# ---- if_fetch_queue ----
if_fetch_queue, sizing map:
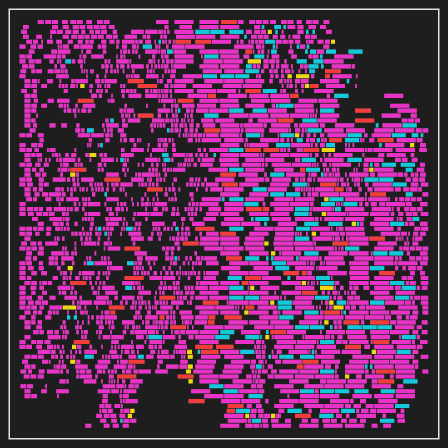

<file path="src/rtl/if_fetch_queue.sv">
// Instruction-fetch stage: owns the PC, keeps several imem reads in flight, and queues {pc, word} for ID.
// Define IF_FETCH_BYPASS_EN to let a response reach ID in the same cycle it returns when the queue is empty.
module if_fetch_queue #(
  parameter int unsigned       ADDR_W    = 64,
  parameter int unsigned       INST_W    = 32,
  parameter int unsigned       DEPTH     = 4,
  parameter int unsigned       MAX_OUTST = 2,
  parameter logic [ADDR_W-1:0] RESET_PC  = '0,
  parameter int unsigned       PC_INCR   = 4
) (
  input  logic              clk,
  input  logic              rst,
  input  logic [1:0]        pc_src,
  input  logic [ADDR_W-1:0] br_target,
  input  logic [ADDR_W-1:0] jr_target,
  output logic              imem_req,
  output logic [ADDR_W-1:0] imem_addr,
  input  logic              imem_gnt,
  input  logic              imem_rvalid,
  input  logic [INST_W-1:0] imem_rdata,
  output logic              inst_valid,
  input  logic              inst_ready,
  output logic [INST_W-1:0] inst,
  output logic [ADDR_W-1:0] inst_pc,
  output logic [ADDR_W-1:0] inst_pc_incr
);
  localparam int PW = $clog2(DEPTH);
  localparam int CW = PW + 1;
  localparam logic [ADDR_W-1:0] INCR = ADDR_W'(PC_INCR);

  typedef struct packed {
    logic [ADDR_W-1:0] pc;
    logic [INST_W-1:0] word;
  } entry_t;

  entry_t            q [DEPTH];
  logic [ADDR_W-1:0] fetch_pc, rsp_pc, target;
  logic [PW-1:0]     rd_ptr, wr_ptr;
  logic [CW-1:0]     count, outst, drop;
  logic              redirect, fire, rsp_vld, rsp_keep, byp, push, pop;
  entry_t            head, rsp, out_ent;

  assign redirect = pc_src != 2'b00;
  assign target   = pc_src[1] ? jr_target : br_target;

  // A response with nothing outstanding (e.g. arriving after reset) is ignored outright.
  assign rsp_vld  = imem_rvalid && (outst != '0);
  assign rsp_keep = rsp_vld && (drop == '0) && !redirect && !rst;
  assign rsp      = {rsp_pc, imem_rdata};
  assign head     = q[rd_ptr];

`ifdef IF_FETCH_BYPASS_EN
  assign byp = rsp_keep && (count == '0);
`else
  assign byp = 1'b0;
`endif

  assign inst_valid   = (count != '0) || byp;
  assign out_ent      = (count != '0) ? head : (byp ? rsp : '0);
  assign inst_pc      = out_ent.pc;
  assign inst         = out_ent.word;
  assign inst_pc_incr = inst_pc + INCR;

  assign pop  = (count != '0) && inst_ready && !redirect;
  assign push = rsp_keep && !(byp && inst_ready);

  // Every in-flight read already owns a queue slot, so a push can never find the queue full.
  assign imem_req  = !rst && !redirect && (outst < CW'(MAX_OUTST)) &&
                     (({1'b0, count} + {1'b0, outst}) < (CW+1)'(DEPTH));
  assign imem_addr = fetch_pc;
  assign fire      = imem_req && imem_gnt;

  always_ff @(posedge clk) begin
    if (rst) begin
      fetch_pc <= RESET_PC;
      rsp_pc   <= RESET_PC;
      rd_ptr   <= '0;
      wr_ptr   <= '0;
      count    <= '0;
      outst    <= '0;
      drop     <= '0;
    end else if (redirect) begin
      // Everything still in flight after this cycle belongs to the old path.
      fetch_pc <= target;
      rsp_pc   <= target;
      rd_ptr   <= '0;
      wr_ptr   <= '0;
      count    <= '0;
      outst    <= outst - CW'(rsp_vld);
      drop     <= outst - CW'(rsp_vld);
    end else begin
      if (fire)                    fetch_pc <= fetch_pc + INCR;
      if (rsp_keep)                rsp_pc   <= rsp_pc + INCR;
      if (rsp_vld && drop != '0)   drop     <= drop - CW'(1);
      if (push)                    wr_ptr   <= wr_ptr + PW'(1);
      if (pop)                     rd_ptr   <= rd_ptr + PW'(1);
      outst <= outst + CW'(fire) - CW'(rsp_vld);
      count <= count + CW'(push) - CW'(pop);
    end
  end

  always_ff @(posedge clk) begin
    if (push) q[wr_ptr] <= rsp;
  end

endmodule
</file>
<file path="config.mk">
export PLATFORM = sky130hd
export DESIGN_NAME = if_fetch_queue
export DESIGN_NICKNAME = d
export VERILOG_FILES = /design/src/rtl/if_fetch_queue.sv
export SDC_FILE = /design/constraint.sdc
export NUM_CORES = 1
export LEC_CHECK = 0
export CAP_MARGIN = 20
export CORE_MARGIN = 5
export CORE_UTILIZATION = 49
export CTS_CLUSTER_SIZE = 40
export DETAILED_ROUTE_END_ITERATION = 12
export GPL_TIMING_DRIVEN = 0
export PLACE_DENSITY = 0.77
export SYNTH_ARGS = -nofsm -noshare
export SYNTH_HDL_FRONTEND = slang
export SYNTH_SLANG_ARGS = --single-unit
</file>
<file path="constraint.sdc">
create_clock -name clk -period 5.8 [get_ports clk]
set_input_delay 1.16 -clock clk [delete_from_list [all_inputs] [get_ports clk]]
set_output_delay 1.16 -clock clk [all_outputs]
set_load 0.05 [all_outputs]
</file>
# ---- barrier_scheduler ----
--- config.mk ---
export PLATFORM = sky130hd
export DESIGN_NAME = barrier_scheduler
export DESIGN_NICKNAME = d
export VERILOG_FILES = /design/src/rtl/barrier_scheduler.sv
export SDC_FILE = /design/constraint.sdc
export NUM_CORES = 1
export LEC_CHECK = 0
export ABC_AREA = 1
export CAP_MARGIN = 40
export CORE_UTILIZATION = 30
export DETAILED_ROUTE_END_ITERATION = 10
export HOLD_SLACK_MARGIN = 0.06
export PLACE_DENSITY_LB_ADDON = 0.05
export SLEW_MARGIN = 20
export SYNTH_ARGS = -nofsm -noshare
export SYNTH_HDL_FRONTEND = slang
export SYNTH_SLANG_ARGS = --single-unit
--- constraint.sdc ---
create_clock -name clk -period 2.67 [get_ports clk]
set_clock_uncertainty 0.1 [all_clocks]
set_input_delay 0.534 -clock clk [delete_from_list [all_inputs] [get_ports clk]]
set_output_delay 0.534 -clock clk [all_outputs]
set_load 0.01 [all_outputs]
--- src/rtl/barrier_scheduler.sv ---
// Purpose : lane-runner sequencer; drives the barrier lookup index, scrolls the
//           playfield, detects player collisions, keeps score and scroll speed.
// Latency : barrier_in sampled at the step edge, new rows and step visible one
//           cycle later; a collision moves to CRASH at the next edge.
// Backpressure: none; start is level-sampled and only acts in IDLE or CRASH.
module barrier_scheduler #(
    parameter int          ROWS      = 8,
    parameter logic [15:0] TICK_INIT = 16'd50000,
    parameter logic [15:0] TICK_MIN  = 16'd10000,
    parameter logic [15:0] TICK_STEP = 16'd2000
) (
    input  logic                clk,
    input  logic                rst_n,
    input  logic                start,
    input  logic [2:0]          player_lane,
    input  logic [2:0]          barrier_in,
    output logic [7:0]          barrier_cnt,
    output logic [3*ROWS-1:0]   rows,
    output logic [15:0]         score,
    output logic                step,
    output logic                running,
    output logic                crash
);

    localparam int RW = 3 * ROWS;

    // Game states
    localparam logic [1:0] ST_IDLE  = 2'd0;
    localparam logic [1:0] ST_RUN   = 2'd1;
    localparam logic [1:0] ST_CRASH = 2'd2;

    logic [1:0]    state;
    logic [15:0]   div_cnt;
    logic [15:0]   period;
    logic [7:0]    cnt_q;
    logic [RW-1:0] rows_q;
    logic [15:0]   score_q;
    logic          step_q;

    // Decoded per-cycle events
    logic          in_run;
    logic          collide;
    logic          div_wrap;
    logic          take_step;
    logic          restart;
    logic [7:0]    cnt_next;
    logic [16:0]   period_dec;
    logic [15:0]   period_fast;

    assign in_run   = (state == ST_RUN);

    // Row 0 is the player row; any overlap with the player's lane ends the run,
    // even between scroll steps.
    assign collide  = in_run && ((rows_q[2:0] & player_lane) != 3'b000);

    // Divider reaches the end of the current scroll period.
    assign div_wrap = (div_cnt == (period - 16'd1));

    // Collision wins over a step in the same cycle.
    assign take_step = in_run && !collide && div_wrap;

    // Restart from CRASH clears the whole game, same as reset.
    assign restart  = (state == ST_CRASH) && start;

    assign cnt_next = cnt_q + 8'd1;

    // Speed-up arithmetic in 17 bits so a large step cannot wrap below zero;
    // the result is clamped to the period floor.
    assign period_dec  = {1'b0, period} - {1'b0, TICK_STEP};
    assign period_fast = (period_dec[16] || (period_dec < {1'b0, TICK_MIN}))
                         ? TICK_MIN : period_dec[15:0];

    // Game state machine: IDLE -> RUN on start, RUN -> CRASH on collision,
    // CRASH -> RUN on start (with a full clear).
    always_ff @(posedge clk) begin
        if (!rst_n) begin
            state <= ST_IDLE;
        end else begin
            case (state)
                ST_IDLE: begin
                    if (start) begin
                        state <= ST_RUN;
                    end
                end
                ST_RUN: begin
                    if (collide) begin
                        state <= ST_CRASH;
                    end
                end
                ST_CRASH: begin
                    if (start) begin
                        state <= ST_RUN;
                    end
                end
                default: begin
                    state <= ST_IDLE;
                end
            endcase
        end
    end

    // Scroll divider: counts 0..period-1 while running; frozen otherwise.
    always_ff @(posedge clk) begin
        if (!rst_n) begin
            div_cnt <= 16'd0;
        end else if (restart) begin
            div_cnt <= 16'd0;
        end else if (in_run && !collide) begin
            if (div_wrap) begin
                div_cnt <= 16'd0;
            end else begin
                div_cnt <= div_cnt + 16'd1;
            end
        end
    end

    // Playfield shift: newest row enters at the top, row 0 falls off.
    always_ff @(posedge clk) begin
        if (!rst_n) begin
            rows_q <= '0;
        end else if (restart) begin
            rows_q <= '0;
        end else if (take_step) begin
            rows_q <= {barrier_in, rows_q[RW-1:3]};
        end
    end

    // Barrier lookup index: free-running modulo 256, one per step.
    always_ff @(posedge clk) begin
        if (!rst_n) begin
            cnt_q <= 8'd0;
        end else if (restart) begin
            cnt_q <= 8'd0;
        end else if (take_step) begin
            cnt_q <= cnt_next;
        end
    end

    // Score: one point per survived step, saturating at all-ones.
    always_ff @(posedge clk) begin
        if (!rst_n) begin
            score_q <= 16'd0;
        end else if (restart) begin
            score_q <= 16'd0;
        end else if (take_step && (score_q != 16'hFFFF)) begin
            score_q <= score_q + 16'd1;
        end
    end

    // Scroll period: shortened every 64 steps (when the new index's low six
    // bits are zero), taking effect from the next divider cycle.
    always_ff @(posedge clk) begin
        if (!rst_n) begin
            period <= TICK_INIT;
        end else if (restart) begin
            period <= TICK_INIT;
        end else if (take_step && (cnt_next[5:0] == 6'd0)) begin
            period <= period_fast;
        end
    end

    // Step strobe: high for the one cycle in which the shifted rows first show.
    always_ff @(posedge clk) begin
        if (!rst_n) begin
            step_q <= 1'b0;
        end else begin
            step_q <= take_step;
        end
    end

    assign barrier_cnt = cnt_q;
    assign rows        = rows_q;
    assign score       = score_q;
    assign step        = step_q;
    assign running     = in_run;
    assign crash       = (state == ST_CRASH);

endmodule

# ---- mole_game_core ----
**config.mk**
```make
export PLATFORM = sky130hd
export DESIGN_NAME = mole_game_core
export DESIGN_NICKNAME = d
export VERILOG_FILES = /design/src/rtl/mole_game_core_pkg.sv /design/src/rtl/mole_game_core_keypad_scan.sv /design/src/rtl/mole_game_core.sv
export SDC_FILE = /design/constraint.sdc
export NUM_CORES = 1
export LEC_CHECK = 0
export CELL_PAD_IN_SITES_DETAIL_PLACEMENT = 0
export CELL_PAD_IN_SITES_GLOBAL_PLACEMENT = 2
export CORE_ASPECT_RATIO = 1.5
export CORE_MARGIN = 5
export CORE_UTILIZATION = 39
export CTS_CLUSTER_SIZE = 28
export DETAILED_ROUTE_END_ITERATION = 16
export PLACE_DENSITY_LB_ADDON = 0.1
export SLEW_MARGIN = 10
export SYNTH_ARGS = -nofsm -noshare
export SYNTH_HDL_FRONTEND = slang
export SYNTH_SLANG_ARGS = --single-unit
```
**constraint.sdc**
```tcl
create_clock -name clk -period 7.3 [get_ports clk]
set_input_delay 1.46 -clock clk [delete_from_list [all_inputs] [get_ports clk]]
set_output_delay 1.46 -clock clk [all_outputs]
set_load 0.01 [all_outputs]
```
**src/rtl/mole_game_core_pkg.sv**
```systemverilog
// Shared types and constants for the whack-a-mole core: FSM states, LFSR
// definition and the score/miss limits.
package mole_game_core_pkg;

  typedef enum logic [2:0] {
    ST_IDLE,
    ST_SPAWN,
    ST_SHOW,
    ST_HIT,
    ST_MISS
  } state_e;

  localparam logic [15:0] LFSR_SEED      = 16'hACE1;
  // Fibonacci taps 16,14,13,11 map to bits 15,13,12,10
  localparam logic [15:0] LFSR_TAPS      = 16'hB400;
  localparam logic [7:0]  CNT_SAT        = 8'd255;
  localparam logic [7:0]  GAME_OVER_MISS = 8'd8;

  function automatic logic [15:0] lfsr_next(input logic [15:0] s);
    return {s[14:0], ^(s & LFSR_TAPS)};
  endfunction

  function automatic logic [7:0] sat_inc(input logic [7:0] v);
    return (v == CNT_SAT) ? v : v + 8'd1;
  endfunction

endpackage

```
**src/rtl/mole_game_core_keypad_scan.sv**
```systemverilog
// 4x4 keypad column scanner with whole-scan debounce; emits a one-cycle
// key_valid pulse per accepted press.
module keypad_scan #(
  parameter int SCAN_DIV  = 50000,
  parameter int DEB_SCANS = 3
) (
  input  logic       clk,
  input  logic       rst,
  input  logic [3:0] row,
  output logic [3:0] col,
  output logic [3:0] key_code,
  output logic       key_valid
);
  localparam int DW = $clog2(SCAN_DIV);
  localparam int CW = $clog2(DEB_SCANS + 1);

  logic [DW-1:0] r_div;
  logic [1:0]    r_col_idx;
  logic          r_scan_hit;
  logic [3:0]    r_scan_code;
  logic [3:0]    r_last_code;
  logic [CW-1:0] r_deb_cnt;
  logic          r_locked;
  logic          r_valid;
  logic [3:0]    r_code;

  logic          w_slot_end, w_scan_end, w_row_hit, w_seen;
  logic [1:0]    w_row_idx;
  logic [3:0]    w_this_code, w_code;
  logic [CW-1:0] w_cnt_next;

  assign w_slot_end  = (r_div == DW'(SCAN_DIV - 1));
  assign w_scan_end  = w_slot_end && (r_col_idx == 2'd3);
  assign w_row_hit   = ~&row;
  assign w_this_code = {r_col_idx, w_row_idx};
  // the last slot of a scan still contributes to that scan's verdict
  assign w_seen      = r_scan_hit || w_row_hit;
  assign w_code      = r_scan_hit ? r_scan_code : w_this_code;

  always_comb begin
    w_row_idx = 2'd3;
    if      (!row[0]) w_row_idx = 2'd0;
    else if (!row[1]) w_row_idx = 2'd1;
    else if (!row[2]) w_row_idx = 2'd2;
  end

  always_comb begin
    w_cnt_next = CW'(1);
    if (w_code == r_last_code && r_deb_cnt != '0)
      w_cnt_next = (r_deb_cnt == CW'(DEB_SCANS)) ? r_deb_cnt : r_deb_cnt + CW'(1);
  end

  always_ff @(posedge clk or posedge rst) begin
    if (rst) begin
      r_div       <= '0;
      r_col_idx   <= 2'd0;
      r_scan_hit  <= 1'b0;
      r_scan_code <= 4'd0;
      r_last_code <= 4'd0;
      r_deb_cnt   <= '0;
      r_locked    <= 1'b0;
      r_valid     <= 1'b0;
      r_code      <= 4'd0;
    end else begin
      r_valid <= 1'b0;
      r_div   <= w_slot_end ? '0 : r_div + DW'(1);
      if (w_slot_end) begin
        r_col_idx <= r_col_idx + 2'd1;
        if (w_scan_end) begin
          r_scan_hit <= 1'b0;
          if (!w_seen) begin
            r_deb_cnt <= '0;
            r_locked  <= 1'b0;
          end else begin
            r_last_code <= w_code;
            r_deb_cnt   <= w_cnt_next;
            if (w_cnt_next == CW'(DEB_SCANS) && !r_locked) begin
              r_valid  <= 1'b1;
              r_code   <= w_code;
              r_locked <= 1'b1;
            end
          end
        end else if (w_row_hit && !r_scan_hit) begin
          r_scan_hit  <= 1'b1;
          r_scan_code <= w_this_code;
        end
      end
    end
  end

  assign col       = ~(4'b0001 << r_col_idx);
  assign key_code  = r_code;
  assign key_valid = r_valid;

endmodule

```
**src/rtl/mole_game_core.sv**
```systemverilog
// Whack-a-mole game core: keypad front end, LFSR mole placement, game FSM,
// score/miss counters, progressive speed-up and buzzer feedback.
module mole_game_core
  import mole_game_core_pkg::*;
#(
  parameter int N_LED      = 8,
  parameter int SCAN_DIV   = 50000,
  parameter int DEB_SCANS  = 3,
  parameter int MOLE_TICKS = 50000000,
  parameter int MIN_TICKS  = 12500000,
  parameter int FB_TICKS   = 10000000,
  parameter int TONE_DIV   = 25000
) (
  input  logic             clk,
  input  logic             rst,
  input  logic [3:0]       row,
  output logic [3:0]       col,
  output logic [N_LED-1:0] led,
  output logic             buzzer,
  output logic [7:0]       score,
  output logic [7:0]       miss,
  output logic             busy
);
  localparam int IW = $clog2(N_LED);

  logic [3:0]    w_key_code;
  logic          w_key_valid;
  state_e        r_state, w_next;
  logic [15:0]   r_lfsr;
  logic [IW-1:0] r_mole_idx, w_spawn_idx;
  logic [31:0]   r_timer, r_mole_ticks, r_tone, w_half;
  logic [7:0]    r_score, r_miss, w_score_inc;
  logic          r_buzz;
  logic          w_expire, w_key_hit, w_key_in_range;

  keypad_scan #(.SCAN_DIV(SCAN_DIV), .DEB_SCANS(DEB_SCANS)) u_scan (
    .clk       (clk),
    .rst       (rst),
    .row       (row),
    .col       (col),
    .key_code  (w_key_code),
    .key_valid (w_key_valid)
  );

  assign w_expire       = (r_timer == 32'd0);
  assign w_key_in_range = ({1'b0, w_key_code} < 5'(N_LED));
  assign w_key_hit      = w_key_valid && (w_key_code == 4'(r_mole_idx));
  // never repeat the previous mole; power-of-two N_LED makes +1 wrap for free
  assign w_spawn_idx    = (r_lfsr[IW-1:0] == r_mole_idx) ? r_mole_idx + IW'(1) : r_lfsr[IW-1:0];
  assign w_score_inc    = sat_inc(r_score);
  assign w_half         = r_mole_ticks >> 1;

  always_ff @(posedge clk or posedge rst) begin
    if (rst) r_state <= ST_IDLE;
    else     r_state <= w_next;
  end

  always_comb begin
    w_next = r_state;
    case (r_state)
      ST_IDLE:  if (w_key_valid) w_next = ST_SPAWN;
      ST_SPAWN: w_next = ST_SHOW;
      ST_SHOW: begin
        if (w_key_hit)                                 w_next = ST_HIT;
        else if (w_key_valid && w_key_in_range)        w_next = ST_MISS;
        else if (w_expire)                             w_next = ST_MISS;
      end
      ST_HIT:   if (w_expire) w_next = ST_SPAWN;
      ST_MISS:  if (w_expire) w_next = (r_miss == GAME_OVER_MISS) ? ST_IDLE : ST_SPAWN;
      default:  w_next = ST_IDLE;
    endcase
  end

  always_ff @(posedge clk or posedge rst) begin
    if (rst) begin
      r_lfsr       <= LFSR_SEED;
      r_mole_idx   <= '0;
      r_timer      <= 32'd0;
      r_mole_ticks <= 32'(MOLE_TICKS);
      r_score      <= 8'd0;
      r_miss       <= 8'd0;
      r_buzz       <= 1'b0;
      r_tone       <= 32'd0;
    end else begin
      r_lfsr <= lfsr_next(r_lfsr);
      if (r_timer != 32'd0) r_timer <= r_timer - 32'd1;
      case (r_state)
        ST_IDLE: if (w_next == ST_SPAWN) begin
          r_score      <= 8'd0;
          r_miss       <= 8'd0;
          r_mole_ticks <= 32'(MOLE_TICKS);
        end
        ST_SPAWN: begin
          r_mole_idx <= w_spawn_idx;
          r_timer    <= r_mole_ticks - 32'd1;
        end
        ST_SHOW: begin
          if (w_next == ST_HIT) begin
            r_score <= w_score_inc;
            if (w_score_inc[2:0] == 3'd0)
              r_mole_ticks <= (w_half < 32'(MIN_TICKS)) ? 32'(MIN_TICKS) : w_half;
            r_timer <= 32'(FB_TICKS - 1);
            r_buzz  <= 1'b0;
            r_tone  <= 32'd0;
          end else if (w_next == ST_MISS) begin
            r_miss  <= sat_inc(r_miss);
            r_timer <= 32'(FB_TICKS - 1);
          end
        end
        ST_HIT: begin
          if (r_tone == 32'(TONE_DIV - 1)) begin
            r_tone <= 32'd0;
            r_buzz <= ~r_buzz;
          end else begin
            r_tone <= r_tone + 32'd1;
          end
        end
        default: ;
      endcase
    end
  end

  always_comb begin
    led    = '0;
    buzzer = 1'b0;
    case (r_state)
      ST_SHOW: led[r_mole_idx] = 1'b1;
      ST_HIT: begin
        led    = '1;
        buzzer = r_buzz;
      end
      default: ;
    endcase
  end

  assign score = r_score;
  assign miss  = r_miss;
  assign busy  = (r_state != ST_IDLE);

endmodule

```

## Gallery

Cells coloured by class.
image #1
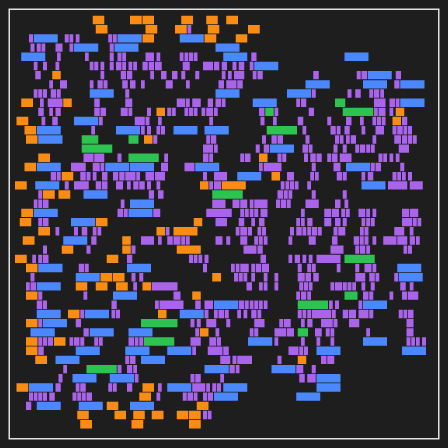
image #2
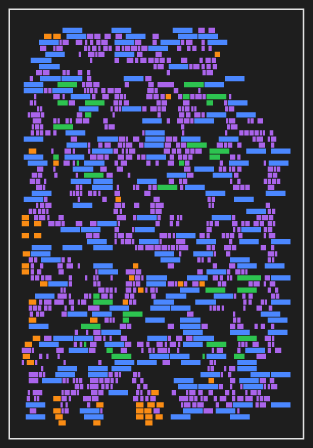
image #3
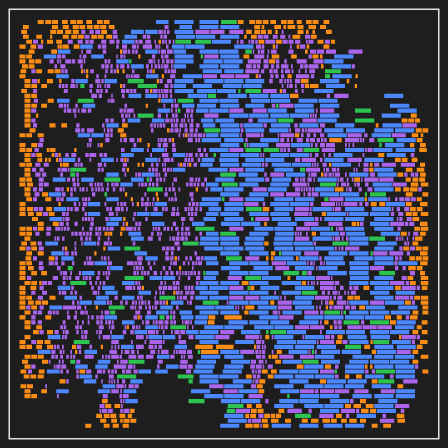
The one with the highest utilization is image #3.
The one with the lowest utilization is image #1.
| from | picture |
|---|---|
| mole_game_core | image #2 |
| barrier_scheduler | image #1 |
| if_fetch_queue | image #3 |

Key to image #1:
legend:
  remaining logic cells:
    colour: purple
    cells: 606
  registers:
    colour: blue
    cells: 79
  clock drivers and dummy loads:
    colour: green
    cells: 16
  remaining buffers and delay cells:
    colour: orange
    cells: 81

mole_game_core, sequential cells coloured by netlist name:
Other sequential cells in the stronger grey, the rest of the logic in the fainter grey.
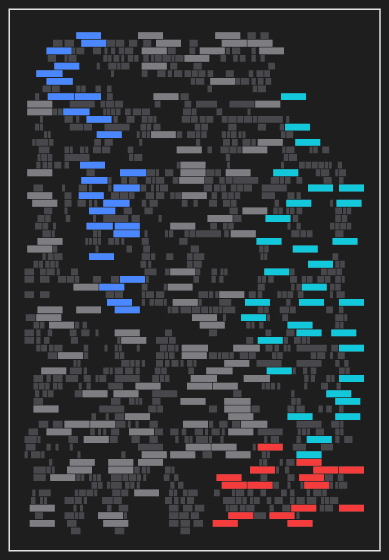
legend:
  `r_tone`:
    colour: cyan
    sequential_cells: 32
  `r_mole_ticks`:
    colour: blue
    sequential_cells: 26
  `u_scan.r_div`:
    colour: red
    sequential_cells: 16
    where: bottom right
not coloured: 90

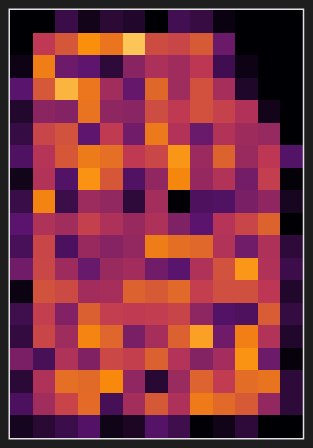
mole_game_core: placement density heat map
13 x 19 tiles, from black (low) to pale yellow (high), 0 to 100% covered.
nearly empty tiles: 9.3%
fullest tile: 88%
tiles over 75% full: 3.2%
mean over tiles: 38%
emptiest ninth of the die: top right
effective utilization at floorplan: 39.23%
share of the core filled with cells in the final layout: 44.74%
placeable core area: 22130 um2

==> summary.txt, mole_game_core <==
The synthesis and place-and-route flow finished, so here is a summary.

The net switching power of the design came out at 0.0003930 W. For reference, the mux area share after synthesis is approximately 1.1%. The flow ran to the end, and the final reports show no timing, DRC or antenna violations. The area used by multi-input combinational logic is 4313 um2.

The number of cells reported by Yosys stat comes to between 900 and 1000. The vertical die dimension reported for this design is 192.7 um. The depth of the worst hold-timing path is 0. The timing endpoint of the critical path is led[4]. The final net count is 967.

For this sky-water flow run, the detailed-routed wirelength per cell is reported as 17.63 um. The mapped netlist covers 8682 um2. The OpenROAD report gives the critical path a required time of about 6 ns. The source of the worst hold timing path is r_lfsr[3]. The shortest clock period the worst path allows after layout is between 3 and 4 ns. A synthesized cell averages 9.406 um2. The multi-input combinational cell count came out at 692. The detailed router reports a met2 wire length of 11560 um. Yosys attributes the largest share of cell area to sky130_fd_sc_hd__dfrtp_1 (42%), sky130_fd_sc_hd__dfstp_2 (6.1%), sky130_fd_sc_hd__o21ai_0 (5.4%).

The simple logic cell fraction of the synthesized area is 21.44%. The multi-input gate share of the layout cell area is between 40 and 50%. The post-route cell area is 9902 um2. Per the skew report, the later register of the worst-skew pair sees a clock latency of between 0.4 and 0.5 ns.

Per the OpenROAD floorplan log, the width of the die is 131.8 um. Entering global routing, the biggest net connects 100 pins. The global placer's final weighted congestion came out at 0.8133. The delay contributed by the slowest stage of the critical path came out at 0.58 ns. The first TritonRoute pass finished after 5 iterations. The signed area change from the synthesized netlist to the final layout came out at 14.05%. The post-synthesis instance total came out at 923. Ranked by power, first place goes to registers. The worst setup path is captured at an output port.
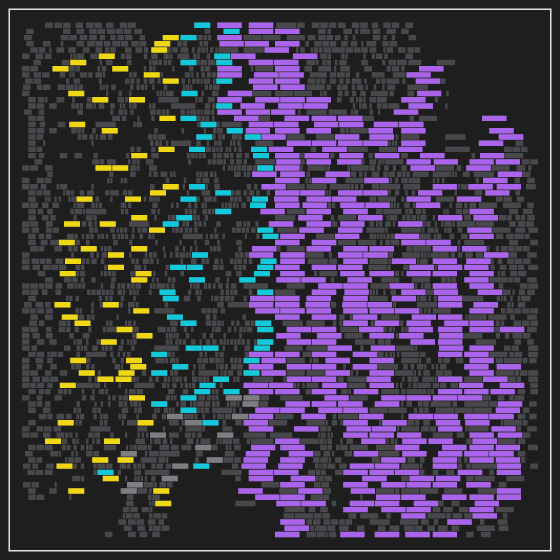
if_fetch_queue: sequential cells coloured by netlist name
Other sequential cells in the stronger grey, the rest of the logic in the fainter grey.
legend:
  `q`:
    colour: purple
    sequential_cells: 384
  `rsp_pc`:
    colour: cyan
    sequential_cells: 62
  `imem_addr`:
    colour: yellow
    sequential_cells: 64
    where: a column on the left

## Picture notes: 'sizing map' of if_fetch_queue
legend:
  x3 and x4:
    colour: yellow
    cells: 43
    share: 1.7%
    most_used: buf_4
  x2:
    colour: cyan
    cells: 193
    share: 7.5%
    most_used: mux4_2
  x6 and larger:
    colour: red
    cells: 81
    share: 3.1%
    most_used: clkbuf_16
  x1 and smaller:
    colour: magenta
    cells: 2271
    share: 88%
    most_used: edfxtp_1
number of signal-net buffers in the layout: 525
area of all placed cells without fillers: 31990 um2
P&R area growth vs syn: 27.26%
final setup margin: 0.1147 ns

==> summary.txt, if_fetch_queue <==
The synthesis and place-and-route flow finished, so here is a summary.

The post-synthesis instance area came out at approximately 25000 um2. The detailed-route wire length on metal 1 is 34680 um. In this run the clock root is driven by a sky130_fd_sc_hd__clkbuf_16. The multiplexer share of the synthesized area is 9.791%.

The first-pass GRT wire length came out at 130400 um. The number of design rule violations left after detail routing is 0. The maximum fanout count along the critical path came out at 10. The initial antenna violation count came out at 0. The count of routing violations after the opening detailed-route iteration came out at 2586. For reference, the post-synthesis area per instance comes to 12.03 um2.

For met3 alone, demand over resource in global routing was 6.336%. The flip-flop count of the largest register, all copies and words added came out at 384. The report gives the cell count of the worst hold path as 1.

The number of warning messages in the logs came out at 30. The launch point of the worst register-to-register path is recorded as outst[2]. The total combinational power is 0.000924 W. The netlist uses 77 different library cells. The worst min-delay path class is register to register. According to the timing report, the arrival time at the worst endpoint equals about 4.5 ns.

The source of the worst hold timing path is imem_addr[44]. The filler cell count in the final layout came out at 3953. The worst setup path is captured at an output port. The final count of hold timing violations came out at 0. The final cell utilization of the core is 62.61%. Pins over their slew limit in the final report were tallied at 0. The internal power is 0.006445 W. The nature of the critical path startpoint is a register.

The total cells reported by yosys after synthesis came out at ~2100. At the end of routability-driven placement, the weighted congestion stood at just under 1. The number of standard-cell rows in the floorplan came out at 83. Yosys reported that registers with async set or reset make up 0%.

The final-layout setup total negative slack is 0 ns. The multi-input combinational cell count came out at 1391. The total vias in the final route is 20593. Among cell families on the critical path, the largest total delay comes from buffers and inverters. The most congested layer reported by global routing is met2. Before placement the cells fill 49.20% of the core.

The worst path required time came out at 4.64 ns. Detailed routing placed a total of between 40000 and 50000 um of wire on met2. The via count of the first global-routing pass came to 20484.

In this run the power spent charging and discharging nets is approximately 0.0022 W. Counting I/O delays and the setup requirement, the final critical path takes 5.685 ns. The remaining global-route overflow is 0. The flow ran to the end, and the final reports show no timing, DRC or antenna violations. Synthesis produced a netlist with a net count of ~2300. For this design the static power due to leakage is 11.35 nW. On the worst path, the slowest cell contributes a delay of 0.53 ns. The fraction of standard cell area that is sequential came out at 44.88%. The number of clock buffers in the layout is 57. The worst hold slack across all endpoints came out at approximately 0.53 ns. The worst-case setup slack after placement came out at -1.557 ns.
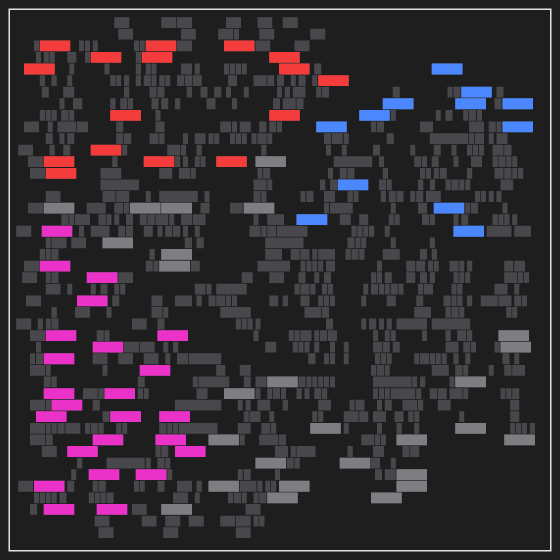
barrier_scheduler: sequential cells coloured by netlist name
Other sequential cells in the stronger grey, the rest of the logic in the fainter grey.
legend:
  `period`:
    colour: blue
    sequential_cells: 12
    where: top right
  `rows`:
    colour: magenta
    sequential_cells: 24
  `score`:
    colour: red
    sequential_cells: 16
not coloured: 27

==> summary.txt, barrier_scheduler <==
The synthesis and place-and-route flow finished, so here is a summary.

The area fraction in full adders, half adders and majority gates is 1.609%. The worst-case setup slack after placement is 0.05751 ns. The internal power is between 0.0015 and 0.002 W. The count of flip-flops and latches came out at 79. The number of buffers between clock root and the deepest sink came out at 2.

The non-clock buffer count in the final layout is 81. The half-perimeter wire length after detailed placement is 9656 um. The final clock period utilization by the worst path came out at 89.98%. The multiplexer share of the synthesized area is 0%.

In the post-synthesis netlist, the biggest area contributors are sky130_fd_sc_hd__dfxtp_1 (34%), sky130_fd_sc_hd__nand2_1 (13%), sky130_fd_sc_hd__nor2_1 (9.8%). The cell type of the slowest stage on the worst timing path is sky130_fd_sc_hd__ha_2. The fraction of power spent switching nets is 23.59%. The area fraction in compound gates after synthesis came out at 8.686%. The global placer's final weighted congestion came out at 0.8344. Total global-route track usage over all layers is 16.95%. The fraction of power consumed by combinational cells is roughly 4%. The global routing met3 resource utilization came out at 4.597%. The net switching power of the design came out at 0.0006158 W. Looking at area per cell type in the netlist, the leader is sky130_fd_sc_hd__dfxtp_1. The path with the worst hold slack has its endpoint at period[5]. The count of TritonRoute iterations in the first routing pass is 4. The area used by multi-input combinational logic came out at roughly 2600 um2. Per report_power, the Sequential row totals 0.00119 W. The shortest clock period the worst path allows after layout came out at 2.402 ns. Counting pins that exceed their max-slew limit in the final report gives 0. The flow ran to the end, and the final reports show no timing, DRC or antenna violations. The final net count came out at 792. The cell sitting at the root of the clock tree is a sky130_fd_sc_hd__clkbuf_16. The count of inverters not on the clock network in the layout came out at between 80 and 90. In this run the critical path is formed by inv_1, ha_2, nor2_1, nor2_1, nand3_1, nor2_1, nand4_1, nor2_4, nand4_4, buf_4, nor2_1, nand3_1, nand2_1, nor2_1.

The detailed-route wire length on metal 1 came out at approximately 6100 um. The pin closest to its max-slew limit shows a slew of 0.4028 ns. The final route contains 4508 vias. Of the synthesized area, sequential elements account for about a third. The count of hold buffers inserted by post-cts repair came out at 0. The most frequently used flop master after synthesis is sky130_fd_sc_hd__dfxtp_1. The number of gates resized after cts came out at 0. The met2 track utilization from global routing is 27.46%.

Summed over all nets, wire length on met3 after detailed routing comes to 638 um.

# ---- uart_duplex_flat ----
uart_duplex_flat, sequential cells coloured by netlist name:
Other sequential cells in the stronger grey, the rest of the logic in the fainter grey.
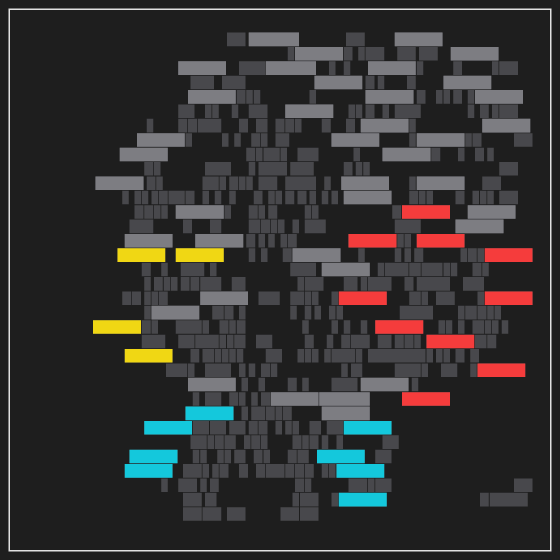

<file path="config.mk">
export PLATFORM = sky130hd
export DESIGN_NAME = uart_duplex_flat
export DESIGN_NICKNAME = d
export VERILOG_FILES = /design/src/rtl/uart_duplex_if.sv /design/src/rtl/uart_duplex.sv /design/src/flat_wrapper.sv
export SDC_FILE = /design/constraint.sdc
export NUM_CORES = 1
export LEC_CHECK = 0
export ABC_AREA = 1
export CORE_MARGIN = 3
export CORE_UTILIZATION = 35
export CTS_BUF_LIST = sky130_fd_sc_hd__clkbuf_8
export CTS_CLUSTER_DIAMETER = 80
export DETAILED_ROUTE_END_ITERATION = 16
export SYNTH_ARGS = -nofsm -noshare
export SYNTH_HDL_FRONTEND = slang
export SYNTH_SLANG_ARGS = --single-unit
</file>
<file path="constraint.sdc">
create_clock -name i_clock -period 2.5 [get_ports i_clock]
set_clock_uncertainty 0.2 [all_clocks]
set_input_delay 0.375 -clock i_clock [delete_from_list [all_inputs] [get_ports i_clock]]
set_output_delay 0.375 -clock i_clock [all_outputs]
set_load 0.02 [all_outputs]
</file>
<file path="src/rtl/uart_duplex_if.sv">
// -----------------------------------------------------------------------------
// uart_duplex_if
//   Parallel-side bundle of the full-duplex UART.
//   TX handshake : i_tx_data / i_tx_valid in, o_tx_ready out.
//   RX report    : o_rx_data, o_rx_valid (1-cycle pulse),
//                  o_rx_parity_err, o_rx_frame_err.
//   Modports: slave  = the UART itself
//             master = the processor/debug logic driving it
//   Signal names are seen from the UART's point of view (i_ = into UART).
// -----------------------------------------------------------------------------
interface uart_duplex_if #(
    parameter int NB_DATA = 8
);
    logic [NB_DATA-1:0] i_tx_data;
    logic               i_tx_valid;
    logic               o_tx_ready;
    logic [NB_DATA-1:0] o_rx_data;
    logic               o_rx_valid;
    logic               o_rx_parity_err;
    logic               o_rx_frame_err;

    modport slave (
        input  i_tx_data,
        input  i_tx_valid,
        output o_tx_ready,
        output o_rx_data,
        output o_rx_valid,
        output o_rx_parity_err,
        output o_rx_frame_err
    );

    modport master (
        output i_tx_data,
        output i_tx_valid,
        input  o_tx_ready,
        input  o_rx_data,
        input  o_rx_valid,
        input  o_rx_parity_err,
        input  o_rx_frame_err
    );
endinterface

</file>
<file path="src/rtl/uart_duplex.sv">
// -----------------------------------------------------------------------------
// uart_duplex
//   Full-duplex UART: one free-running oversampling tick generator shared by
//   an independent transmitter and receiver. Frame = start(0), NB_DATA bits
//   LSB first, optional odd/even parity, NB_STOP stop bits(1).
//
//   Ports
//     i_clock   : system clock, all logic on rising edge
//     i_reset   : asynchronous, active-low reset
//     bus       : uart_duplex_if.slave (TX handshake + RX report)
//     o_tx_data : serial TX line, idle high
//     i_rx_data : serial RX line, asynchronous to i_clock
// -----------------------------------------------------------------------------
module uart_duplex #(
    parameter int NB_DATA     = 8,
    parameter int NB_STOP     = 1,
    parameter int PARITY_MODE = 0,      // 0 none, 1 odd, 2 even
    parameter int BAUD_RATE   = 9600,
    parameter int SYS_CLOCK   = 100*(10**6),
    parameter int OVERSAMPLE  = 16,
    parameter int TICK_RATE   = SYS_CLOCK/(BAUD_RATE*OVERSAMPLE)
) (
    input  logic         i_clock,
    input  logic         i_reset,
    uart_duplex_if.slave bus,
    output logic         o_tx_data,
    input  logic         i_rx_data
);

    typedef enum logic [2:0] {
        ST_IDLE,
        ST_START,
        ST_DATA,
        ST_PARITY,
        ST_STOP
    } state_e;

    localparam int TW  = (TICK_RATE > 1) ? $clog2(TICK_RATE) : 1;
    // Tick counter inside a bit; wide enough for the whole stop period on TX.
    localparam int TCW = $clog2(NB_STOP*OVERSAMPLE);
    localparam int BW  = $clog2(NB_DATA);

    localparam logic [TCW-1:0] BIT_LAST      = TCW'(OVERSAMPLE-1);
    localparam logic [TCW-1:0] HALF_LAST     = TCW'(OVERSAMPLE/2-1);
    localparam logic [TCW-1:0] STOP_LAST     = TCW'(NB_STOP*OVERSAMPLE-1);
    localparam logic [BW-1:0]  DATA_LAST     = BW'(NB_DATA-1);
    localparam logic [BW-1:0]  STOP_IDX_LAST = BW'(NB_STOP-1);

    // -------------------------------------------------------------------------
    // Tick generator
    // -------------------------------------------------------------------------
    logic [TW-1:0] tick_cnt_q;
    logic          tick;

    assign tick = (tick_cnt_q == TW'(TICK_RATE-1));

    // NOTE: state registers use non-blocking assignments so every flop samples
    // the pre-edge values of its neighbours, exactly like the hardware does.
    always_ff @(posedge i_clock or negedge i_reset) begin
        if (!i_reset) begin
            tick_cnt_q <= '0;
        end else begin
            tick_cnt_q <= tick ? '0 : tick_cnt_q + TW'(1);
        end
    end

    // -------------------------------------------------------------------------
    // Transmitter
    // -------------------------------------------------------------------------
    state_e             tx_state_q, tx_state_d;
    logic [NB_DATA-1:0] tx_word_q,  tx_word_d;
    logic [BW-1:0]      tx_bit_q,   tx_bit_d;
    logic [TCW-1:0]     tx_tcnt_q,  tx_tcnt_d;
    logic               tx_line_q,  tx_line_d;
    logic               tx_parity;

    assign tx_parity = (PARITY_MODE == 1) ? ~^tx_word_q : ^tx_word_q;

    // NOTE: every variable gets a default before the case statement so that
    // no path leaves it unassigned, which would otherwise infer a latch.
    always_comb begin
        tx_state_d = tx_state_q;
        tx_word_d  = tx_word_q;
        tx_bit_d   = tx_bit_q;
        tx_tcnt_d  = tx_tcnt_q;

        case (tx_state_q)
            ST_IDLE: begin
                if (bus.i_tx_valid) begin
                    tx_word_d  = bus.i_tx_data;
                    tx_bit_d   = '0;
                    tx_tcnt_d  = '0;
                    tx_state_d = ST_START;
                end
            end
            ST_START: begin
                if (tick) begin
                    if (tx_tcnt_q == BIT_LAST) begin
                        tx_tcnt_d  = '0;
                        tx_state_d = ST_DATA;
                    end else begin
                        tx_tcnt_d = tx_tcnt_q + TCW'(1);
                    end
                end
            end
            ST_DATA: begin
                if (tick) begin
                    if (tx_tcnt_q == BIT_LAST) begin
                        tx_tcnt_d = '0;
                        if (tx_bit_q == DATA_LAST) begin
                            tx_state_d = (PARITY_MODE != 0) ? ST_PARITY : ST_STOP;
                        end else begin
                            tx_bit_d = tx_bit_q + BW'(1);
                        end
                    end else begin
                        tx_tcnt_d = tx_tcnt_q + TCW'(1);
                    end
                end
            end
            ST_PARITY: begin
                if (tick) begin
                    if (tx_tcnt_q == BIT_LAST) begin
                        tx_tcnt_d  = '0;
                        tx_state_d = ST_STOP;
                    end else begin
                        tx_tcnt_d = tx_tcnt_q + TCW'(1);
                    end
                end
            end
            ST_STOP: begin
                // All stop bits are one continuous high period.
                if (tick) begin
                    if (tx_tcnt_q == STOP_LAST) begin
                        tx_tcnt_d  = '0;
                        tx_state_d = ST_IDLE;
                    end else begin
                        tx_tcnt_d = tx_tcnt_q + TCW'(1);
                    end
                end
            end
            default: tx_state_d = ST_IDLE;
        endcase

        // Line is registered from the next state so it changes together with
        // the state register: the start bit shows up the cycle after handshake.
        case (tx_state_d)
            ST_START:  tx_line_d = 1'b0;
            ST_DATA:   tx_line_d = tx_word_d[tx_bit_d];
            ST_PARITY: tx_line_d = tx_parity;
            default:   tx_line_d = 1'b1;
        endcase
    end

    always_ff @(posedge i_clock or negedge i_reset) begin
        if (!i_reset) begin
            tx_state_q <= ST_IDLE;
            tx_word_q  <= '0;
            tx_bit_q   <= '0;
            tx_tcnt_q  <= '0;
            tx_line_q  <= 1'b1;
        end else begin
            tx_state_q <= tx_state_d;
            tx_word_q  <= tx_word_d;
            tx_bit_q   <= tx_bit_d;
            tx_tcnt_q  <= tx_tcnt_d;
            tx_line_q  <= tx_line_d;
        end
    end

    assign bus.o_tx_ready = (tx_state_q == ST_IDLE);
    assign o_tx_data      = tx_line_q;

    // -------------------------------------------------------------------------
    // Receiver
    // -------------------------------------------------------------------------
    logic               rx_sync1_q, rx_sync2_q;
    logic               rx_line;
    state_e             rx_state_q, rx_state_d;
    logic [NB_DATA-1:0] rx_shift_q, rx_shift_d;
    logic [BW-1:0]      rx_bit_q,   rx_bit_d;
    logic [TCW-1:0]     rx_tcnt_q,  rx_tcnt_d;
    logic               rx_par_q,   rx_par_d;
    logic               rx_facc_q,  rx_facc_d;   // OR of earlier low stop samples
    logic [NB_DATA-1:0] rx_data_q,  rx_data_d;
    logic               rx_valid_q, rx_valid_d;
    logic               rx_perr_q,  rx_perr_d;
    logic               rx_ferr_q,  rx_ferr_d;
    logic               rx_perr_calc;

    // Synchronizer flops reset to the idle level so reset never fakes a start.
    always_ff @(posedge i_clock or negedge i_reset) begin
        if (!i_reset) begin
            rx_sync1_q <= 1'b1;
            rx_sync2_q <= 1'b1;
        end else begin
            rx_sync1_q <= i_rx_data;
            rx_sync2_q <= rx_sync1_q;
        end
    end

    assign rx_line = rx_sync2_q;

    always_comb begin
        rx_perr_calc = 1'b0;
        if (PARITY_MODE == 1) begin
            rx_perr_calc = ~(^{rx_shift_q, rx_par_q});
        end else if (PARITY_MODE == 2) begin
            rx_perr_calc = ^{rx_shift_q, rx_par_q};
        end
    end

    always_comb begin
        rx_state_d = rx_state_q;
        rx_shift_d = rx_shift_q;
        rx_bit_d   = rx_bit_q;
        rx_tcnt_d  = rx_tcnt_q;
        rx_par_d   = rx_par_q;
        rx_facc_d  = rx_facc_q;
        rx_data_d  = rx_data_q;
        rx_perr_d  = rx_perr_q;
        rx_ferr_d  = rx_ferr_q;
        rx_valid_d = 1'b0;

        case (rx_state_q)
            ST_IDLE: begin
                if (!rx_line) begin
                    rx_tcnt_d  = '0;
                    rx_state_d = ST_START;
                end
            end
            ST_START: begin
                // Half a bit later we are mid start bit; every later sample
                // lands mid-bit by counting whole bits from here.
                if (tick) begin
                    if (rx_tcnt_q == HALF_LAST) begin
                        rx_tcnt_d  = '0;
                        rx_bit_d   = '0;
                        rx_state_d = rx_line ? ST_IDLE : ST_DATA;
                    end else begin
                        rx_tcnt_d = rx_tcnt_q + TCW'(1);
                    end
                end
            end
            ST_DATA: begin
                if (tick) begin
                    if (rx_tcnt_q == BIT_LAST) begin
                        rx_tcnt_d  = '0;
                        rx_shift_d = {rx_line, rx_shift_q[NB_DATA-1:1]};
                        if (rx_bit_q == DATA_LAST) begin
                            rx_bit_d   = '0;
                            rx_facc_d  = 1'b0;
                            rx_state_d = (PARITY_MODE != 0) ? ST_PARITY : ST_STOP;
                        end else begin
                            rx_bit_d = rx_bit_q + BW'(1);
                        end
                    end else begin
                        rx_tcnt_d = rx_tcnt_q + TCW'(1);
                    end
                end
            end
            ST_PARITY: begin
                if (tick) begin
                    if (rx_tcnt_q == BIT_LAST) begin
                        rx_tcnt_d  = '0;
                        rx_par_d   = rx_line;
                        rx_state_d = ST_STOP;
                    end else begin
                        rx_tcnt_d = rx_tcnt_q + TCW'(1);
                    end
                end
            end
            ST_STOP: begin
                if (tick) begin
                    if (rx_tcnt_q == BIT_LAST) begin
                        rx_tcnt_d = '0;
                        if (rx_bit_q == STOP_IDX_LAST) begin
                            // Report mid last stop bit so a start edge right
                            // after it is still caught from IDLE.
                            rx_data_d  = rx_shift_q;
                            rx_perr_d  = rx_perr_calc;
                            rx_ferr_d  = rx_facc_q | ~rx_line;
                            rx_valid_d = 1'b1;
                            rx_state_d = ST_IDLE;
                        end else begin
                            rx_facc_d = rx_facc_q | ~rx_line;
                            rx_bit_d  = rx_bit_q + BW'(1);
                        end
                    end else begin
                        rx_tcnt_d = rx_tcnt_q + TCW'(1);
                    end
                end
            end
            default: rx_state_d = ST_IDLE;
        endcase
    end

    always_ff @(posedge i_clock or negedge i_reset) begin
        if (!i_reset) begin
            rx_state_q <= ST_IDLE;
            rx_shift_q <= '0;
            rx_bit_q   <= '0;
            rx_tcnt_q  <= '0;
            rx_par_q   <= 1'b0;
            rx_facc_q  <= 1'b0;
            rx_data_q  <= '0;
            rx_valid_q <= 1'b0;
            rx_perr_q  <= 1'b0;
            rx_ferr_q  <= 1'b0;
        end else begin
            rx_state_q <= rx_state_d;
            rx_shift_q <= rx_shift_d;
            rx_bit_q   <= rx_bit_d;
            rx_tcnt_q  <= rx_tcnt_d;
            rx_par_q   <= rx_par_d;
            rx_facc_q  <= rx_facc_d;
            rx_data_q  <= rx_data_d;
            rx_valid_q <= rx_valid_d;
            rx_perr_q  <= rx_perr_d;
            rx_ferr_q  <= rx_ferr_d;
        end
    end

    assign bus.o_rx_data       = rx_data_q;
    assign bus.o_rx_valid      = rx_valid_q;
    assign bus.o_rx_parity_err = rx_perr_q;
    assign bus.o_rx_frame_err  = rx_ferr_q;

endmodule

</file>
<file path="src/flat_wrapper.sv">
// flat-port wrapper written by rule: the top's interface ports become plain ports
module uart_duplex_flat 
#(
    parameter int NB_DATA     = 8,
    parameter int NB_STOP     = 1,
    parameter int PARITY_MODE = 0,                              
    parameter int BAUD_RATE   = 9600,
    parameter int SYS_CLOCK   = 100*(10**6),
    parameter int OVERSAMPLE  = 16,
    parameter int TICK_RATE   = SYS_CLOCK/(BAUD_RATE*OVERSAMPLE)
)
  (i_clock, i_reset, o_tx_data, i_rx_data, bus_i_tx_data, bus_i_tx_valid, bus_o_tx_ready, bus_o_rx_data, bus_o_rx_valid, bus_o_rx_parity_err, bus_o_rx_frame_err);
  uart_duplex_if #(.NB_DATA(NB_DATA)) bus_i ();
  input  logic i_clock;
  input  logic i_reset;
  output logic o_tx_data;
  input  logic i_rx_data;
  input wire logic [$bits(bus_i.i_tx_data)-1:0] bus_i_tx_data;
  input wire logic [$bits(bus_i.i_tx_valid)-1:0] bus_i_tx_valid;
  output wire logic [$bits(bus_i.o_tx_ready)-1:0] bus_o_tx_ready;
  output wire logic [$bits(bus_i.o_rx_data)-1:0] bus_o_rx_data;
  output wire logic [$bits(bus_i.o_rx_valid)-1:0] bus_o_rx_valid;
  output wire logic [$bits(bus_i.o_rx_parity_err)-1:0] bus_o_rx_parity_err;
  output wire logic [$bits(bus_i.o_rx_frame_err)-1:0] bus_o_rx_frame_err;
  assign bus_i.i_tx_data = bus_i_tx_data;
  assign bus_i.i_tx_valid = bus_i_tx_valid;
  assign bus_o_tx_ready = bus_i.o_tx_ready;
  assign bus_o_rx_data = bus_i.o_rx_data;
  assign bus_o_rx_valid = bus_i.o_rx_valid;
  assign bus_o_rx_parity_err = bus_i.o_rx_parity_err;
  assign bus_o_rx_frame_err = bus_i.o_rx_frame_err;
  uart_duplex #(.NB_DATA(NB_DATA), .NB_STOP(NB_STOP), .PARITY_MODE(PARITY_MODE), .BAUD_RATE(BAUD_RATE), .SYS_CLOCK(SYS_CLOCK), .OVERSAMPLE(OVERSAMPLE), .TICK_RATE(TICK_RATE)) u_core (.i_clock(i_clock), .i_reset(i_reset), .bus(bus_i), .o_tx_data(o_tx_data), .i_rx_data(i_rx_data));
endmodule
</file>
# ---- sensor_frame_tx ----
## src/rtl/sensor_frame_tx.sv

```systemverilog
// -----------------------------------------------------------------------------
// sensor_frame_tx
//
// Upstream feeder for uart_tx. It snapshots the 4-bit food level (peso) and
// the 4-bit water level (agua) and sends them as a framed, checksummed 5-byte
// ASCII packet:
//
//   '{'  H(peso)  H(agua)  H(peso ^ agua)  '}'
//
// H(n) is the ASCII hex digit of n ('0'..'9', 'A'..'F'). A frame is requested
// periodically (AUTO=1, every PERIOD cycles) and/or on demand by send_now.
// Requests collapse into a single pending flag; there is no queue.
//
// Parameters:
//   PERIOD     clk cycles between automatic frame requests (>= 2)
//   AUTO       1 = periodic frames enabled, 0 = only send_now triggers frames
//
// Ports:
//   clk        system clock, rising edge
//   rst        asynchronous, active-high reset
//   peso       food level (4 bits)
//   agua       water level (4 bits)
//   send_now   single-cycle request for an immediate frame
//   tx_ready   uart_tx ready: 1 = idle and accepting a byte
//   tx_start   one-cycle strobe to uart_tx.start
//   tx_data    byte to uart_tx.data, held until the byte completes
//   busy       high from frame snapshot until the final byte completes
//   frame_done one-cycle pulse after the 5th byte completes
// -----------------------------------------------------------------------------
module sensor_frame_tx #(
    parameter int PERIOD = 12000000,
    parameter bit AUTO   = 1'b1
) (
    input  logic       clk,
    input  logic       rst,
    input  logic [3:0] peso,
    input  logic [3:0] agua,
    input  logic       send_now,
    input  logic       tx_ready,
    output logic       tx_start,
    output logic [7:0] tx_data,
    output logic       busy,
    output logic       frame_done
);

    localparam int CNT_W = (PERIOD > 2) ? $clog2(PERIOD) : 1;
    localparam logic [CNT_W-1:0] CNT_LAST = CNT_W'(PERIOD - 1);
    localparam logic [2:0] LAST_INDEX = 3'd4;

    typedef enum logic [2:0] {
        IDLE,
        LOAD,
        SEND,
        WAIT_BUSY,
        WAIT_READY
    } state_t;

    state_t           state;
    logic [CNT_W-1:0] period_cnt;
    logic             pending;
    logic [2:0]       index;
    logic [3:0]       peso_s;
    logic [3:0]       agua_s;

    logic             period_hit;
    logic             request;
    logic             depart;

    // ASCII hex digit of a nibble.
    function automatic logic [7:0] hex_ascii(input logic [3:0] n);
        if (n < 4'd10)
            return 8'h30 + {4'h0, n};
        else
            return 8'h37 + {4'h0, n};
    endfunction

    // Byte at position idx of the frame built from the snapshot values.
    function automatic logic [7:0] frame_byte(input logic [2:0] idx,
                                              input logic [3:0] p,
                                              input logic [3:0] a);
        case (idx)
            3'd0:    return 8'h7B;
            3'd1:    return hex_ascii(p);
            3'd2:    return hex_ascii(a);
            3'd3:    return hex_ascii(p ^ a);
            default: return 8'h7D;
        endcase
    endfunction

    assign period_hit = AUTO && (period_cnt == CNT_LAST);
    assign request    = send_now || period_hit;
    assign depart     = (state == IDLE) && pending;

    // Free-running period counter; keeps counting while a frame is in flight
    // so the frame rate does not drift with UART timing.
    always_ff @(posedge clk or posedge rst) begin
        if (rst) begin
            period_cnt <= '0;
        end else if (AUTO) begin
            if (period_hit)
                period_cnt <= '0;
            else
                period_cnt <= period_cnt + CNT_W'(1);
        end else begin
            period_cnt <= '0;
        end
    end

    // A request arriving in the same cycle as the IDLE->LOAD departure wins,
    // leaving pending set for exactly one follow-up frame.
    always_ff @(posedge clk or posedge rst) begin
        if (rst)
            pending <= 1'b0;
        else
            pending <= (pending && !depart) || request;
    end

    // Level snapshot; only taken in LOAD so mid-frame input changes are not
    // seen by the frame being sent.
    always_ff @(posedge clk) begin
        if (state == LOAD) begin
            peso_s <= peso;
            agua_s <= agua;
        end
    end

    // Frame sequencer with registered outputs.
    always_ff @(posedge clk or posedge rst) begin
        if (rst) begin
            state      <= IDLE;
            index      <= 3'd0;
            tx_start   <= 1'b0;
            tx_data    <= 8'h00;
            busy       <= 1'b0;
            frame_done <= 1'b0;
        end else begin
            tx_start   <= 1'b0;
            frame_done <= 1'b0;
            case (state)
                IDLE: begin
                    busy <= 1'b0;
                    if (pending)
                        state <= LOAD;
                end
                LOAD: begin
                    index <= 3'd0;
                    busy  <= 1'b1;
                    state <= SEND;
                end
                SEND: begin
                    if (tx_ready) begin
                        tx_data  <= frame_byte(index, peso_s, agua_s);
                        tx_start <= 1'b1;
                        state    <= WAIT_BUSY;
                    end
                end
                // uart_tx drops ready once it has taken the byte; waiting for
                // that edge keeps a stale ready from triggering the next byte.
                WAIT_BUSY: begin
                    if (!tx_ready)
                        state <= WAIT_READY;
                end
                WAIT_READY: begin
                    if (tx_ready) begin
                        if (index == LAST_INDEX) begin
                            frame_done <= 1'b1;
                            busy       <= 1'b0;
                            state      <= IDLE;
                        end else begin
                            index <= index + 3'd1;
                            state <= SEND;
                        end
                    end
                end
                default: begin
                    state <= IDLE;
                end
            endcase
        end
    end

endmodule

```

## config.mk

```make
export PLATFORM = sky130hd
export DESIGN_NAME = sensor_frame_tx
export DESIGN_NICKNAME = d
export VERILOG_FILES = /design/src/rtl/sensor_frame_tx.sv
export SDC_FILE = /design/constraint.sdc
export NUM_CORES = 1
export LEC_CHECK = 0
export CAP_MARGIN = 20
export CORE_AREA = 2 2 89 82
export DETAILED_ROUTE_END_ITERATION = 12
export DIE_AREA = 0 0 91 84
export GPL_TIMING_DRIVEN = 0
export PLACE_DENSITY_LB_ADDON = 0.15
export REMOVE_ABC_BUFFERS = 1
export SLEW_MARGIN = 20
export SYNTH_ARGS = -nofsm -noshare
export SYNTH_HDL_FRONTEND = slang
export SYNTH_SLANG_ARGS = --single-unit
```

## constraint.sdc

```tcl
create_clock -name clk -period 4.4 [get_ports clk]
set_clock_uncertainty 0.1 [all_clocks]
set_input_delay 0.66 -clock clk [delete_from_list [all_inputs] [get_ports clk]]
set_output_delay 0.66 -clock clk [all_outputs]
set_load 0.03 [all_outputs]
```

# ---- div_unit_flat ----
==> src/rtl/div_unit_if.sv <==
// EX-stage divider handshake: instruction/operands in, stall/done/result out.
// Master is the pipeline (EX/hazard side); slave is the divider.
interface div_unit_if #(
    parameter int XLEN = 32
);
    logic            start;
    logic [2:0]      funct3;
    logic [XLEN-1:0] op_a;
    logic [XLEN-1:0] op_b;
    logic            hold;
    logic            flush;
    logic            div_stalled;
    logic            done;
    logic [XLEN-1:0] result;

    modport master (
        output start, funct3, op_a, op_b, hold, flush,
        input  div_stalled, done, result
    );

    modport slave (
        input  start, funct3, op_a, op_b, hold, flush,
        output div_stalled, done, result
    );
endinterface

==> src/rtl/div_unit.sv <==
// Iterative radix-2 DIV/DIVU/REM/REMU; done at cycle XLEN+1 after start (cycle 1 for b=0/overflow with DIV_FAST_EN).
// Stalls F/D/E via div_stalled from start through the last iteration; hold keeps the result in DONE, flush aborts.
module div_unit #(
    parameter int XLEN  = 32,
    parameter int CNT_W = 6
) (
    input logic       clk,
    input logic       rst,
    div_unit_if.slave bus
);

    typedef enum logic [1:0] {
        S_IDLE = 2'd0,
        S_CALC = 2'd1,
        S_DONE = 2'd2
    } state_t;

    state_t          state_q, state_d;
    logic [XLEN-1:0] quot_q, quot_d;
    logic [XLEN-1:0] rem_q, rem_d;
    logic [XLEN-1:0] dvs_q, dvs_d;
    logic [XLEN-1:0] result_q, result_d;
    logic [CNT_W-1:0] cnt_q, cnt_d;
    logic            rem_sel_q, rem_sel_d;
    logic            qneg_q, qneg_d;
    logic            rneg_q, rneg_d;

    logic            stall;
    logic            done;

    // Operand conditioning for the start cycle
    logic            is_signed;
    logic            a_neg, b_neg;
    logic [XLEN-1:0] a_abs, b_abs;
    logic            b_zero;
    logic            ovf;

    assign is_signed = ~bus.funct3[0];
    assign a_neg     = is_signed & bus.op_a[XLEN-1];
    assign b_neg     = is_signed & bus.op_b[XLEN-1];
    assign a_abs     = a_neg ? (~bus.op_a + 1'b1) : bus.op_a;
    assign b_abs     = b_neg ? (~bus.op_b + 1'b1) : bus.op_b;
    assign b_zero    = (bus.op_b == '0);
    assign ovf       = is_signed && (bus.op_a == {1'b1, {(XLEN-1){1'b0}}}) && (bus.op_b == '1);

    // One restoring step: shift {rem,quot} left, trial-subtract the divisor
    logic [XLEN+1:0] trial;
    logic            keep;
    logic [XLEN-1:0] rem_it, quot_it;
    logic [XLEN-1:0] q_fin, r_fin;

    assign trial   = {1'b0, rem_q, quot_q[XLEN-1]} - {2'b00, dvs_q};
    assign keep    = ~trial[XLEN+1];
    assign rem_it  = keep ? trial[XLEN-1:0] : {rem_q[XLEN-2:0], quot_q[XLEN-1]};
    assign quot_it = {quot_q[XLEN-2:0], keep};
    assign q_fin   = qneg_q ? (~quot_it + 1'b1) : quot_it;
    assign r_fin   = rneg_q ? (~rem_it + 1'b1) : rem_it;

    always_comb begin
        state_d   = state_q;
        quot_d    = quot_q;
        rem_d     = rem_q;
        dvs_d     = dvs_q;
        result_d  = result_q;
        cnt_d     = cnt_q;
        rem_sel_d = rem_sel_q;
        qneg_d    = qneg_q;
        rneg_d    = rneg_q;
        stall     = 1'b0;
        done      = 1'b0;

        case (state_q)
            S_IDLE: begin
                if (bus.start && !bus.flush) begin
                    stall     = 1'b1;
                    rem_sel_d = bus.funct3[1];
                    qneg_d    = (a_neg ^ b_neg) & ~b_zero;
                    rneg_d    = a_neg;
                    quot_d    = a_abs;
                    dvs_d     = b_abs;
                    rem_d     = '0;
                    cnt_d     = CNT_W'(XLEN);
                    state_d   = S_CALC;
`ifdef DIV_FAST_EN
                    if (b_zero || ovf) begin
                        state_d = S_DONE;
                        if (bus.funct3[1]) begin
                            result_d = ovf ? '0 : bus.op_a;
                        end else begin
                            result_d = b_zero ? '1 : bus.op_a;
                        end
                    end
`endif
                end
            end
            S_CALC: begin
                stall  = 1'b1;
                quot_d = quot_it;
                rem_d  = rem_it;
                cnt_d  = cnt_q - CNT_W'(1);
                if (cnt_q == CNT_W'(1)) begin
                    state_d  = S_DONE;
                    result_d = rem_sel_q ? r_fin : q_fin;
                end
            end
            S_DONE: begin
                done = 1'b1;
                if (!bus.hold) begin
                    state_d = S_IDLE;
                end
            end
            default: begin
                state_d = S_IDLE;
            end
        endcase

        if (bus.flush) begin
            state_d = S_IDLE;
            done    = 1'b0;
        end

        if (rst) begin
            stall = 1'b0;
        end
    end

    always_ff @(posedge clk) begin
        if (rst) begin
            state_q   <= S_IDLE;
            quot_q    <= '0;
            rem_q     <= '0;
            dvs_q     <= '0;
            result_q  <= '0;
            cnt_q     <= '0;
            rem_sel_q <= 1'b0;
            qneg_q    <= 1'b0;
            rneg_q    <= 1'b0;
        end else begin
            state_q   <= state_d;
            quot_q    <= quot_d;
            rem_q     <= rem_d;
            dvs_q     <= dvs_d;
            result_q  <= result_d;
            cnt_q     <= cnt_d;
            rem_sel_q <= rem_sel_d;
            qneg_q    <= qneg_d;
            rneg_q    <= rneg_d;
        end
    end

    assign bus.div_stalled = stall;
    assign bus.done        = done;
    assign bus.result      = result_q;

endmodule

==> src/flat_wrapper.sv <==
// flat-port wrapper written by rule: the top's interface ports become plain ports
module div_unit_flat 
#(
    parameter int XLEN  = 32,
    parameter int CNT_W = 6
)
  (clk, rst, bus_start, bus_funct3, bus_op_a, bus_op_b, bus_hold, bus_flush, bus_div_stalled, bus_done, bus_result);
  div_unit_if #(.XLEN(XLEN)) bus_i ();
  input logic clk;
  input logic rst;
  input wire logic [$bits(bus_i.start)-1:0] bus_start;
  input wire logic [$bits(bus_i.funct3)-1:0] bus_funct3;
  input wire logic [$bits(bus_i.op_a)-1:0] bus_op_a;
  input wire logic [$bits(bus_i.op_b)-1:0] bus_op_b;
  input wire logic [$bits(bus_i.hold)-1:0] bus_hold;
  input wire logic [$bits(bus_i.flush)-1:0] bus_flush;
  output wire logic [$bits(bus_i.div_stalled)-1:0] bus_div_stalled;
  output wire logic [$bits(bus_i.done)-1:0] bus_done;
  output wire logic [$bits(bus_i.result)-1:0] bus_result;
  assign bus_i.start = bus_start;
  assign bus_i.funct3 = bus_funct3;
  assign bus_i.op_a = bus_op_a;
  assign bus_i.op_b = bus_op_b;
  assign bus_i.hold = bus_hold;
  assign bus_i.flush = bus_flush;
  assign bus_div_stalled = bus_i.div_stalled;
  assign bus_done = bus_i.done;
  assign bus_result = bus_i.result;
  div_unit #(.XLEN(XLEN), .CNT_W(CNT_W)) u_core (.clk(clk), .rst(rst), .bus(bus_i));
endmodule
==> config.mk <==
export PLATFORM = sky130hd
export DESIGN_NAME = div_unit_flat
export DESIGN_NICKNAME = d
export VERILOG_FILES = /design/src/rtl/div_unit_if.sv /design/src/rtl/div_unit.sv /design/src/flat_wrapper.sv
export SDC_FILE = /design/constraint.sdc
export NUM_CORES = 1
export LEC_CHECK = 0
export ABC_AREA = 1
export CAP_MARGIN = 20
export CORE_UTILIZATION = 54
export DETAILED_ROUTE_END_ITERATION = 16
export PLACE_DENSITY_LB_ADDON = 0.12
export SYNTH_ARGS = -nofsm -noshare
export SYNTH_HDL_FRONTEND = slang
export SYNTH_SLANG_ARGS = --single-unit
==> constraint.sdc <==
create_clock -name clk -period 3.3 [get_ports clk]
set_input_delay 0.66 -clock clk [delete_from_list [all_inputs] [get_ports clk]]
set_output_delay 0.66 -clock clk [all_outputs]
set_load 0.1 [all_outputs]
uart_duplex_flat, track usage over the die:
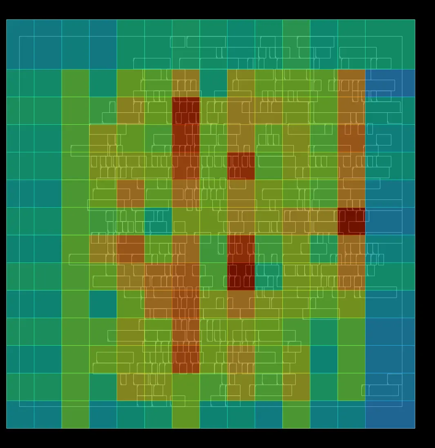
overall routing resource usage: 12.92%
layer with the highest usage: met2

About 'sequential cells coloured by netlist name' of uart_duplex_flat:
legend:
  `u_core.tx_word_q`:
    colour: cyan
    sequential_cells: 8
    where: bottom middle
  `u_core.tick_cnt_q`:
    colour: red
    sequential_cells: 10
    where: right middle
  `u_core.tx_tcnt_q`:
    colour: yellow
    sequential_cells: 4
    where: left middle
not coloured: 38
share of the core filled with cells in the final layout: 42.93%
Flop+latch power: 0.00111 W
area used by sequential logic in the layout: 1505 um2
flip-flop and latch share of the layout cell area: 39.62%

==> summary.txt, uart_duplex_flat <==
The synthesis and place-and-route flow finished, so here is a summary.

The initial antenna violation count is 0. The nature of the critical path startpoint is a register. The biggest slice of the area belongs to registers. The core utilization at floorplan is 36.54%. The number of enable-type register cells in the synthesized netlist is 0. The post-route cell area is approximately 3800 um2. The final-layout setup total negative slack came out at 0 ns. The final net count came out at roughly 450.

CTS reports a maximum clock tree buffer depth of 2. The script computed a power per unit cell area of about 630 nW/um2. The fmax came out at 440.2 MHz.

The depth of the worst hold-timing path came out at 0. The total CTS buffers came out at 9. The non-clock buffer contribution to total cell area came out at 7.115%. The die is 102.1 um tall. For this design the static power due to leakage is 1.759 nW.

The number of design rule violations left after detail routing is 0. The total cells reported by yosys after synthesis is 392. The critical path goes through inv_1, nand2_2, nor2_4, clkdlybuf4s50_1. The synthesized netlist handed to floorplanning was reported with a cell count of a little under 400.

The run finished with clean final reports. The antenna violation net count after detailed routing came out at 0. The largest individual stage delay along the critical path comes from the cell sky130_fd_sc_hd__clkdlybuf4s50_1. The most critical min-delay path falls under register to register.

Per the OpenROAD floorplan log, the area of the core is 8848 um2. The number of max-slew violations in the final report came out at 0. The detailed-routed wire length on met3 came out at 200 um. Looking at the reg2reg group, the worst path starts from u_core.tick_cnt_q[0]. Counting instances in the post-synthesis netlist gives the leading cell types as sky130_fd_sc_hd__nand2_1 (78), sky130_fd_sc_hd__inv_1 (65), sky130_fd_sc_hd__dfrtp_1 (57). For reference, the most critical setup path is categorized as register to output port.

The count of buffering cells on the critical path with inverters included is 2. The sequential group share of total power is 46.5%. The number of unique standard cell types used by synthesis came out at 43. The maximum number of pins on one net before global-route repair came out at 61. STA lists the startpoint of the worst hold path as u_core.rx_sync1_q.

In the final layout, the multi-input gates occupy 1419 um2. The net count after synthesis is 412. After detailed routing, the wire length on met1 is 2934 um. In the synthesis report, Yosys lists the chip area as 3233 um2. The worst hold slack across all endpoints is 0.1608 ns. The slack of the worst reg-to-reg path is 0.40 ns.

The total length of routed met2 wires came out at 2769 um. The clock tree cell share of total cell area came out at 5.237%. The multi-input combinational cell count is 255.

The final clock period utilization by the worst path is 90.87%. Per the detail_route log, the uppermost layer with routed signals is met4. Yosys shows that the main logic family after synthesis is simple AND/OR/NAND/NOR gates. The number of cells on the worst reg-to-reg path is 13. The clock net sink count came out at 60. The global routing met3 resource utilization is approximately 3.7%.

The total vias in the final route came out at 2516.
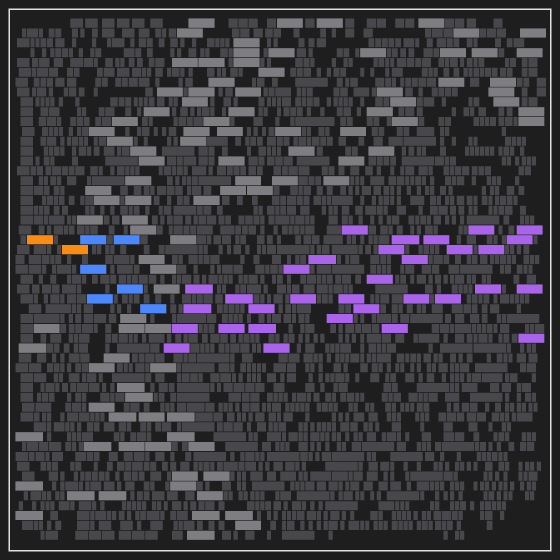
div_unit_flat: sequential cells coloured by netlist name
Other sequential cells in the stronger grey, the rest of the logic in the fainter grey.
legend:
  `u_core.cnt_q`:
    colour: blue
    sequential_cells: 6
    where: left middle
  `u_core.state_q`:
    colour: orange
    sequential_cells: 2
  `u_core.rem_q`:
    colour: purple
    sequential_cells: 32
Flop+latch power: 0.00181 W
area used by sequential logic in the layout: 2809 um2
share of the core filled with cells in the final layout: 72.19%
flip-flop and latch share of the layout cell area: 18.39%

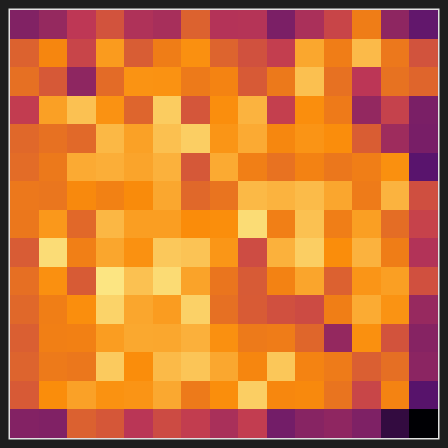
div_unit_flat: placement density heat map
15 x 15 tiles, from black (low) to pale yellow (high), 0 to 100% covered.
fullest tile: 94%
emptiest ninth of the die: bottom right
mean over tiles: 67%

==> summary.txt, div_unit_flat <==
The synthesis and place-and-route flow finished, so here is a summary.

According to the cell report, the number of logic gates is 1511. The final tally of setup violations is 3. For reference, the top cells by area after synthesis are sky130_fd_sc_hd__dfxtp_1 (24%), sky130_fd_sc_hd__nand2_1 (19%), sky130_fd_sc_hd__inv_1 (8.9%). Summed over all routing layers, the global router reports a total usage of approximately a third. In this design, the largest share of critical-path delay is due to simple AND/OR/NAND/NOR gates. The slack of the critical path came out at -0.1087 ns. The area fraction in full adders, half adders and majority gates is 4.238%.

The checks that failed: negative setup slack. Per STA, the worst path is made up of ha_4, nand2_1, inv_1, nand2_1, nand3_2, nand2_1, nand2_2, a21oi_4, nand2_4, inv_4, ha_4, nand3_4, nor2_4, nand3_2, nor3_4, inv_1, nor4_2, nand3_1, nor2_2, nand2_1, a21o_1, a21oi_2, a21oi_1. The tightest min-delay check is of the register to register type. The core utilization at floorplan came out at about 55%. The leakage dissipation came out at 7.471 nW. The final layout report lists a clock buffer count of 21.

The remaining global-route overflow is 0. The via count of the first global-routing pass came out at 12614. The report lists the number of cells resized after CTS as 35. The flow ran to the end, but the final reports show violations. The number of design rule violations left after detail routing is 0.

The total number of tap cells is 275.
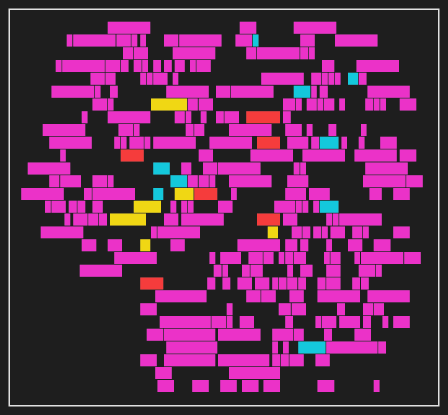
sensor_frame_tx: sizing map
legend:
  x1 and smaller:
    colour: magenta
    cells: 260
    share: 93%
    most_used: dfrtp_1
  x6 and larger:
    colour: red
    cells: 6
    share: 2.1%
    most_used: clkbuf_8
  x2:
    colour: cyan
    cells: 9
    share: 3.2%
  x3 and x4:
    colour: yellow
    cells: 6
    share: 2.1%
    most_used: inv_4
number of signal-net buffers in the layout: 22
P&R area growth vs syn: 14.67%

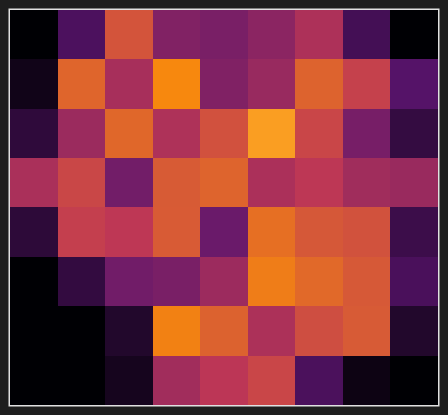
sensor_frame_tx: placement density heat map
9 x 8 tiles, from black (low) to pale yellow (high), 0 to 100% covered.
nearly empty tiles: 11%
mean over tiles: 38%
tiles over 75% full: 1.4%
fullest tile: 79%
emptiest ninth of the die: bottom left
effective utilization at floorplan: 38.39%
placeable core area: 6822 um2
share of the core filled with cells in the final layout: 44.02%

==> summary.txt, sensor_frame_tx <==
The synthesis and place-and-route flow finished, so here is a summary.

The run finished with clean final reports. In this run, the synthesized area fraction spent on AND-OR/OR-AND gates is recorded as 11.23%. The nature of the critical path startpoint is an input port. By instance count after routing, the leading logic cell type is sky130_fd_sc_hd__dfrtp_1. The clock tree cell share of total cell area came out at 2.833%. Summed over all combinational cells, the power is 0.000365 W.

In this run the tools logged warnings totalling 28. The post-synthesis instance total came out at about 260. The clock input transition at the sequential cells of the worst setup and hold paths is 0.09 ns. Routed signal wires occupy layers up through met4. The post-synthesis instance area came out at 2619 um2. The total number of H-tree levels is 2. The register cell area after layout is around 1300 um2.

The clock latency on the worst-skew pair came out at 0.30 ns. The number of buffers between clock root and the deepest sink came out at 2. In this run, flip-flops and latches consume 48.7% of the power. In the final layout, the share of cells above drive strength 1 is 7.473%. The first-pass GRT wire length came out at 8700 um. The post-route cell area came out at 3003 um2.

The cell area after placement came out at 2918 um2. The final layout contains a sequential cell count of 49. The count of TritonRoute iterations in the first routing pass is 4.

The worst-case setup slack after placement came out at about 1.4 ns. The sequential fraction of the synthesis area is between 40% and 50%. The script computed the net switching share of total power as 35.43%. The share of Yosys cell area claimed by the top area cell type is 39.18%. The signal on the critical path passes through clkdlybuf4s50_1, nand2_1, nor3_2, o221a_2, inv_1, o32a_1. The tree is rooted in a sky130_fd_sc_hd__clkbuf_8. The final net count is 301. For reference, the most critical setup path is categorized as input port to register.

The count of buffers added on input and output ports is 21. The number of clock buffers in the layout is 6. The slack of the critical path is 1.729 ns.

The final clock period utilization by the worst path is 60.69%. The global-route total usage across every layer is 14.12%. The count of buffering cells on the critical path with inverters included is 2.

The detailed router finished its first iteration with 88 violations. The fraction of standard cell area that is sequential came out at 42.17%. The multi-input gate share of the layout cell area came out at 41.83%.

The power density over the cells came out at 407.6 nW/um2. The count of hold buffers inserted by post-cts repair is 0. For this run the top cell type by instance count after synthesis was sky130_fd_sc_hd__dfrtp_1.

The flow inserted 93 tap cells. The multi-input combinational cell count is between 150 and 200. The global routing met3 resource utilization is 2.891%. The average via count per standard cell is 5.158. The net switching power of the design came out at 0.0004337 W. In the final routed layout, each cell accounts on average for between 10 and 15 um.

The flip-flop count of the largest register, all copies and words added came out at 24. Counting the fill cells in the layout gives 687. The power of the sequential group came out at roughly 0.0006 W. The chip footprint is 7644 um2. Power attributed to the clock group is 0.000263 W. The floorplan die width is between 90 and 100 um. The number of unique standard cell types used by synthesis came out at ~53.

==> notes/layouts.md <==
Pictures saved along the way, in no particular order.

Cells coloured by class.
shot_01.png
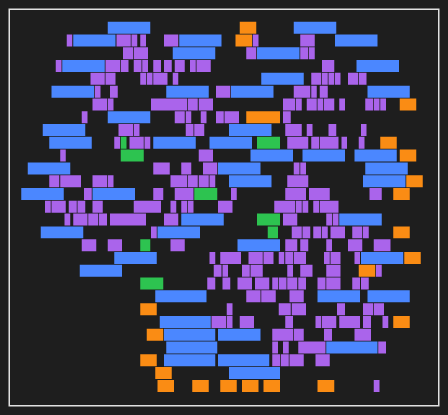
shot_02.png
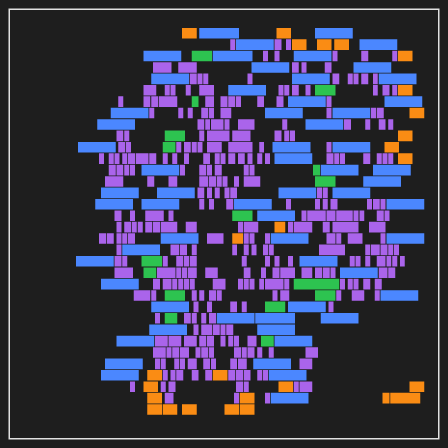
shot_03.png
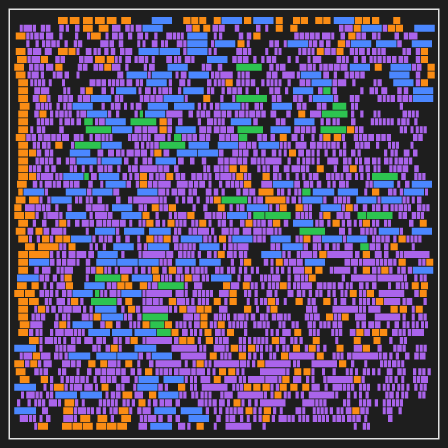
| from | picture |
|---|---|
| uart_duplex_flat | shot_02.png |
| sensor_frame_tx | shot_01.png |
| div_unit_flat | shot_03.png |
- most cells: shot_03.png

Key to shot_02.png:
legend:
  registers:
    colour: blue
    cells: 60
  remaining logic cells:
    colour: purple
    cells: 327
  clock drivers and dummy loads:
    colour: green
    cells: 16
  remaining buffers and delay cells:
    colour: orange
    cells: 27


# ---- mux_bus_arbiter ----
mux_bus_arbiter, cells coloured by class:
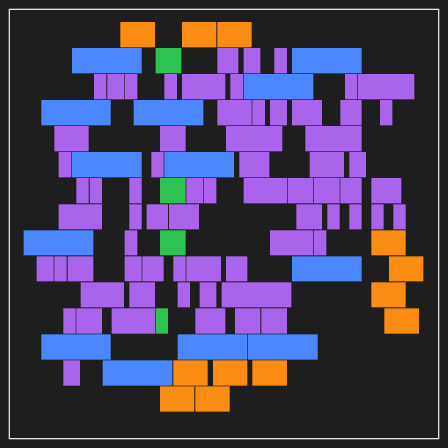

==> src/rtl/mux_arb_pkg.sv <==
// Shared types and helpers for the round-robin mux bus arbiter.
//   arb_state_t : arbiter FSM state (IDLE dead/arbitration cycle, GRANT bus owned)
//   next_rr     : round-robin pointer advance with wrap n-1 -> 0
package mux_arb_pkg;

  typedef enum logic {
    IDLE  = 1'b0,
    GRANT = 1'b1
  } arb_state_t;

  // Advance a round-robin pointer by one, wrapping at n.
  function automatic int unsigned next_rr(input int unsigned ptr, input int unsigned n);
    return ((ptr + 32'd1) >= n) ? 32'd0 : (ptr + 32'd1);
  endfunction

endpackage

==> src/rtl/mux_bus_arbiter_rr_pick.sv <==
// Combinational round-robin picker: first set request at or above rr_ptr,
// wrapping NUM_REQ-1 -> 0.
//   req     : request vector
//   rr_ptr  : highest-priority index this round
//   idx     : index of the winner (0 when no request)
//   onehot  : one-hot of the winner (all zero when no request)
//   any_req : at least one request is set
module rr_pick #(
  parameter int unsigned NUM_REQ   = 4,
  parameter int unsigned SEL_WIDTH = $clog2(NUM_REQ)
) (
  input  logic [NUM_REQ-1:0]   req,
  input  logic [SEL_WIDTH-1:0] rr_ptr,
  output logic [SEL_WIDTH-1:0] idx,
  output logic [NUM_REQ-1:0]   onehot,
  output logic                 any_req
);

  logic [NUM_REQ-1:0] rot;
  int unsigned        src;
  int unsigned        first;
  int unsigned        sum;

  // Rotate so rr_ptr lands on bit 0, find the lowest set bit, rotate the index back.
  always_comb begin
    rot   = '0;
    src   = 0;
    first = 0;
    sum   = 0;
    for (int i = 0; i < int'(NUM_REQ); i++) begin
      src = 32'(i) + 32'(rr_ptr);
      if (src >= NUM_REQ) src = src - NUM_REQ;
      rot[i] = req[SEL_WIDTH'(src)];
    end
    for (int i = int'(NUM_REQ) - 1; i >= 0; i--) begin
      if (rot[i]) first = 32'(i);
    end
    sum = first + 32'(rr_ptr);
    if (sum >= NUM_REQ) sum = sum - NUM_REQ;
    any_req = |req;
    idx     = any_req ? SEL_WIDTH'(sum) : '0;
    onehot  = any_req ? (NUM_REQ'(1) << sum) : '0;
  end

endmodule

==> src/rtl/mux_bus_arbiter.sv <==
// Round-robin arbiter driving the select of a shared multiplexed datapath.
// One dead cycle separates consecutive owners; MAX_HOLD bounds a single grant.
//   clk        : system clock
//   reset      : synchronous, active-high reset
//   req        : per-requester request, held while the bus is wanted
//   grant      : one-hot grant or zero
//   mux_select : owner index for the multiplexer control
//   bus_valid  : multiplexer output carries the owner's data
module mux_bus_arbiter
  import mux_arb_pkg::*;
#(
  parameter int unsigned NUM_REQ   = 4,
  parameter int unsigned SEL_WIDTH = $clog2(NUM_REQ),
  parameter int unsigned MAX_HOLD  = 8
) (
  input  logic                 clk,
  input  logic                 reset,
  input  logic [NUM_REQ-1:0]   req,
  output logic [NUM_REQ-1:0]   grant,
  output logic [SEL_WIDTH-1:0] mux_select,
  output logic                 bus_valid
);

  localparam int unsigned HOLD_W = (MAX_HOLD > 1) ? $clog2(MAX_HOLD) : 1;
  localparam logic [HOLD_W-1:0] HOLD_LAST = (MAX_HOLD == 0) ? '0 : HOLD_W'(MAX_HOLD - 1);

  arb_state_t           state_q, state_d;
  logic [NUM_REQ-1:0]   grant_d;
  logic [SEL_WIDTH-1:0] sel_d;
  logic                 valid_d;
  logic [SEL_WIDTH-1:0] ptr_q, ptr_d;
  logic [HOLD_W-1:0]    hold_q, hold_d;

  logic [SEL_WIDTH-1:0] pick_idx;
  logic [NUM_REQ-1:0]   pick_onehot;
  logic                 pick_any;
  logic                 owner_req;
  logic                 timeout;

  rr_pick #(
    .NUM_REQ  (NUM_REQ),
    .SEL_WIDTH(SEL_WIDTH)
  ) u_pick (
    .req    (req),
    .rr_ptr (ptr_q),
    .idx    (pick_idx),
    .onehot (pick_onehot),
    .any_req(pick_any)
  );

  // State and output registers.
  always_ff @(posedge clk) begin
    if (reset) begin
      state_q    <= IDLE;
      grant      <= '0;
      mux_select <= '0;
      bus_valid  <= 1'b0;
      ptr_q      <= '0;
      hold_q     <= '0;
    end else begin
      state_q    <= state_d;
      grant      <= grant_d;
      mux_select <= sel_d;
      bus_valid  <= valid_d;
      ptr_q      <= ptr_d;
      hold_q     <= hold_d;
    end
  end

  // Next-state: arbitrate in IDLE, release or preempt in GRANT.
  // mux_select is left untouched on release so the select never glitches.
  always_comb begin
    state_d   = state_q;
    grant_d   = grant;
    sel_d     = mux_select;
    valid_d   = bus_valid;
    ptr_d     = ptr_q;
    hold_d    = hold_q;
    owner_req = |(req & grant);
    timeout   = (MAX_HOLD != 0) && (hold_q == HOLD_LAST);
    case (state_q)
      IDLE: begin
        if (pick_any) begin
          state_d = GRANT;
          grant_d = pick_onehot;
          sel_d   = pick_idx;
          valid_d = 1'b1;
          hold_d  = '0;
        end
      end
      GRANT: begin
        if (!owner_req || timeout) begin
          state_d = IDLE;
          grant_d = '0;
          valid_d = 1'b0;
          ptr_d   = SEL_WIDTH'(next_rr(32'(mux_select), NUM_REQ));
        end else if (hold_q != HOLD_LAST) begin
          hold_d = hold_q + HOLD_W'(1);
        end
      end
      default: state_d = IDLE;
    endcase
  end

endmodule

==> config.mk <==
export PLATFORM = sky130hd
export DESIGN_NAME = mux_bus_arbiter
export DESIGN_NICKNAME = d
export VERILOG_FILES = /design/src/rtl/mux_arb_pkg.sv /design/src/rtl/mux_bus_arbiter_rr_pick.sv /design/src/rtl/mux_bus_arbiter.sv
export SDC_FILE = /design/constraint.sdc
export NUM_CORES = 1
export LEC_CHECK = 0
export CAP_MARGIN = 20
export CORE_UTILIZATION = 42
export CTS_CLUSTER_SIZE = 30
export DETAILED_ROUTE_END_ITERATION = 16
export GPL_ROUTABILITY_DRIVEN = 1
export HOLD_SLACK_MARGIN = 0.05
export PLACE_DENSITY = 0.66
export SKIP_LAST_GASP = 1
export SLEW_MARGIN = 20
export SYNTH_ARGS = -nofsm -noshare
export SYNTH_HDL_FRONTEND = slang
export SYNTH_SLANG_ARGS = --single-unit
==> constraint.sdc <==
create_clock -name clk -period 6.55 [get_ports clk]
set_clock_uncertainty 0.15 [all_clocks]
set_input_delay 0.9825 -clock clk [delete_from_list [all_inputs] [get_ports clk]]
set_output_delay 0.9825 -clock clk [all_outputs]
set_load 0.02 [all_outputs]
# ---- seq_multiplier ----
### src/rtl/seq_mul_pkg.sv
// seq_mul_pkg: shared FSM state encoding and counter-width helper for seq_multiplier
package seq_mul_pkg;
  typedef enum logic [1:0] {IDLE, RUN, DONE} state_t;
  function automatic int cnt_w(input int width);
    return $clog2(width + 1);
  endfunction
endpackage

### src/rtl/seq_mul_abs.sv
// seq_mul_abs: combinational two's-complement magnitude; a = input, mag = |a| as unsigned (min value maps to 2^(WIDTH-1))
module seq_mul_abs #(
  parameter int WIDTH = 4
) (
  input  logic [WIDTH-1:0] a,
  output logic [WIDTH-1:0] mag
);
  assign mag = a[WIDTH-1] ? -a : a;
endmodule

### src/rtl/seq_multiplier.sv
// seq_multiplier: shift-add multiplier, one partial product per clock; start/A/B in, C (2xWIDTH) with busy and done strobe out; SEQ_MUL_SIGNED_EN adds signed_mode
module seq_multiplier
  import seq_mul_pkg::*;
#(
  parameter int WIDTH = 4
) (
  input  logic               clk,
  input  logic               rst,
  input  logic               start,
  input  logic [WIDTH-1:0]   A,
  input  logic [WIDTH-1:0]   B,
`ifdef SEQ_MUL_SIGNED_EN
  input  logic               signed_mode,
`endif
  output logic [2*WIDTH-1:0] C,
  output logic               busy,
  output logic               done
);
  localparam int CW = cnt_w(WIDTH);
  state_t             state;
  logic [2*WIDTH-1:0] mcand, acc, acc_next, res;
  logic [WIDTH-1:0]   mplier, op_a, op_b;
  logic [CW-1:0]      cnt;
`ifdef SEQ_MUL_SIGNED_EN
  logic               sign;
  logic [WIDTH-1:0]   mag_a, mag_b;
  seq_mul_abs #(.WIDTH(WIDTH)) u_abs_a (.a(A), .mag(mag_a));
  seq_mul_abs #(.WIDTH(WIDTH)) u_abs_b (.a(B), .mag(mag_b));
  assign op_a = signed_mode ? mag_a : A;
  assign op_b = signed_mode ? mag_b : B;
  assign res  = sign ? -acc_next : acc_next;
`else
  assign op_a = A;
  assign op_b = B;
  assign res  = acc_next;
`endif
  assign acc_next = mplier[0] ? acc + mcand : acc;
  always_ff @(posedge clk) begin
    if (rst) begin
      state  <= IDLE;
      mcand  <= '0;
      mplier <= '0;
      acc    <= '0;
      cnt    <= '0;
      C      <= '0;
      busy   <= 1'b0;
      done   <= 1'b0;
`ifdef SEQ_MUL_SIGNED_EN
      sign   <= 1'b0;
`endif
    end else begin
      done <= 1'b0;
      case (state)
        RUN: begin
          acc    <= acc_next;
          mcand  <= mcand << 1;
          mplier <= mplier >> 1;
          cnt    <= cnt - 1'b1;
          if (cnt == CW'(1)) begin
            state <= DONE;
            C     <= res;
            busy  <= 1'b0;
            done  <= 1'b1;
          end
        end
        default: begin
          if (start) begin
            state  <= RUN;
            mcand  <= {{WIDTH{1'b0}}, op_a};
            mplier <= op_b;
            acc    <= '0;
            cnt    <= CW'(WIDTH);
            busy   <= 1'b1;
`ifdef SEQ_MUL_SIGNED_EN
            sign   <= signed_mode & (A[WIDTH-1] ^ B[WIDTH-1]);
`endif
          end else begin
            state <= IDLE;
          end
        end
      endcase
    end
  end
endmodule

### config.mk
export PLATFORM = sky130hd
export DESIGN_NAME = seq_multiplier
export DESIGN_NICKNAME = d
export VERILOG_FILES = /design/src/rtl/seq_mul_pkg.sv /design/src/rtl/seq_mul_abs.sv /design/src/rtl/seq_multiplier.sv
export SDC_FILE = /design/constraint.sdc
export NUM_CORES = 1
export LEC_CHECK = 0
export CAP_MARGIN = 5
export CORE_MARGIN = 8
export CORE_UTILIZATION = 27
export DETAILED_ROUTE_END_ITERATION = 10
export PLACE_DENSITY = 0.47
export SLEW_MARGIN = 10
export SYNTH_ARGS = -nofsm -noshare
export SYNTH_HDL_FRONTEND = slang
export SYNTH_SLANG_ARGS = --single-unit
### constraint.sdc
create_clock -name clk -period 5.5 [get_ports clk]
set_input_delay 0.55 -clock clk [delete_from_list [all_inputs] [get_ports clk]]
set_output_delay 0.55 -clock clk [all_outputs]
set_load 0.01 [all_outputs]
# ---- data_compare4 ----
File: src/rtl/data_compare4.sv
// Cascadable magnitude comparator (74x85 style) with a one-hot {gt,eq,lt} result registered once.
// Define DATA_COMPARE4_SIGNED_EN to compare a and b as two's-complement values instead of unsigned.
module data_compare4 #(
  parameter int WIDTH = 4
) (
  input  logic             clk,
  input  logic             rst_n,
  input  logic [WIDTH-1:0] a,
  input  logic [WIDTH-1:0] b,
  input  logic [2:0]       comp,
  output logic [2:0]       o
);

  // Equal operands defer to the lower stage; gt outranks lt, and an empty or
  // eq-only cascade both resolve to eq so the output stays one-hot.
  function automatic logic [2:0] resolve_cascade(input logic [2:0] c);
    logic [2:0] res;
    if (c[2]) begin
      res = 3'b100;
    end else if (c[0]) begin
      res = 3'b001;
    end else begin
      res = 3'b010;
    end
    return res;
  endfunction

  logic       gt_s;
  logic       lt_s;
  logic [2:0] r_s;
  logic [2:0] o_r;

  // Magnitude compare of the operands in the configured number representation.
  always_comb begin
`ifdef DATA_COMPARE4_SIGNED_EN
    gt_s = ($signed(a) > $signed(b));
    lt_s = ($signed(a) < $signed(b));
`else
    gt_s = (a > b);
    lt_s = (a < b);
`endif
  end

  // Select the local verdict or the resolved cascade value.
  always_comb begin
    r_s = 3'b000;
    case ({gt_s, lt_s})
      2'b10:   r_s = 3'b100;
      2'b01:   r_s = 3'b001;
      2'b00:   r_s = resolve_cascade(comp);
      default: r_s = 3'b010;
    endcase
  end

  // Result register; reset clears it immediately without waiting for a clock.
  always_ff @(posedge clk or negedge rst_n) begin
    if (!rst_n) begin
      o_r <= 3'b000;
    end else begin
      o_r <= r_s;
    end
  end

  assign o = o_r;

endmodule

File: config.mk
export PLATFORM = sky130hd
export DESIGN_NAME = data_compare4
export DESIGN_NICKNAME = d
export VERILOG_FILES = /design/src/rtl/data_compare4.sv
export SDC_FILE = /design/constraint.sdc
export NUM_CORES = 1
export LEC_CHECK = 0
export CORE_AREA = 4 4 41 43
export DETAILED_ROUTE_END_ITERATION = 10
export DIE_AREA = 0 0 45 47
export PLACE_DENSITY_LB_ADDON = 0.1
export SETUP_SLACK_MARGIN = 0.1
export SYNTH_ARGS = -nofsm -noshare
export SYNTH_HDL_FRONTEND = slang
export SYNTH_SLANG_ARGS = --single-unit
File: constraint.sdc
create_clock -name clk -period 0.8 [get_ports clk]
set_clock_uncertainty 0.05 [all_clocks]
set_input_delay 0.12 -clock clk [delete_from_list [all_inputs] [get_ports clk]]
set_output_delay 0.12 -clock clk [all_outputs]
set_load 0.01 [all_outputs]
# ---- mul_hilo_unit ----
==> src/rtl/mips_pkg.sv <==
// Shared MIPS core definitions used by the multiply/divide side unit.
//   mul_state_t : multiplier FSM encoding (IDLE, RUN, FIX)
//   MUL_ITER    : shift-add iterations per multiply
//   FUNCT_MULT / FUNCT_MULTU : funct codes the decoder uses to qualify start
package mips_pkg;

    typedef enum logic [1:0] {
        IDLE = 2'd0,
        RUN  = 2'd1,
        FIX  = 2'd2
    } mul_state_t;

    localparam int MUL_ITER = 32;

    localparam logic [5:0] FUNCT_MULT  = 6'b011000;
    localparam logic [5:0] FUNCT_MULTU = 6'b011001;

endpackage

==> src/rtl/mul_hilo_unit_hilo_regs.sv <==
// hilo_regs: architectural HI/LO flop pair.
//   clk, reset     : clock, async active-low reset (clears HI/LO)
//   commit         : load prod_hi/prod_lo (multiplier FIX edge)
//   prod_hi/lo     : product halves to commit
//   hi_we, lo_we   : mthi/mtlo strobes, already qualified by the caller
//   wd             : mthi/mtlo write data
//   hi, lo         : register outputs, straight from flops
module hilo_regs #(
    parameter int WIDTH = 32
) (
    input  logic             clk,
    input  logic             reset,
    input  logic             commit,
    input  logic [WIDTH-1:0] prod_hi,
    input  logic [WIDTH-1:0] prod_lo,
    input  logic             hi_we,
    input  logic             lo_we,
    input  logic [WIDTH-1:0] wd,
    output logic [WIDTH-1:0] hi,
    output logic [WIDTH-1:0] lo
);

    // commit and the write strobes are never active together (commit happens
    // in FIX, writes only in IDLE); commit still wins for robustness.
    always_ff @(posedge clk or negedge reset) begin
        if (!reset) begin
            hi <= '0;
            lo <= '0;
        end else if (commit) begin
            hi <= prod_hi;
            lo <= prod_lo;
        end else begin
            if (hi_we) hi <= wd;
            if (lo_we) lo <= wd;
        end
    end

endmodule

==> src/rtl/mul_hilo_unit.sv <==
// mul_hilo_unit: iterative WIDTH x WIDTH multiplier owning the HI/LO pair.
//   clk, reset        : clock, async active-low reset (aborts any operation)
//   start, signed_op  : launch mult (signed_op=1) / multu, sampled in IDLE only
//   a, b              : operands, sampled with start
//   hi_we, lo_we, wd  : mthi/mtlo writes, honoured in IDLE only
//   hi, lo            : architectural HI/LO
//   busy              : state is not IDLE (core stalls the PC on it)
//   done              : one-cycle pulse the cycle after HI/LO commit
// Sign handling is sign-magnitude: unsigned shift-add of |a| * |b|, negated at
// the end when the operand signs differ. Latency: 32 RUN edges + 1 FIX edge.
module mul_hilo_unit
    import mips_pkg::*;
#(
    parameter int WIDTH = 32
) (
    input  logic             clk,
    input  logic             reset,
    input  logic             start,
    input  logic             signed_op,
    input  logic [WIDTH-1:0] a,
    input  logic [WIDTH-1:0] b,
    input  logic             hi_we,
    input  logic             lo_we,
    input  logic [WIDTH-1:0] wd,
    output logic [WIDTH-1:0] hi,
    output logic [WIDTH-1:0] lo,
    output logic             busy,
    output logic             done
);

    localparam int CW = $clog2(WIDTH);

    mul_state_t         state;
    logic [CW-1:0]      cnt;
    logic [WIDTH:0]     acc;
    logic [WIDTH-1:0]   mcand;
    logic [WIDTH-1:0]   mplier;
    logic               neg;

    logic               idle;
    logic [WIDTH-1:0]   a_mag;
    logic [WIDTH-1:0]   b_mag;
    logic [WIDTH:0]     sum;
    logic [2*WIDTH-1:0] prod_raw;
    logic [2*WIDTH-1:0] prod;

    assign idle = (state == IDLE);
    assign busy = !idle;

    // Negating the most negative value wraps back to itself, which read as
    // unsigned is exactly its magnitude, so no overflow case is needed.
    assign a_mag = (signed_op && a[WIDTH-1]) ? (~a + 1'b1) : a;
    assign b_mag = (signed_op && b[WIDTH-1]) ? (~b + 1'b1) : b;

    // Accumulator top bit is always 0 after a shift, so the add cannot
    // overflow the WIDTH+1 bit accumulator.
    assign sum = acc + (mplier[0] ? {1'b0, mcand} : '0);

    assign prod_raw = {acc[WIDTH-1:0], mplier};
    assign prod     = neg ? (~prod_raw + 1'b1) : prod_raw;

    always_ff @(posedge clk or negedge reset) begin
        if (!reset) begin
            state  <= IDLE;
            cnt    <= '0;
            acc    <= '0;
            mcand  <= '0;
            mplier <= '0;
            neg    <= 1'b0;
            done   <= 1'b0;
        end else begin
            done <= (state == FIX);
            unique case (state)
                IDLE: begin
                    if (start) begin
                        mcand  <= a_mag;
                        mplier <= b_mag;
                        neg    <= signed_op & (a[WIDTH-1] ^ b[WIDTH-1]);
                        acc    <= '0;
                        cnt    <= CW'(WIDTH - 1);
                        state  <= RUN;
                    end
                end
                RUN: begin
                    // {acc, mplier} <= {sum, mplier} >> 1
                    acc    <= {1'b0, sum[WIDTH:1]};
                    mplier <= {sum[0], mplier[WIDTH-1:1]};
                    cnt    <= cnt - 1'b1;
                    if (cnt == '0) state <= FIX;
                end
                FIX: begin
                    state <= IDLE;
                end
                default: begin
                    state <= IDLE;
                end
            endcase
        end
    end

    hilo_regs #(.WIDTH(WIDTH)) u_hilo (
        .clk     (clk),
        .reset   (reset),
        .commit  (state == FIX),
        .prod_hi (prod[2*WIDTH-1:WIDTH]),
        .prod_lo (prod[WIDTH-1:0]),
        .hi_we   (hi_we & idle),
        .lo_we   (lo_we & idle),
        .wd      (wd),
        .hi      (hi),
        .lo      (lo)
    );

endmodule

==> config.mk <==
export PLATFORM = sky130hd
export DESIGN_NAME = mul_hilo_unit
export DESIGN_NICKNAME = d
export VERILOG_FILES = /design/src/rtl/mips_pkg.sv /design/src/rtl/mul_hilo_unit_hilo_regs.sv /design/src/rtl/mul_hilo_unit.sv
export SDC_FILE = /design/constraint.sdc
export NUM_CORES = 1
export LEC_CHECK = 0
export ABC_AREA = 1
export CORE_ASPECT_RATIO = 1.75
export CORE_UTILIZATION = 51
export CTS_BUF_LIST = sky130_fd_sc_hd__clkbuf_8
export CTS_CLUSTER_SIZE = 40
export DETAILED_ROUTE_END_ITERATION = 10
export PLACE_DENSITY = 0.74
export SYNTH_ARGS = -nofsm -noshare
export SYNTH_HDL_FRONTEND = slang
export SYNTH_SLANG_ARGS = --single-unit
==> constraint.sdc <==
create_clock -name clk -period 6.57 [get_ports clk]
set_input_delay 1.6425 -clock clk [delete_from_list [all_inputs] [get_ports clk]]
set_output_delay 1.6425 -clock clk [all_outputs]
set_load 0.01 [all_outputs]
# ---- pipeline_stall_ctrl ----
`src/rtl/pipeline_stall_ctrl.sv`:
```
// pipeline_stall_ctrl: stall/flush scheduler for a 5-stage MIPS pipeline.
// Detects ID-stage RAW hazards against the EXE/MEM destinations, holds the
// whole pipeline while a MEM-stage SRAM access waits for ready, flushes IF on
// taken branches, and keeps a wait-timeout FSM plus saturating perf counters.
module pipeline_stall_ctrl #(
    parameter int unsigned TIMEOUT = 64,
    parameter int unsigned CNT_W   = 16
) (
    input  logic             clk,
    input  logic             rst,
    input  logic             ID_valid,
    input  logic [4:0]       src1,
    input  logic [4:0]       src2,
    input  logic             is_single_src,
    input  logic             is_BNE,
    input  logic             forward_en,
    input  logic [4:0]       EXE_Dest,
    input  logic             EXE_WB_EN,
    input  logic             EXE_MEM_R_EN,
    input  logic [4:0]       MEM_Dest,
    input  logic             MEM_WB_EN,
    input  logic             MEM_access,
    input  logic             sram_ready,
    input  logic             Br_taken,
    output logic             freeze_ID,
    output logic             freeze_IF,
    output logic             pipe_hold,
    output logic             IF_flush,
    output logic             err_timeout,
    output logic [CNT_W-1:0] hazard_cnt,
    output logic [CNT_W-1:0] memwait_cnt
);

    // Wide enough to hold TIMEOUT-1 and its increment without overflow.
    localparam int unsigned WCW = $clog2(TIMEOUT) + 1;

    typedef enum logic [1:0] {
        ST_RUN      = 2'd0,
        ST_MEM_WAIT = 2'd1,
        ST_ERR      = 2'd2
    } state_t;

    state_t           r_state;
    state_t           w_state_nxt;
    logic [WCW-1:0]   r_wait_cnt;
    logic [WCW-1:0]   w_wait_nxt;
    logic [CNT_W-1:0] r_hazard_cnt;
    logic [CNT_W-1:0] r_memwait_cnt;

    logic w_pipe_hold;
    logic w_haz_src1;
    logic w_haz_src2;
    logic w_use_src2;
    logic w_hazard;
    logic w_freeze_ID;

    // Per-source RAW hazard: a load in EXE always stalls; any EXE/MEM producer
    // stalls when forwarding is disabled. r0 never carries a dependency.
    always_comb begin
        w_haz_src1 = 1'b0;
        w_haz_src2 = 1'b0;
        if (src1 != 5'd0) begin
            w_haz_src1 = (EXE_WB_EN & (EXE_Dest == src1) & (~forward_en | EXE_MEM_R_EN))
                       | (~forward_en & MEM_WB_EN & (MEM_Dest == src1));
        end
        if (src2 != 5'd0) begin
            w_haz_src2 = (EXE_WB_EN & (EXE_Dest == src2) & (~forward_en | EXE_MEM_R_EN))
                       | (~forward_en & MEM_WB_EN & (MEM_Dest == src2));
        end
    end

    assign w_use_src2 = ~is_single_src | is_BNE;
    assign w_hazard   = ID_valid & ~Br_taken & (w_haz_src1 | (w_use_src2 & w_haz_src2));

    // Wait FSM next-state and hold decode.
    always_comb begin
        w_state_nxt = r_state;
        w_wait_nxt  = r_wait_cnt;
        w_pipe_hold = 1'b0;
        unique case (r_state)
            ST_RUN: begin
                w_pipe_hold = MEM_access & ~sram_ready;
                if (w_pipe_hold) begin
                    w_state_nxt = ST_MEM_WAIT;
                    w_wait_nxt  = WCW'(1);
                end
            end
            ST_MEM_WAIT: begin
                w_pipe_hold = ~sram_ready;
                if (sram_ready) begin
                    w_state_nxt = ST_RUN;
                    w_wait_nxt  = '0;
                end else begin
                    w_wait_nxt = r_wait_cnt + WCW'(1);
                    if (r_wait_cnt == WCW'(TIMEOUT - 1)) begin
                        w_state_nxt = ST_ERR;
                    end
                end
            end
            ST_ERR: begin
                w_pipe_hold = 1'b1;
            end
            default: begin
                w_state_nxt = ST_RUN;
                w_wait_nxt  = '0;
            end
        endcase
    end

    // State and wait counter registers.
    always_ff @(posedge clk) begin
        if (rst) begin
            r_state    <= ST_RUN;
            r_wait_cnt <= '0;
        end else begin
            r_state    <= w_state_nxt;
            r_wait_cnt <= w_wait_nxt;
        end
    end

    // Bubbles are only meaningful when the pipeline actually advances.
    assign w_freeze_ID = w_hazard & ~w_pipe_hold;

    // Saturating performance counters.
    always_ff @(posedge clk) begin
        if (rst) begin
            r_hazard_cnt  <= '0;
            r_memwait_cnt <= '0;
        end else begin
            if (w_freeze_ID && (r_hazard_cnt != '1)) begin
                r_hazard_cnt <= r_hazard_cnt + CNT_W'(1);
            end
            if (w_pipe_hold && (r_memwait_cnt != '1)) begin
                r_memwait_cnt <= r_memwait_cnt + CNT_W'(1);
            end
        end
    end

    assign freeze_ID   = w_freeze_ID;
    assign freeze_IF   = w_hazard | w_pipe_hold;
    assign pipe_hold   = w_pipe_hold;
    assign IF_flush    = Br_taken & ~w_pipe_hold;
    assign err_timeout = (r_state == ST_ERR);
    assign hazard_cnt  = r_hazard_cnt;
    assign memwait_cnt = r_memwait_cnt;

endmodule

```
`config.mk`:
```
export PLATFORM = sky130hd
export DESIGN_NAME = pipeline_stall_ctrl
export DESIGN_NICKNAME = d
export VERILOG_FILES = /design/src/rtl/pipeline_stall_ctrl.sv
export SDC_FILE = /design/constraint.sdc
export NUM_CORES = 1
export LEC_CHECK = 0
export CORE_MARGIN = 5
export CORE_UTILIZATION = 35
export CTS_BUF_LIST = sky130_fd_sc_hd__clkbuf_16
export DETAILED_ROUTE_END_ITERATION = 6
export GPL_TIMING_DRIVEN = 0
export SLEW_MARGIN = 0
export SYNTH_ARGS = -nofsm -noshare
export SYNTH_HDL_FRONTEND = slang
export SYNTH_SLANG_ARGS = --single-unit
```
`constraint.sdc`:
```
create_clock -name clk -period 2.5 [get_ports clk]
set_input_delay 0.25 -clock clk [delete_from_list [all_inputs] [get_ports clk]]
set_output_delay 0.25 -clock clk [all_outputs]
set_load 0.005 [all_outputs]
```

==> notes/layouts.md <==
Pictures saved along the way, in no particular order.

Sequential cells coloured by netlist name.
Other sequential cells in the stronger grey, the rest of the logic in the fainter grey.
picture 1
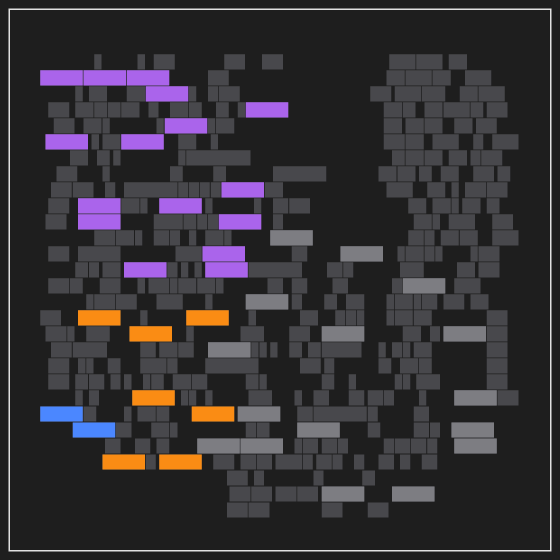
picture 2
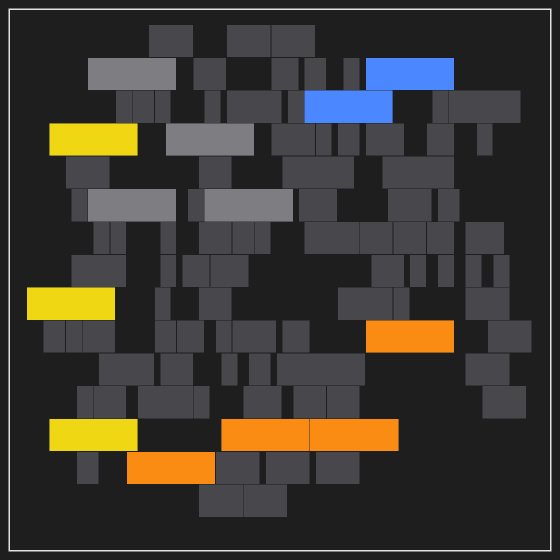
picture 3
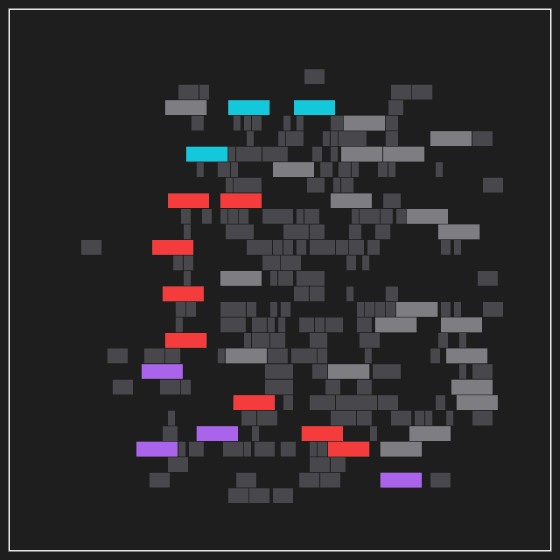
- picture 1 = pipeline_stall_ctrl
- picture 2 = mux_bus_arbiter
- picture 3 = seq_multiplier
Of these, most cells: picture 1
Of these, fewest sequential cells: picture 2

Key to picture 2:
legend:
  `grant`:
    colour: orange
    sequential_cells: 4
    where: bottom middle
  `ptr_q`:
    colour: blue
    sequential_cells: 2
  `hold_q`:
    colour: yellow
    sequential_cells: 3

pipeline_stall_ctrl, cells coloured by class:
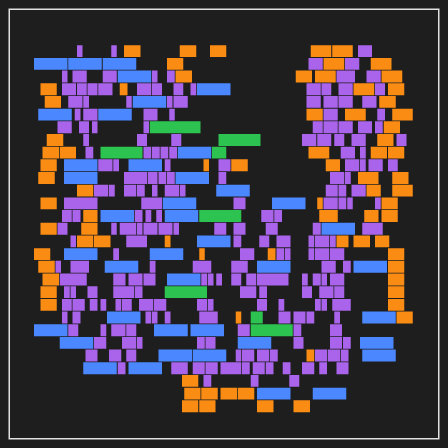
legend:
  remaining buffers and delay cells:
    colour: orange
    cells: 78
  clock drivers and dummy loads:
    colour: green
    cells: 8
  remaining logic cells:
    colour: purple
    cells: 225
  registers:
    colour: blue
    cells: 41

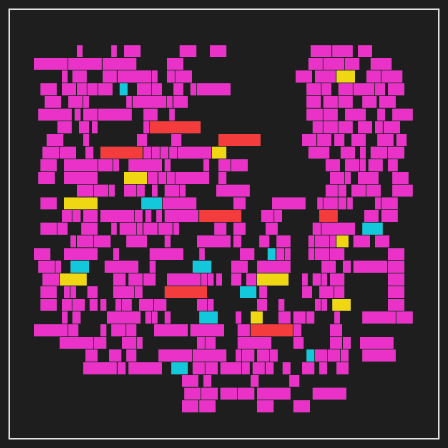
pipeline_stall_ctrl: sizing map
legend:
  x2:
    colour: cyan
    cells: 10
    share: 2.8%
  x3 and x4:
    colour: yellow
    cells: 9
    share: 2.6%
  x1 and smaller:
    colour: magenta
    cells: 326
    share: 93%
    most_used: clkdlybuf4s50_1
  x6 and larger:
    colour: red
    cells: 7
    share: 2.0%
    most_used: clkbuf_16

==> summary.txt, pipeline_stall_ctrl <==
The synthesis and place-and-route flow finished, so here is a summary.

The power of the sequential group is 0.000664 W. The global routing met3 resource utilization is between 5 and 6%. A synthesized cell averages 8.451 um2.

The global placer's final weighted congestion came out at 0.8368. The post-synthesis instance total came out at 277. The final tally of setup violations is 0. The count of max-cap constraint violations is 0. Looking at the clock tree report, the maximum root-to-sink buffer count equals 2.

The clock distribution power is 0.000750 W. The final clock period utilization by the worst path came out at between 90 and 100%. The first detailed-routing pass took 4 iterations. The count of placed standard cells including taps came out at around 420. The total length of routed met2 wires is 2646 um. Traced cell by cell, the critical path runs through clkdlybuf4s50_1, or2_1, a21oi_4, nand3b_4, or2_0, buf_2, nor4_1, mux2_2. Global routing used about a fifth of the available met1 tracks. The script extracted a net switching power of 0.0003634 W. The multiplexer share of the synthesized area came out at roughly 1.9%. The multi-input gate share of the layout cell area came out at 43.48%. The share of total power dissipated in sequential elements is a little over two fifths.

The run finished with clean final reports. Looking at the power breakdown, combinational cells take 10.9% of the total. The script logs the mean routed wire length per placed instance as 14.39 um.

The fraction of power spent switching nets is 22.89%. Setup repair after global routing left no endpoint under its margin. At the pin with the least slew margin, the transition time is 0.6063 ns. The final antenna diode count is 0. The chip footprint came out at 8424 um2. The final-layout setup total negative slack came out at 0 ns. The leakage dissipation came out at 1.216 nW. For reference, the top logic cell family by area is simple AND/OR/NAND/NOR gates. The number of clock buffers in the layout came out at 5. The slowest stage of the critical path belongs to the cell sky130_fd_sc_hd__clkdlybuf4s50_1. The total chip power came out at 0.001588 W.

The count of routing violations after the opening detailed-route iteration is 49. The fmax is 432.2 MHz. The clock latency on the worst-skew pair came out at about 0.29 ns. The count of hold buffers inserted by post-cts repair is 0. The internal power is 0.001224 W.

The maximum number of pins on one net before global-route repair is 17. The capture point of the critical path was reported as hazard_cnt[14]. The cell depth of the worst setup path came out at 8. The shortest clock period the worst path allows after layout is 2.314 ns. The worst-case setup slack after placement came out at -0.7367 ns. The share of Yosys cell area claimed by the top area cell type came out at 35.06%. After synthesis, the share of flip-flops with an asynchronous set or reset is 0%. Leaving out filler cells and counting taps, the final layout contains 429. The I/O pin total came out at 69.
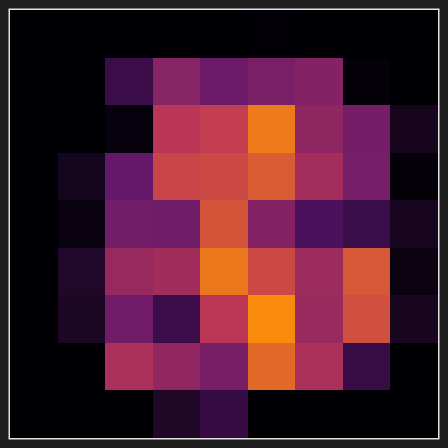
seq_multiplier: placement density heat map
9 x 9 tiles, from black (low) to pale yellow (high), 0 to 100% covered.
nearly empty tiles: 38%
emptiest ninth of the die: top left
fullest tile: 74%

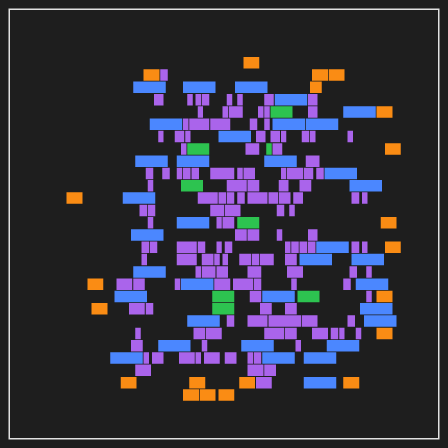
seq_multiplier: cells coloured by class
legend:
  remaining logic cells:
    colour: purple
    cells: 144
  clock drivers and dummy loads:
    colour: green
    cells: 8
  registers:
    colour: blue
    cells: 35
  remaining buffers and delay cells:
    colour: orange
    cells: 21

==> summary.txt, seq_multiplier <==
The synthesis and place-and-route flow finished, so here is a summary.

The count of flip-flops and latches came out at 35. The synth_stat.txt file lists the number of cells as 188. The core area came out at 5956 um2. The fraction of power consumed by combinational cells came out at 11.1%. The cell family contributing the most delay on the critical path is buffers and inverters. The chip footprint is 8954 um2. The TritonCTS clock tree is done. After clock tree synthesis, the setup repair step added 0 buffers. The total vias in the final route came out at approximately 1300. The flow ran to the end, and the final reports show no timing, DRC or antenna violations. The I/O pin total came out at 21. The mean instance size in the synthesized netlist is 8.878 um2. The register cell area after layout came out at roughly 700 um2. The clock tree cell share of total cell area is 4.923%. The overall routed net length came out at about 3900 um. The worst-case vdd ir drop is just over 0.09 mV. Clock tree synthesis found a total of 35 sinks. The die boundary height came out at around 95 um.

The final report gives the standard cell area, fillers excluded, as just over 2000 um2. The final setup skew came out at 0.006080 ns. Hold-check failures listed in the final report amount to 0. The total number of tap cells is ~75. The average via count per standard cell is around 4.7.

According to the floorplan log, the row count is 28. The power group with the largest share is registers. The die is 94.63 um wide.

The critical path runs through a total of 5 cells. The most frequently used library cell after synthesis is sky130_fd_sc_hd__dfxtp_1. The number of buffers between clock root and the deepest sink is 2. The worst hold slack across all endpoints is between 0.4 and 0.5 ns. The initial antenna violation count is 0. The number of placed instances, taps included, is roughly 280. The area used by multi-input combinational logic came out at 897.1 um2. Per the post-place timing report, worst setup slack is 2.594 ns.

The mean routed wirelength per cell is around 14 um.
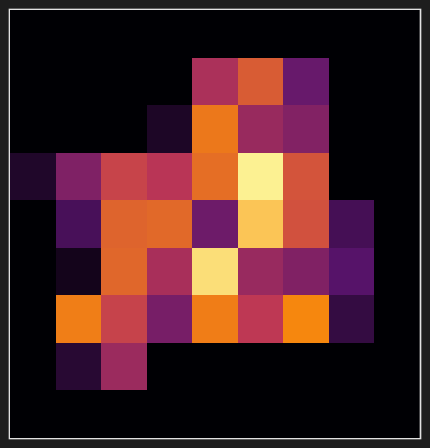
data_compare4: placement density heat map
9 x 9 tiles, from black (low) to pale yellow (high), 0 to 100% covered.
tiles over 75% full: 3.7%
densest ninth of the die: middle
emptiest ninth of the die: top left
placeable core area: 1301 um2
share of the core filled with cells in the final layout: 35.96%
effective utilization at floorplan: 15.96%

==> summary.txt, data_compare4 <==
The synthesis and place-and-route flow finished, so here is a summary.

The run finished, with violations left. The final reports fail on negative setup slack. The clock net sink count is 3. Setup repair after global routing could not meet its margin everywhere. The gate-level netlist out of Yosys references 11 unique cell types. The simple logic cell fraction of the synthesized area came out at 9.639%. The mean routed wirelength per cell is 9.604 um. The number of buffer cells added on primary ports is 14. The final-layout setup total negative slack came out at -0.4192 ns.

The slack of the critical path is -0.08471 ns. The worst setup path is launched from a register. The total cells reported by yosys after synthesis is 19. The number of standard-cell rows in the floorplan is 13. Endpoints failing hold in the final report were tallied at 0. The number of design rule violations left after detail routing is 0. The floorplan die width came out at 45 um. The arrival time at the worst endpoint is about 0.7 ns. The count of inverters not on the clock network in the layout came out at 4. The clock tree cell share of total cell area is 5.615%. The via count of the first global-routing pass is 229. The total combinational power is 0.000201 W.

The post-synthesis instance area is about 210 um2. Non-clock buffers in the final layout number 15. The power density over the cells came out at 1354 nW/um2.

The final tally of setup violations came out at 6. The count of buffering cells on the critical path with inverters included is 1. The cell area after placement is around 430 um2.

For met1 alone, demand over resource in global routing was 4.795%. In this run, post-CTS hold repair placed 0 buffers. Power attributed to sequential cells is 0.000168 W. The iteration count recorded for the first detailed-route pass is 1. After clock tree synthesis, the clock-pin slew on the worst setup and hold paths is 0.04 ns.

The die covers 2115 um2. The analysis attributes to cell leakage a power of between 0.2 and 0.25 nW. The maximum fanout count along the critical path came out at 1. The cell family contributing the most delay on the critical path is flip-flops. TritonCTS built the clock tree. By startpoint and endpoint, the worst setup path is classified as register to output port. The async set-or-reset flop fraction in the synthesized netlist is 100.0%. The total length of routed met2 wires is 304 um. In this run, flip-flops and latches consume 26.6% of the power. Per the layout area report, the combinational gate area comes to 185.2 um2.
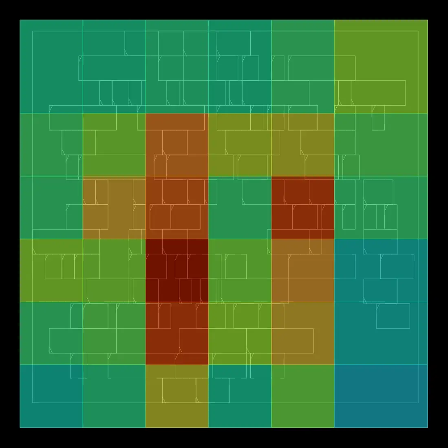
mux_bus_arbiter: track usage over the die
share of the core filled with cells in the final layout: 52.68%
global-route met3 utilization: 2.400%
met1 usage in global routing: 20.50%

Notes on 'cells coloured by class' of mux_bus_arbiter above:
legend:
  remaining logic cells:
    colour: purple
    cells: 68
  registers:
    colour: blue
    cells: 13
  remaining buffers and delay cells:
    colour: orange
    cells: 12
  clock drivers and dummy loads:
    colour: green
    cells: 4
placeable core area: 1727 um2
flip-flop and latch share of the layout cell area: 28.61%
area of all placed cells without fillers: 909.6 um2
Std-Cell Rows: 15

==> summary.txt, mux_bus_arbiter <==
The synthesis and place-and-route flow finished, so here is a summary.

The run finished with clean final reports. The net count after synthesis came out at 96. The die boundary height came out at 44.74 um. The share of layout cells above drive strength 1 is 10.31%.

Net switching is between 30% and 40% of the power. The first-pass GRT wire length came out at 2456 um. The depth of the worst hold-timing path came out at 2. In this run the maximum-capacitance check reported violations numbering 0. The maximum fanout count along the critical path is 10.

Per the CTS log, the maximum H-tree level is 1. The chip occupies 2001 um2. TritonCTS built the clock tree.

Clock buffers in the final layout number 4. As reported, the later end of the worst-skew pair has a clock insertion delay of ~0.28 ns. In the routed design, unresolved DRC markers number 0. The part of the power in the clock network is 20.7%. The final clock period utilization by the worst path came out at 47.12%. IR analysis of the VDD net gives a maximum drop of 0.1259 mV. The dominant combinational cell family by area after synthesis is AND-OR/OR-AND gates. The number of warning messages in the logs came out at 26.

According to the floorplan report, the die width is 44.74 um. Summed over all nets, the half-perimeter wirelength after detailed placement is 1051 um. The final net count is roughly 110. The shortest clock period the worst path allows after layout came out at 3.086 ns. The detailed-route wire length on metal 1 came out at 731 um. Of the total standard cell area in the layout, the multi-input combinational portion is 50.21%.
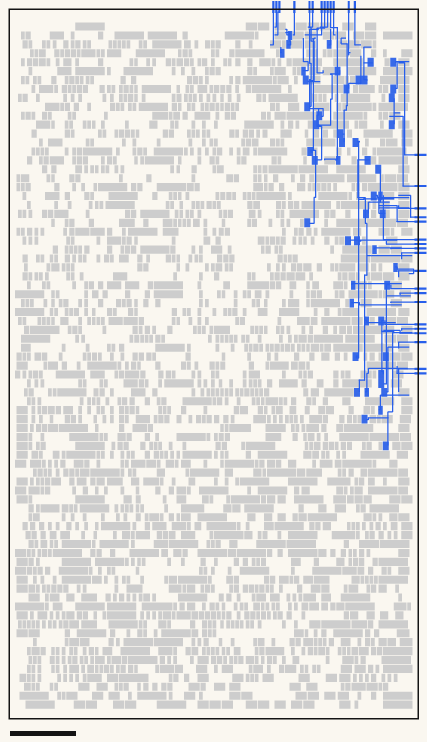
mul_hilo_unit: I/O nets highlighted
Bar = 20 um.
legend:
  `wd`:
    colour: blue
    bits: 32
    direction: input
    edge: 19 right, 13 top
    end_cells: 50
    buffers: 32
    wire: 1150 um

==> summary.txt, mul_hilo_unit <==
The synthesis and place-and-route flow finished, so here is a summary.

The net count after synthesis is 2224. The run finished with clean final reports. Across all checked pins, the minimum headroom to the slew limit is 27.27%.

In this run the critical path is formed by clkdlybuf4s50_1, nand2_1, inv_1, o21ai_0, nand3_1, nand2_1, nand3_1, nand2_1. The end of the worst register-to-register path is acc[29]. The clock network burns 9.9% of the power. The highest signal layer in the routed design is met4.

For this run, design rule violations remaining after detail routing come to 0. Global routing consumed, on the met1 layer, 37.38% of the routing resources. The chip footprint came out at 26810 um2. The via count of the first global-routing pass is 14241.

The fraction of standard cell area that is sequential came out at between 20% and 30%. The antenna violation net count after detailed routing came out at 0. The clock latency on the worst-skew pair came out at about 0.5 ns. Grouping stages by cell kind, the critical path spends the most delay in buffers and inverters.


## Gallery

Placement density heat map.
(a)
10 x 10 tiles, from black (low) to pale yellow (high), 0 to 100% covered.
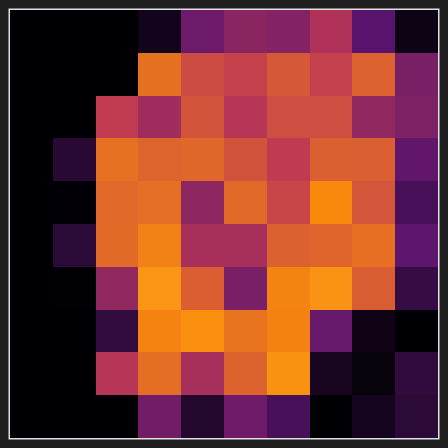
(b)
13 x 13 tiles, from black (low) to pale yellow (high), 0 to 100% covered.
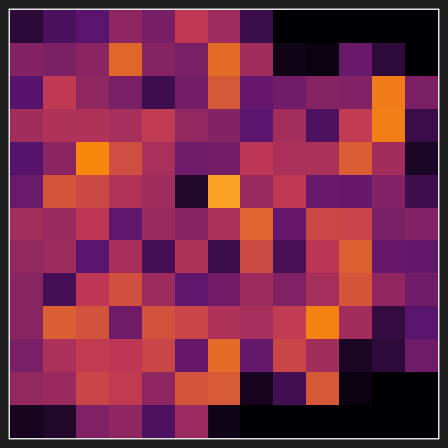
(c)
9 x 9 tiles, from black (low) to pale yellow (high), 0 to 100% covered.
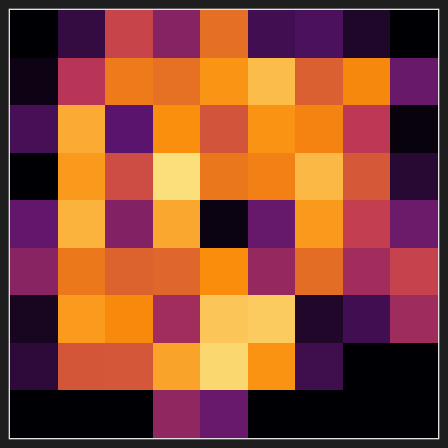
(d)
12 x 22 tiles, from black (low) to pale yellow (high), 0 to 100% covered.
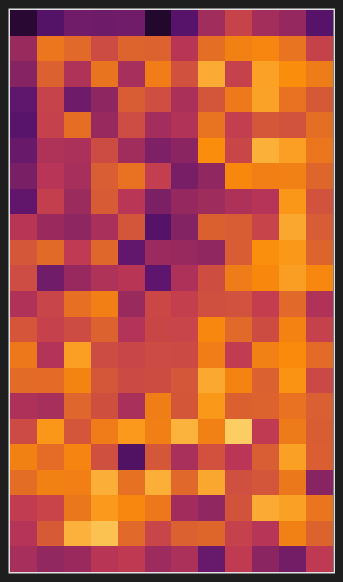
(e)
9 x 9 tiles, from black (low) to pale yellow (high), 0 to 100% covered.
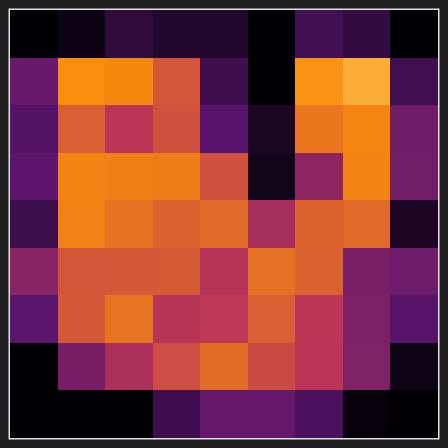
(f)
24 x 24 tiles, from black (low) to pale yellow (high), 0 to 100% covered.
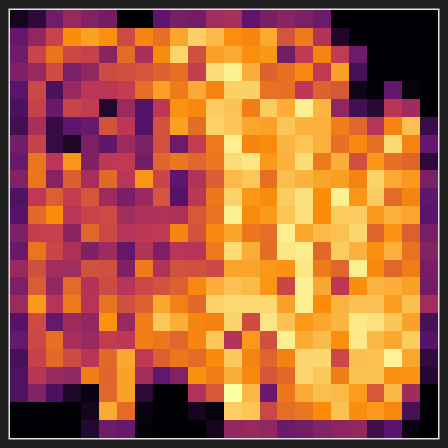
- if_fetch_queue = (f)
- mul_hilo_unit = (d)
- barrier_scheduler = (b)
- mux_bus_arbiter = (c)
- pipeline_stall_ctrl = (e)
- uart_duplex_flat = (a)


==> notes/layouts.md <==
Pictures saved along the way, in no particular order.

Sizing map.
panel A
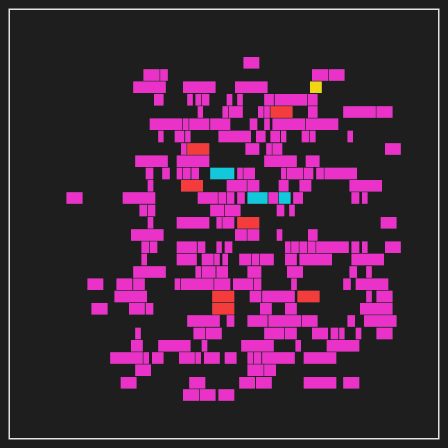
panel B
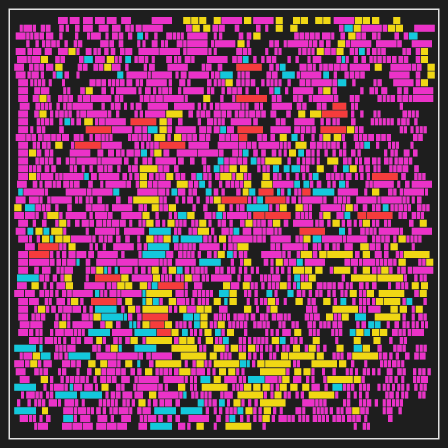
panel C
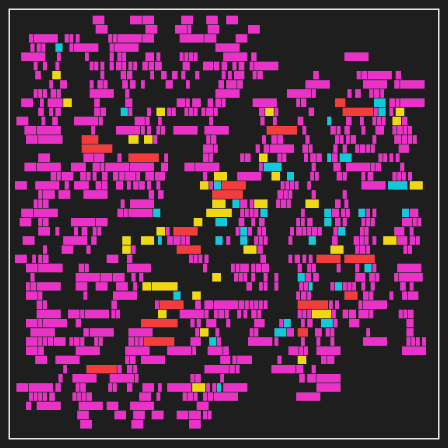
panel D
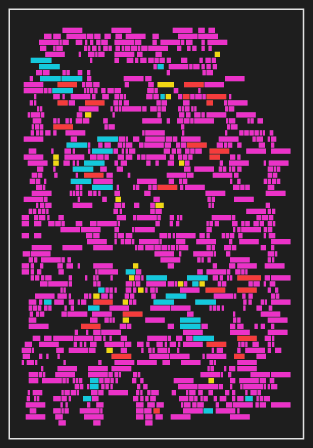
panel E
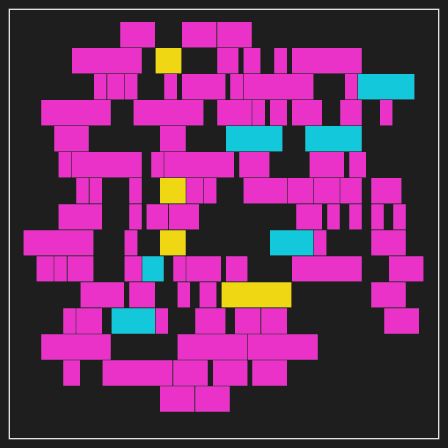
panel F
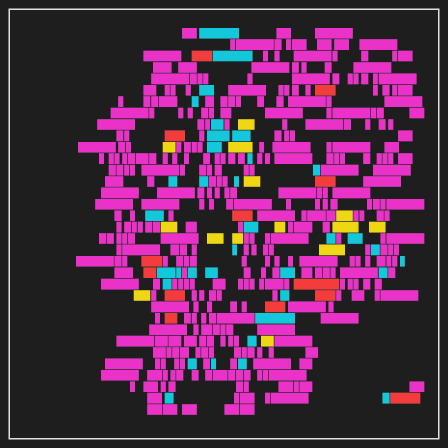
- panel E = mux_bus_arbiter
- panel A = seq_multiplier
- panel D = mole_game_core
- panel F = uart_duplex_flat
- panel B = div_unit_flat
- panel C = barrier_scheduler
Of these, most cells: panel B
Of these, fewest cells: panel E

Power and IR drop assume default switching activity.
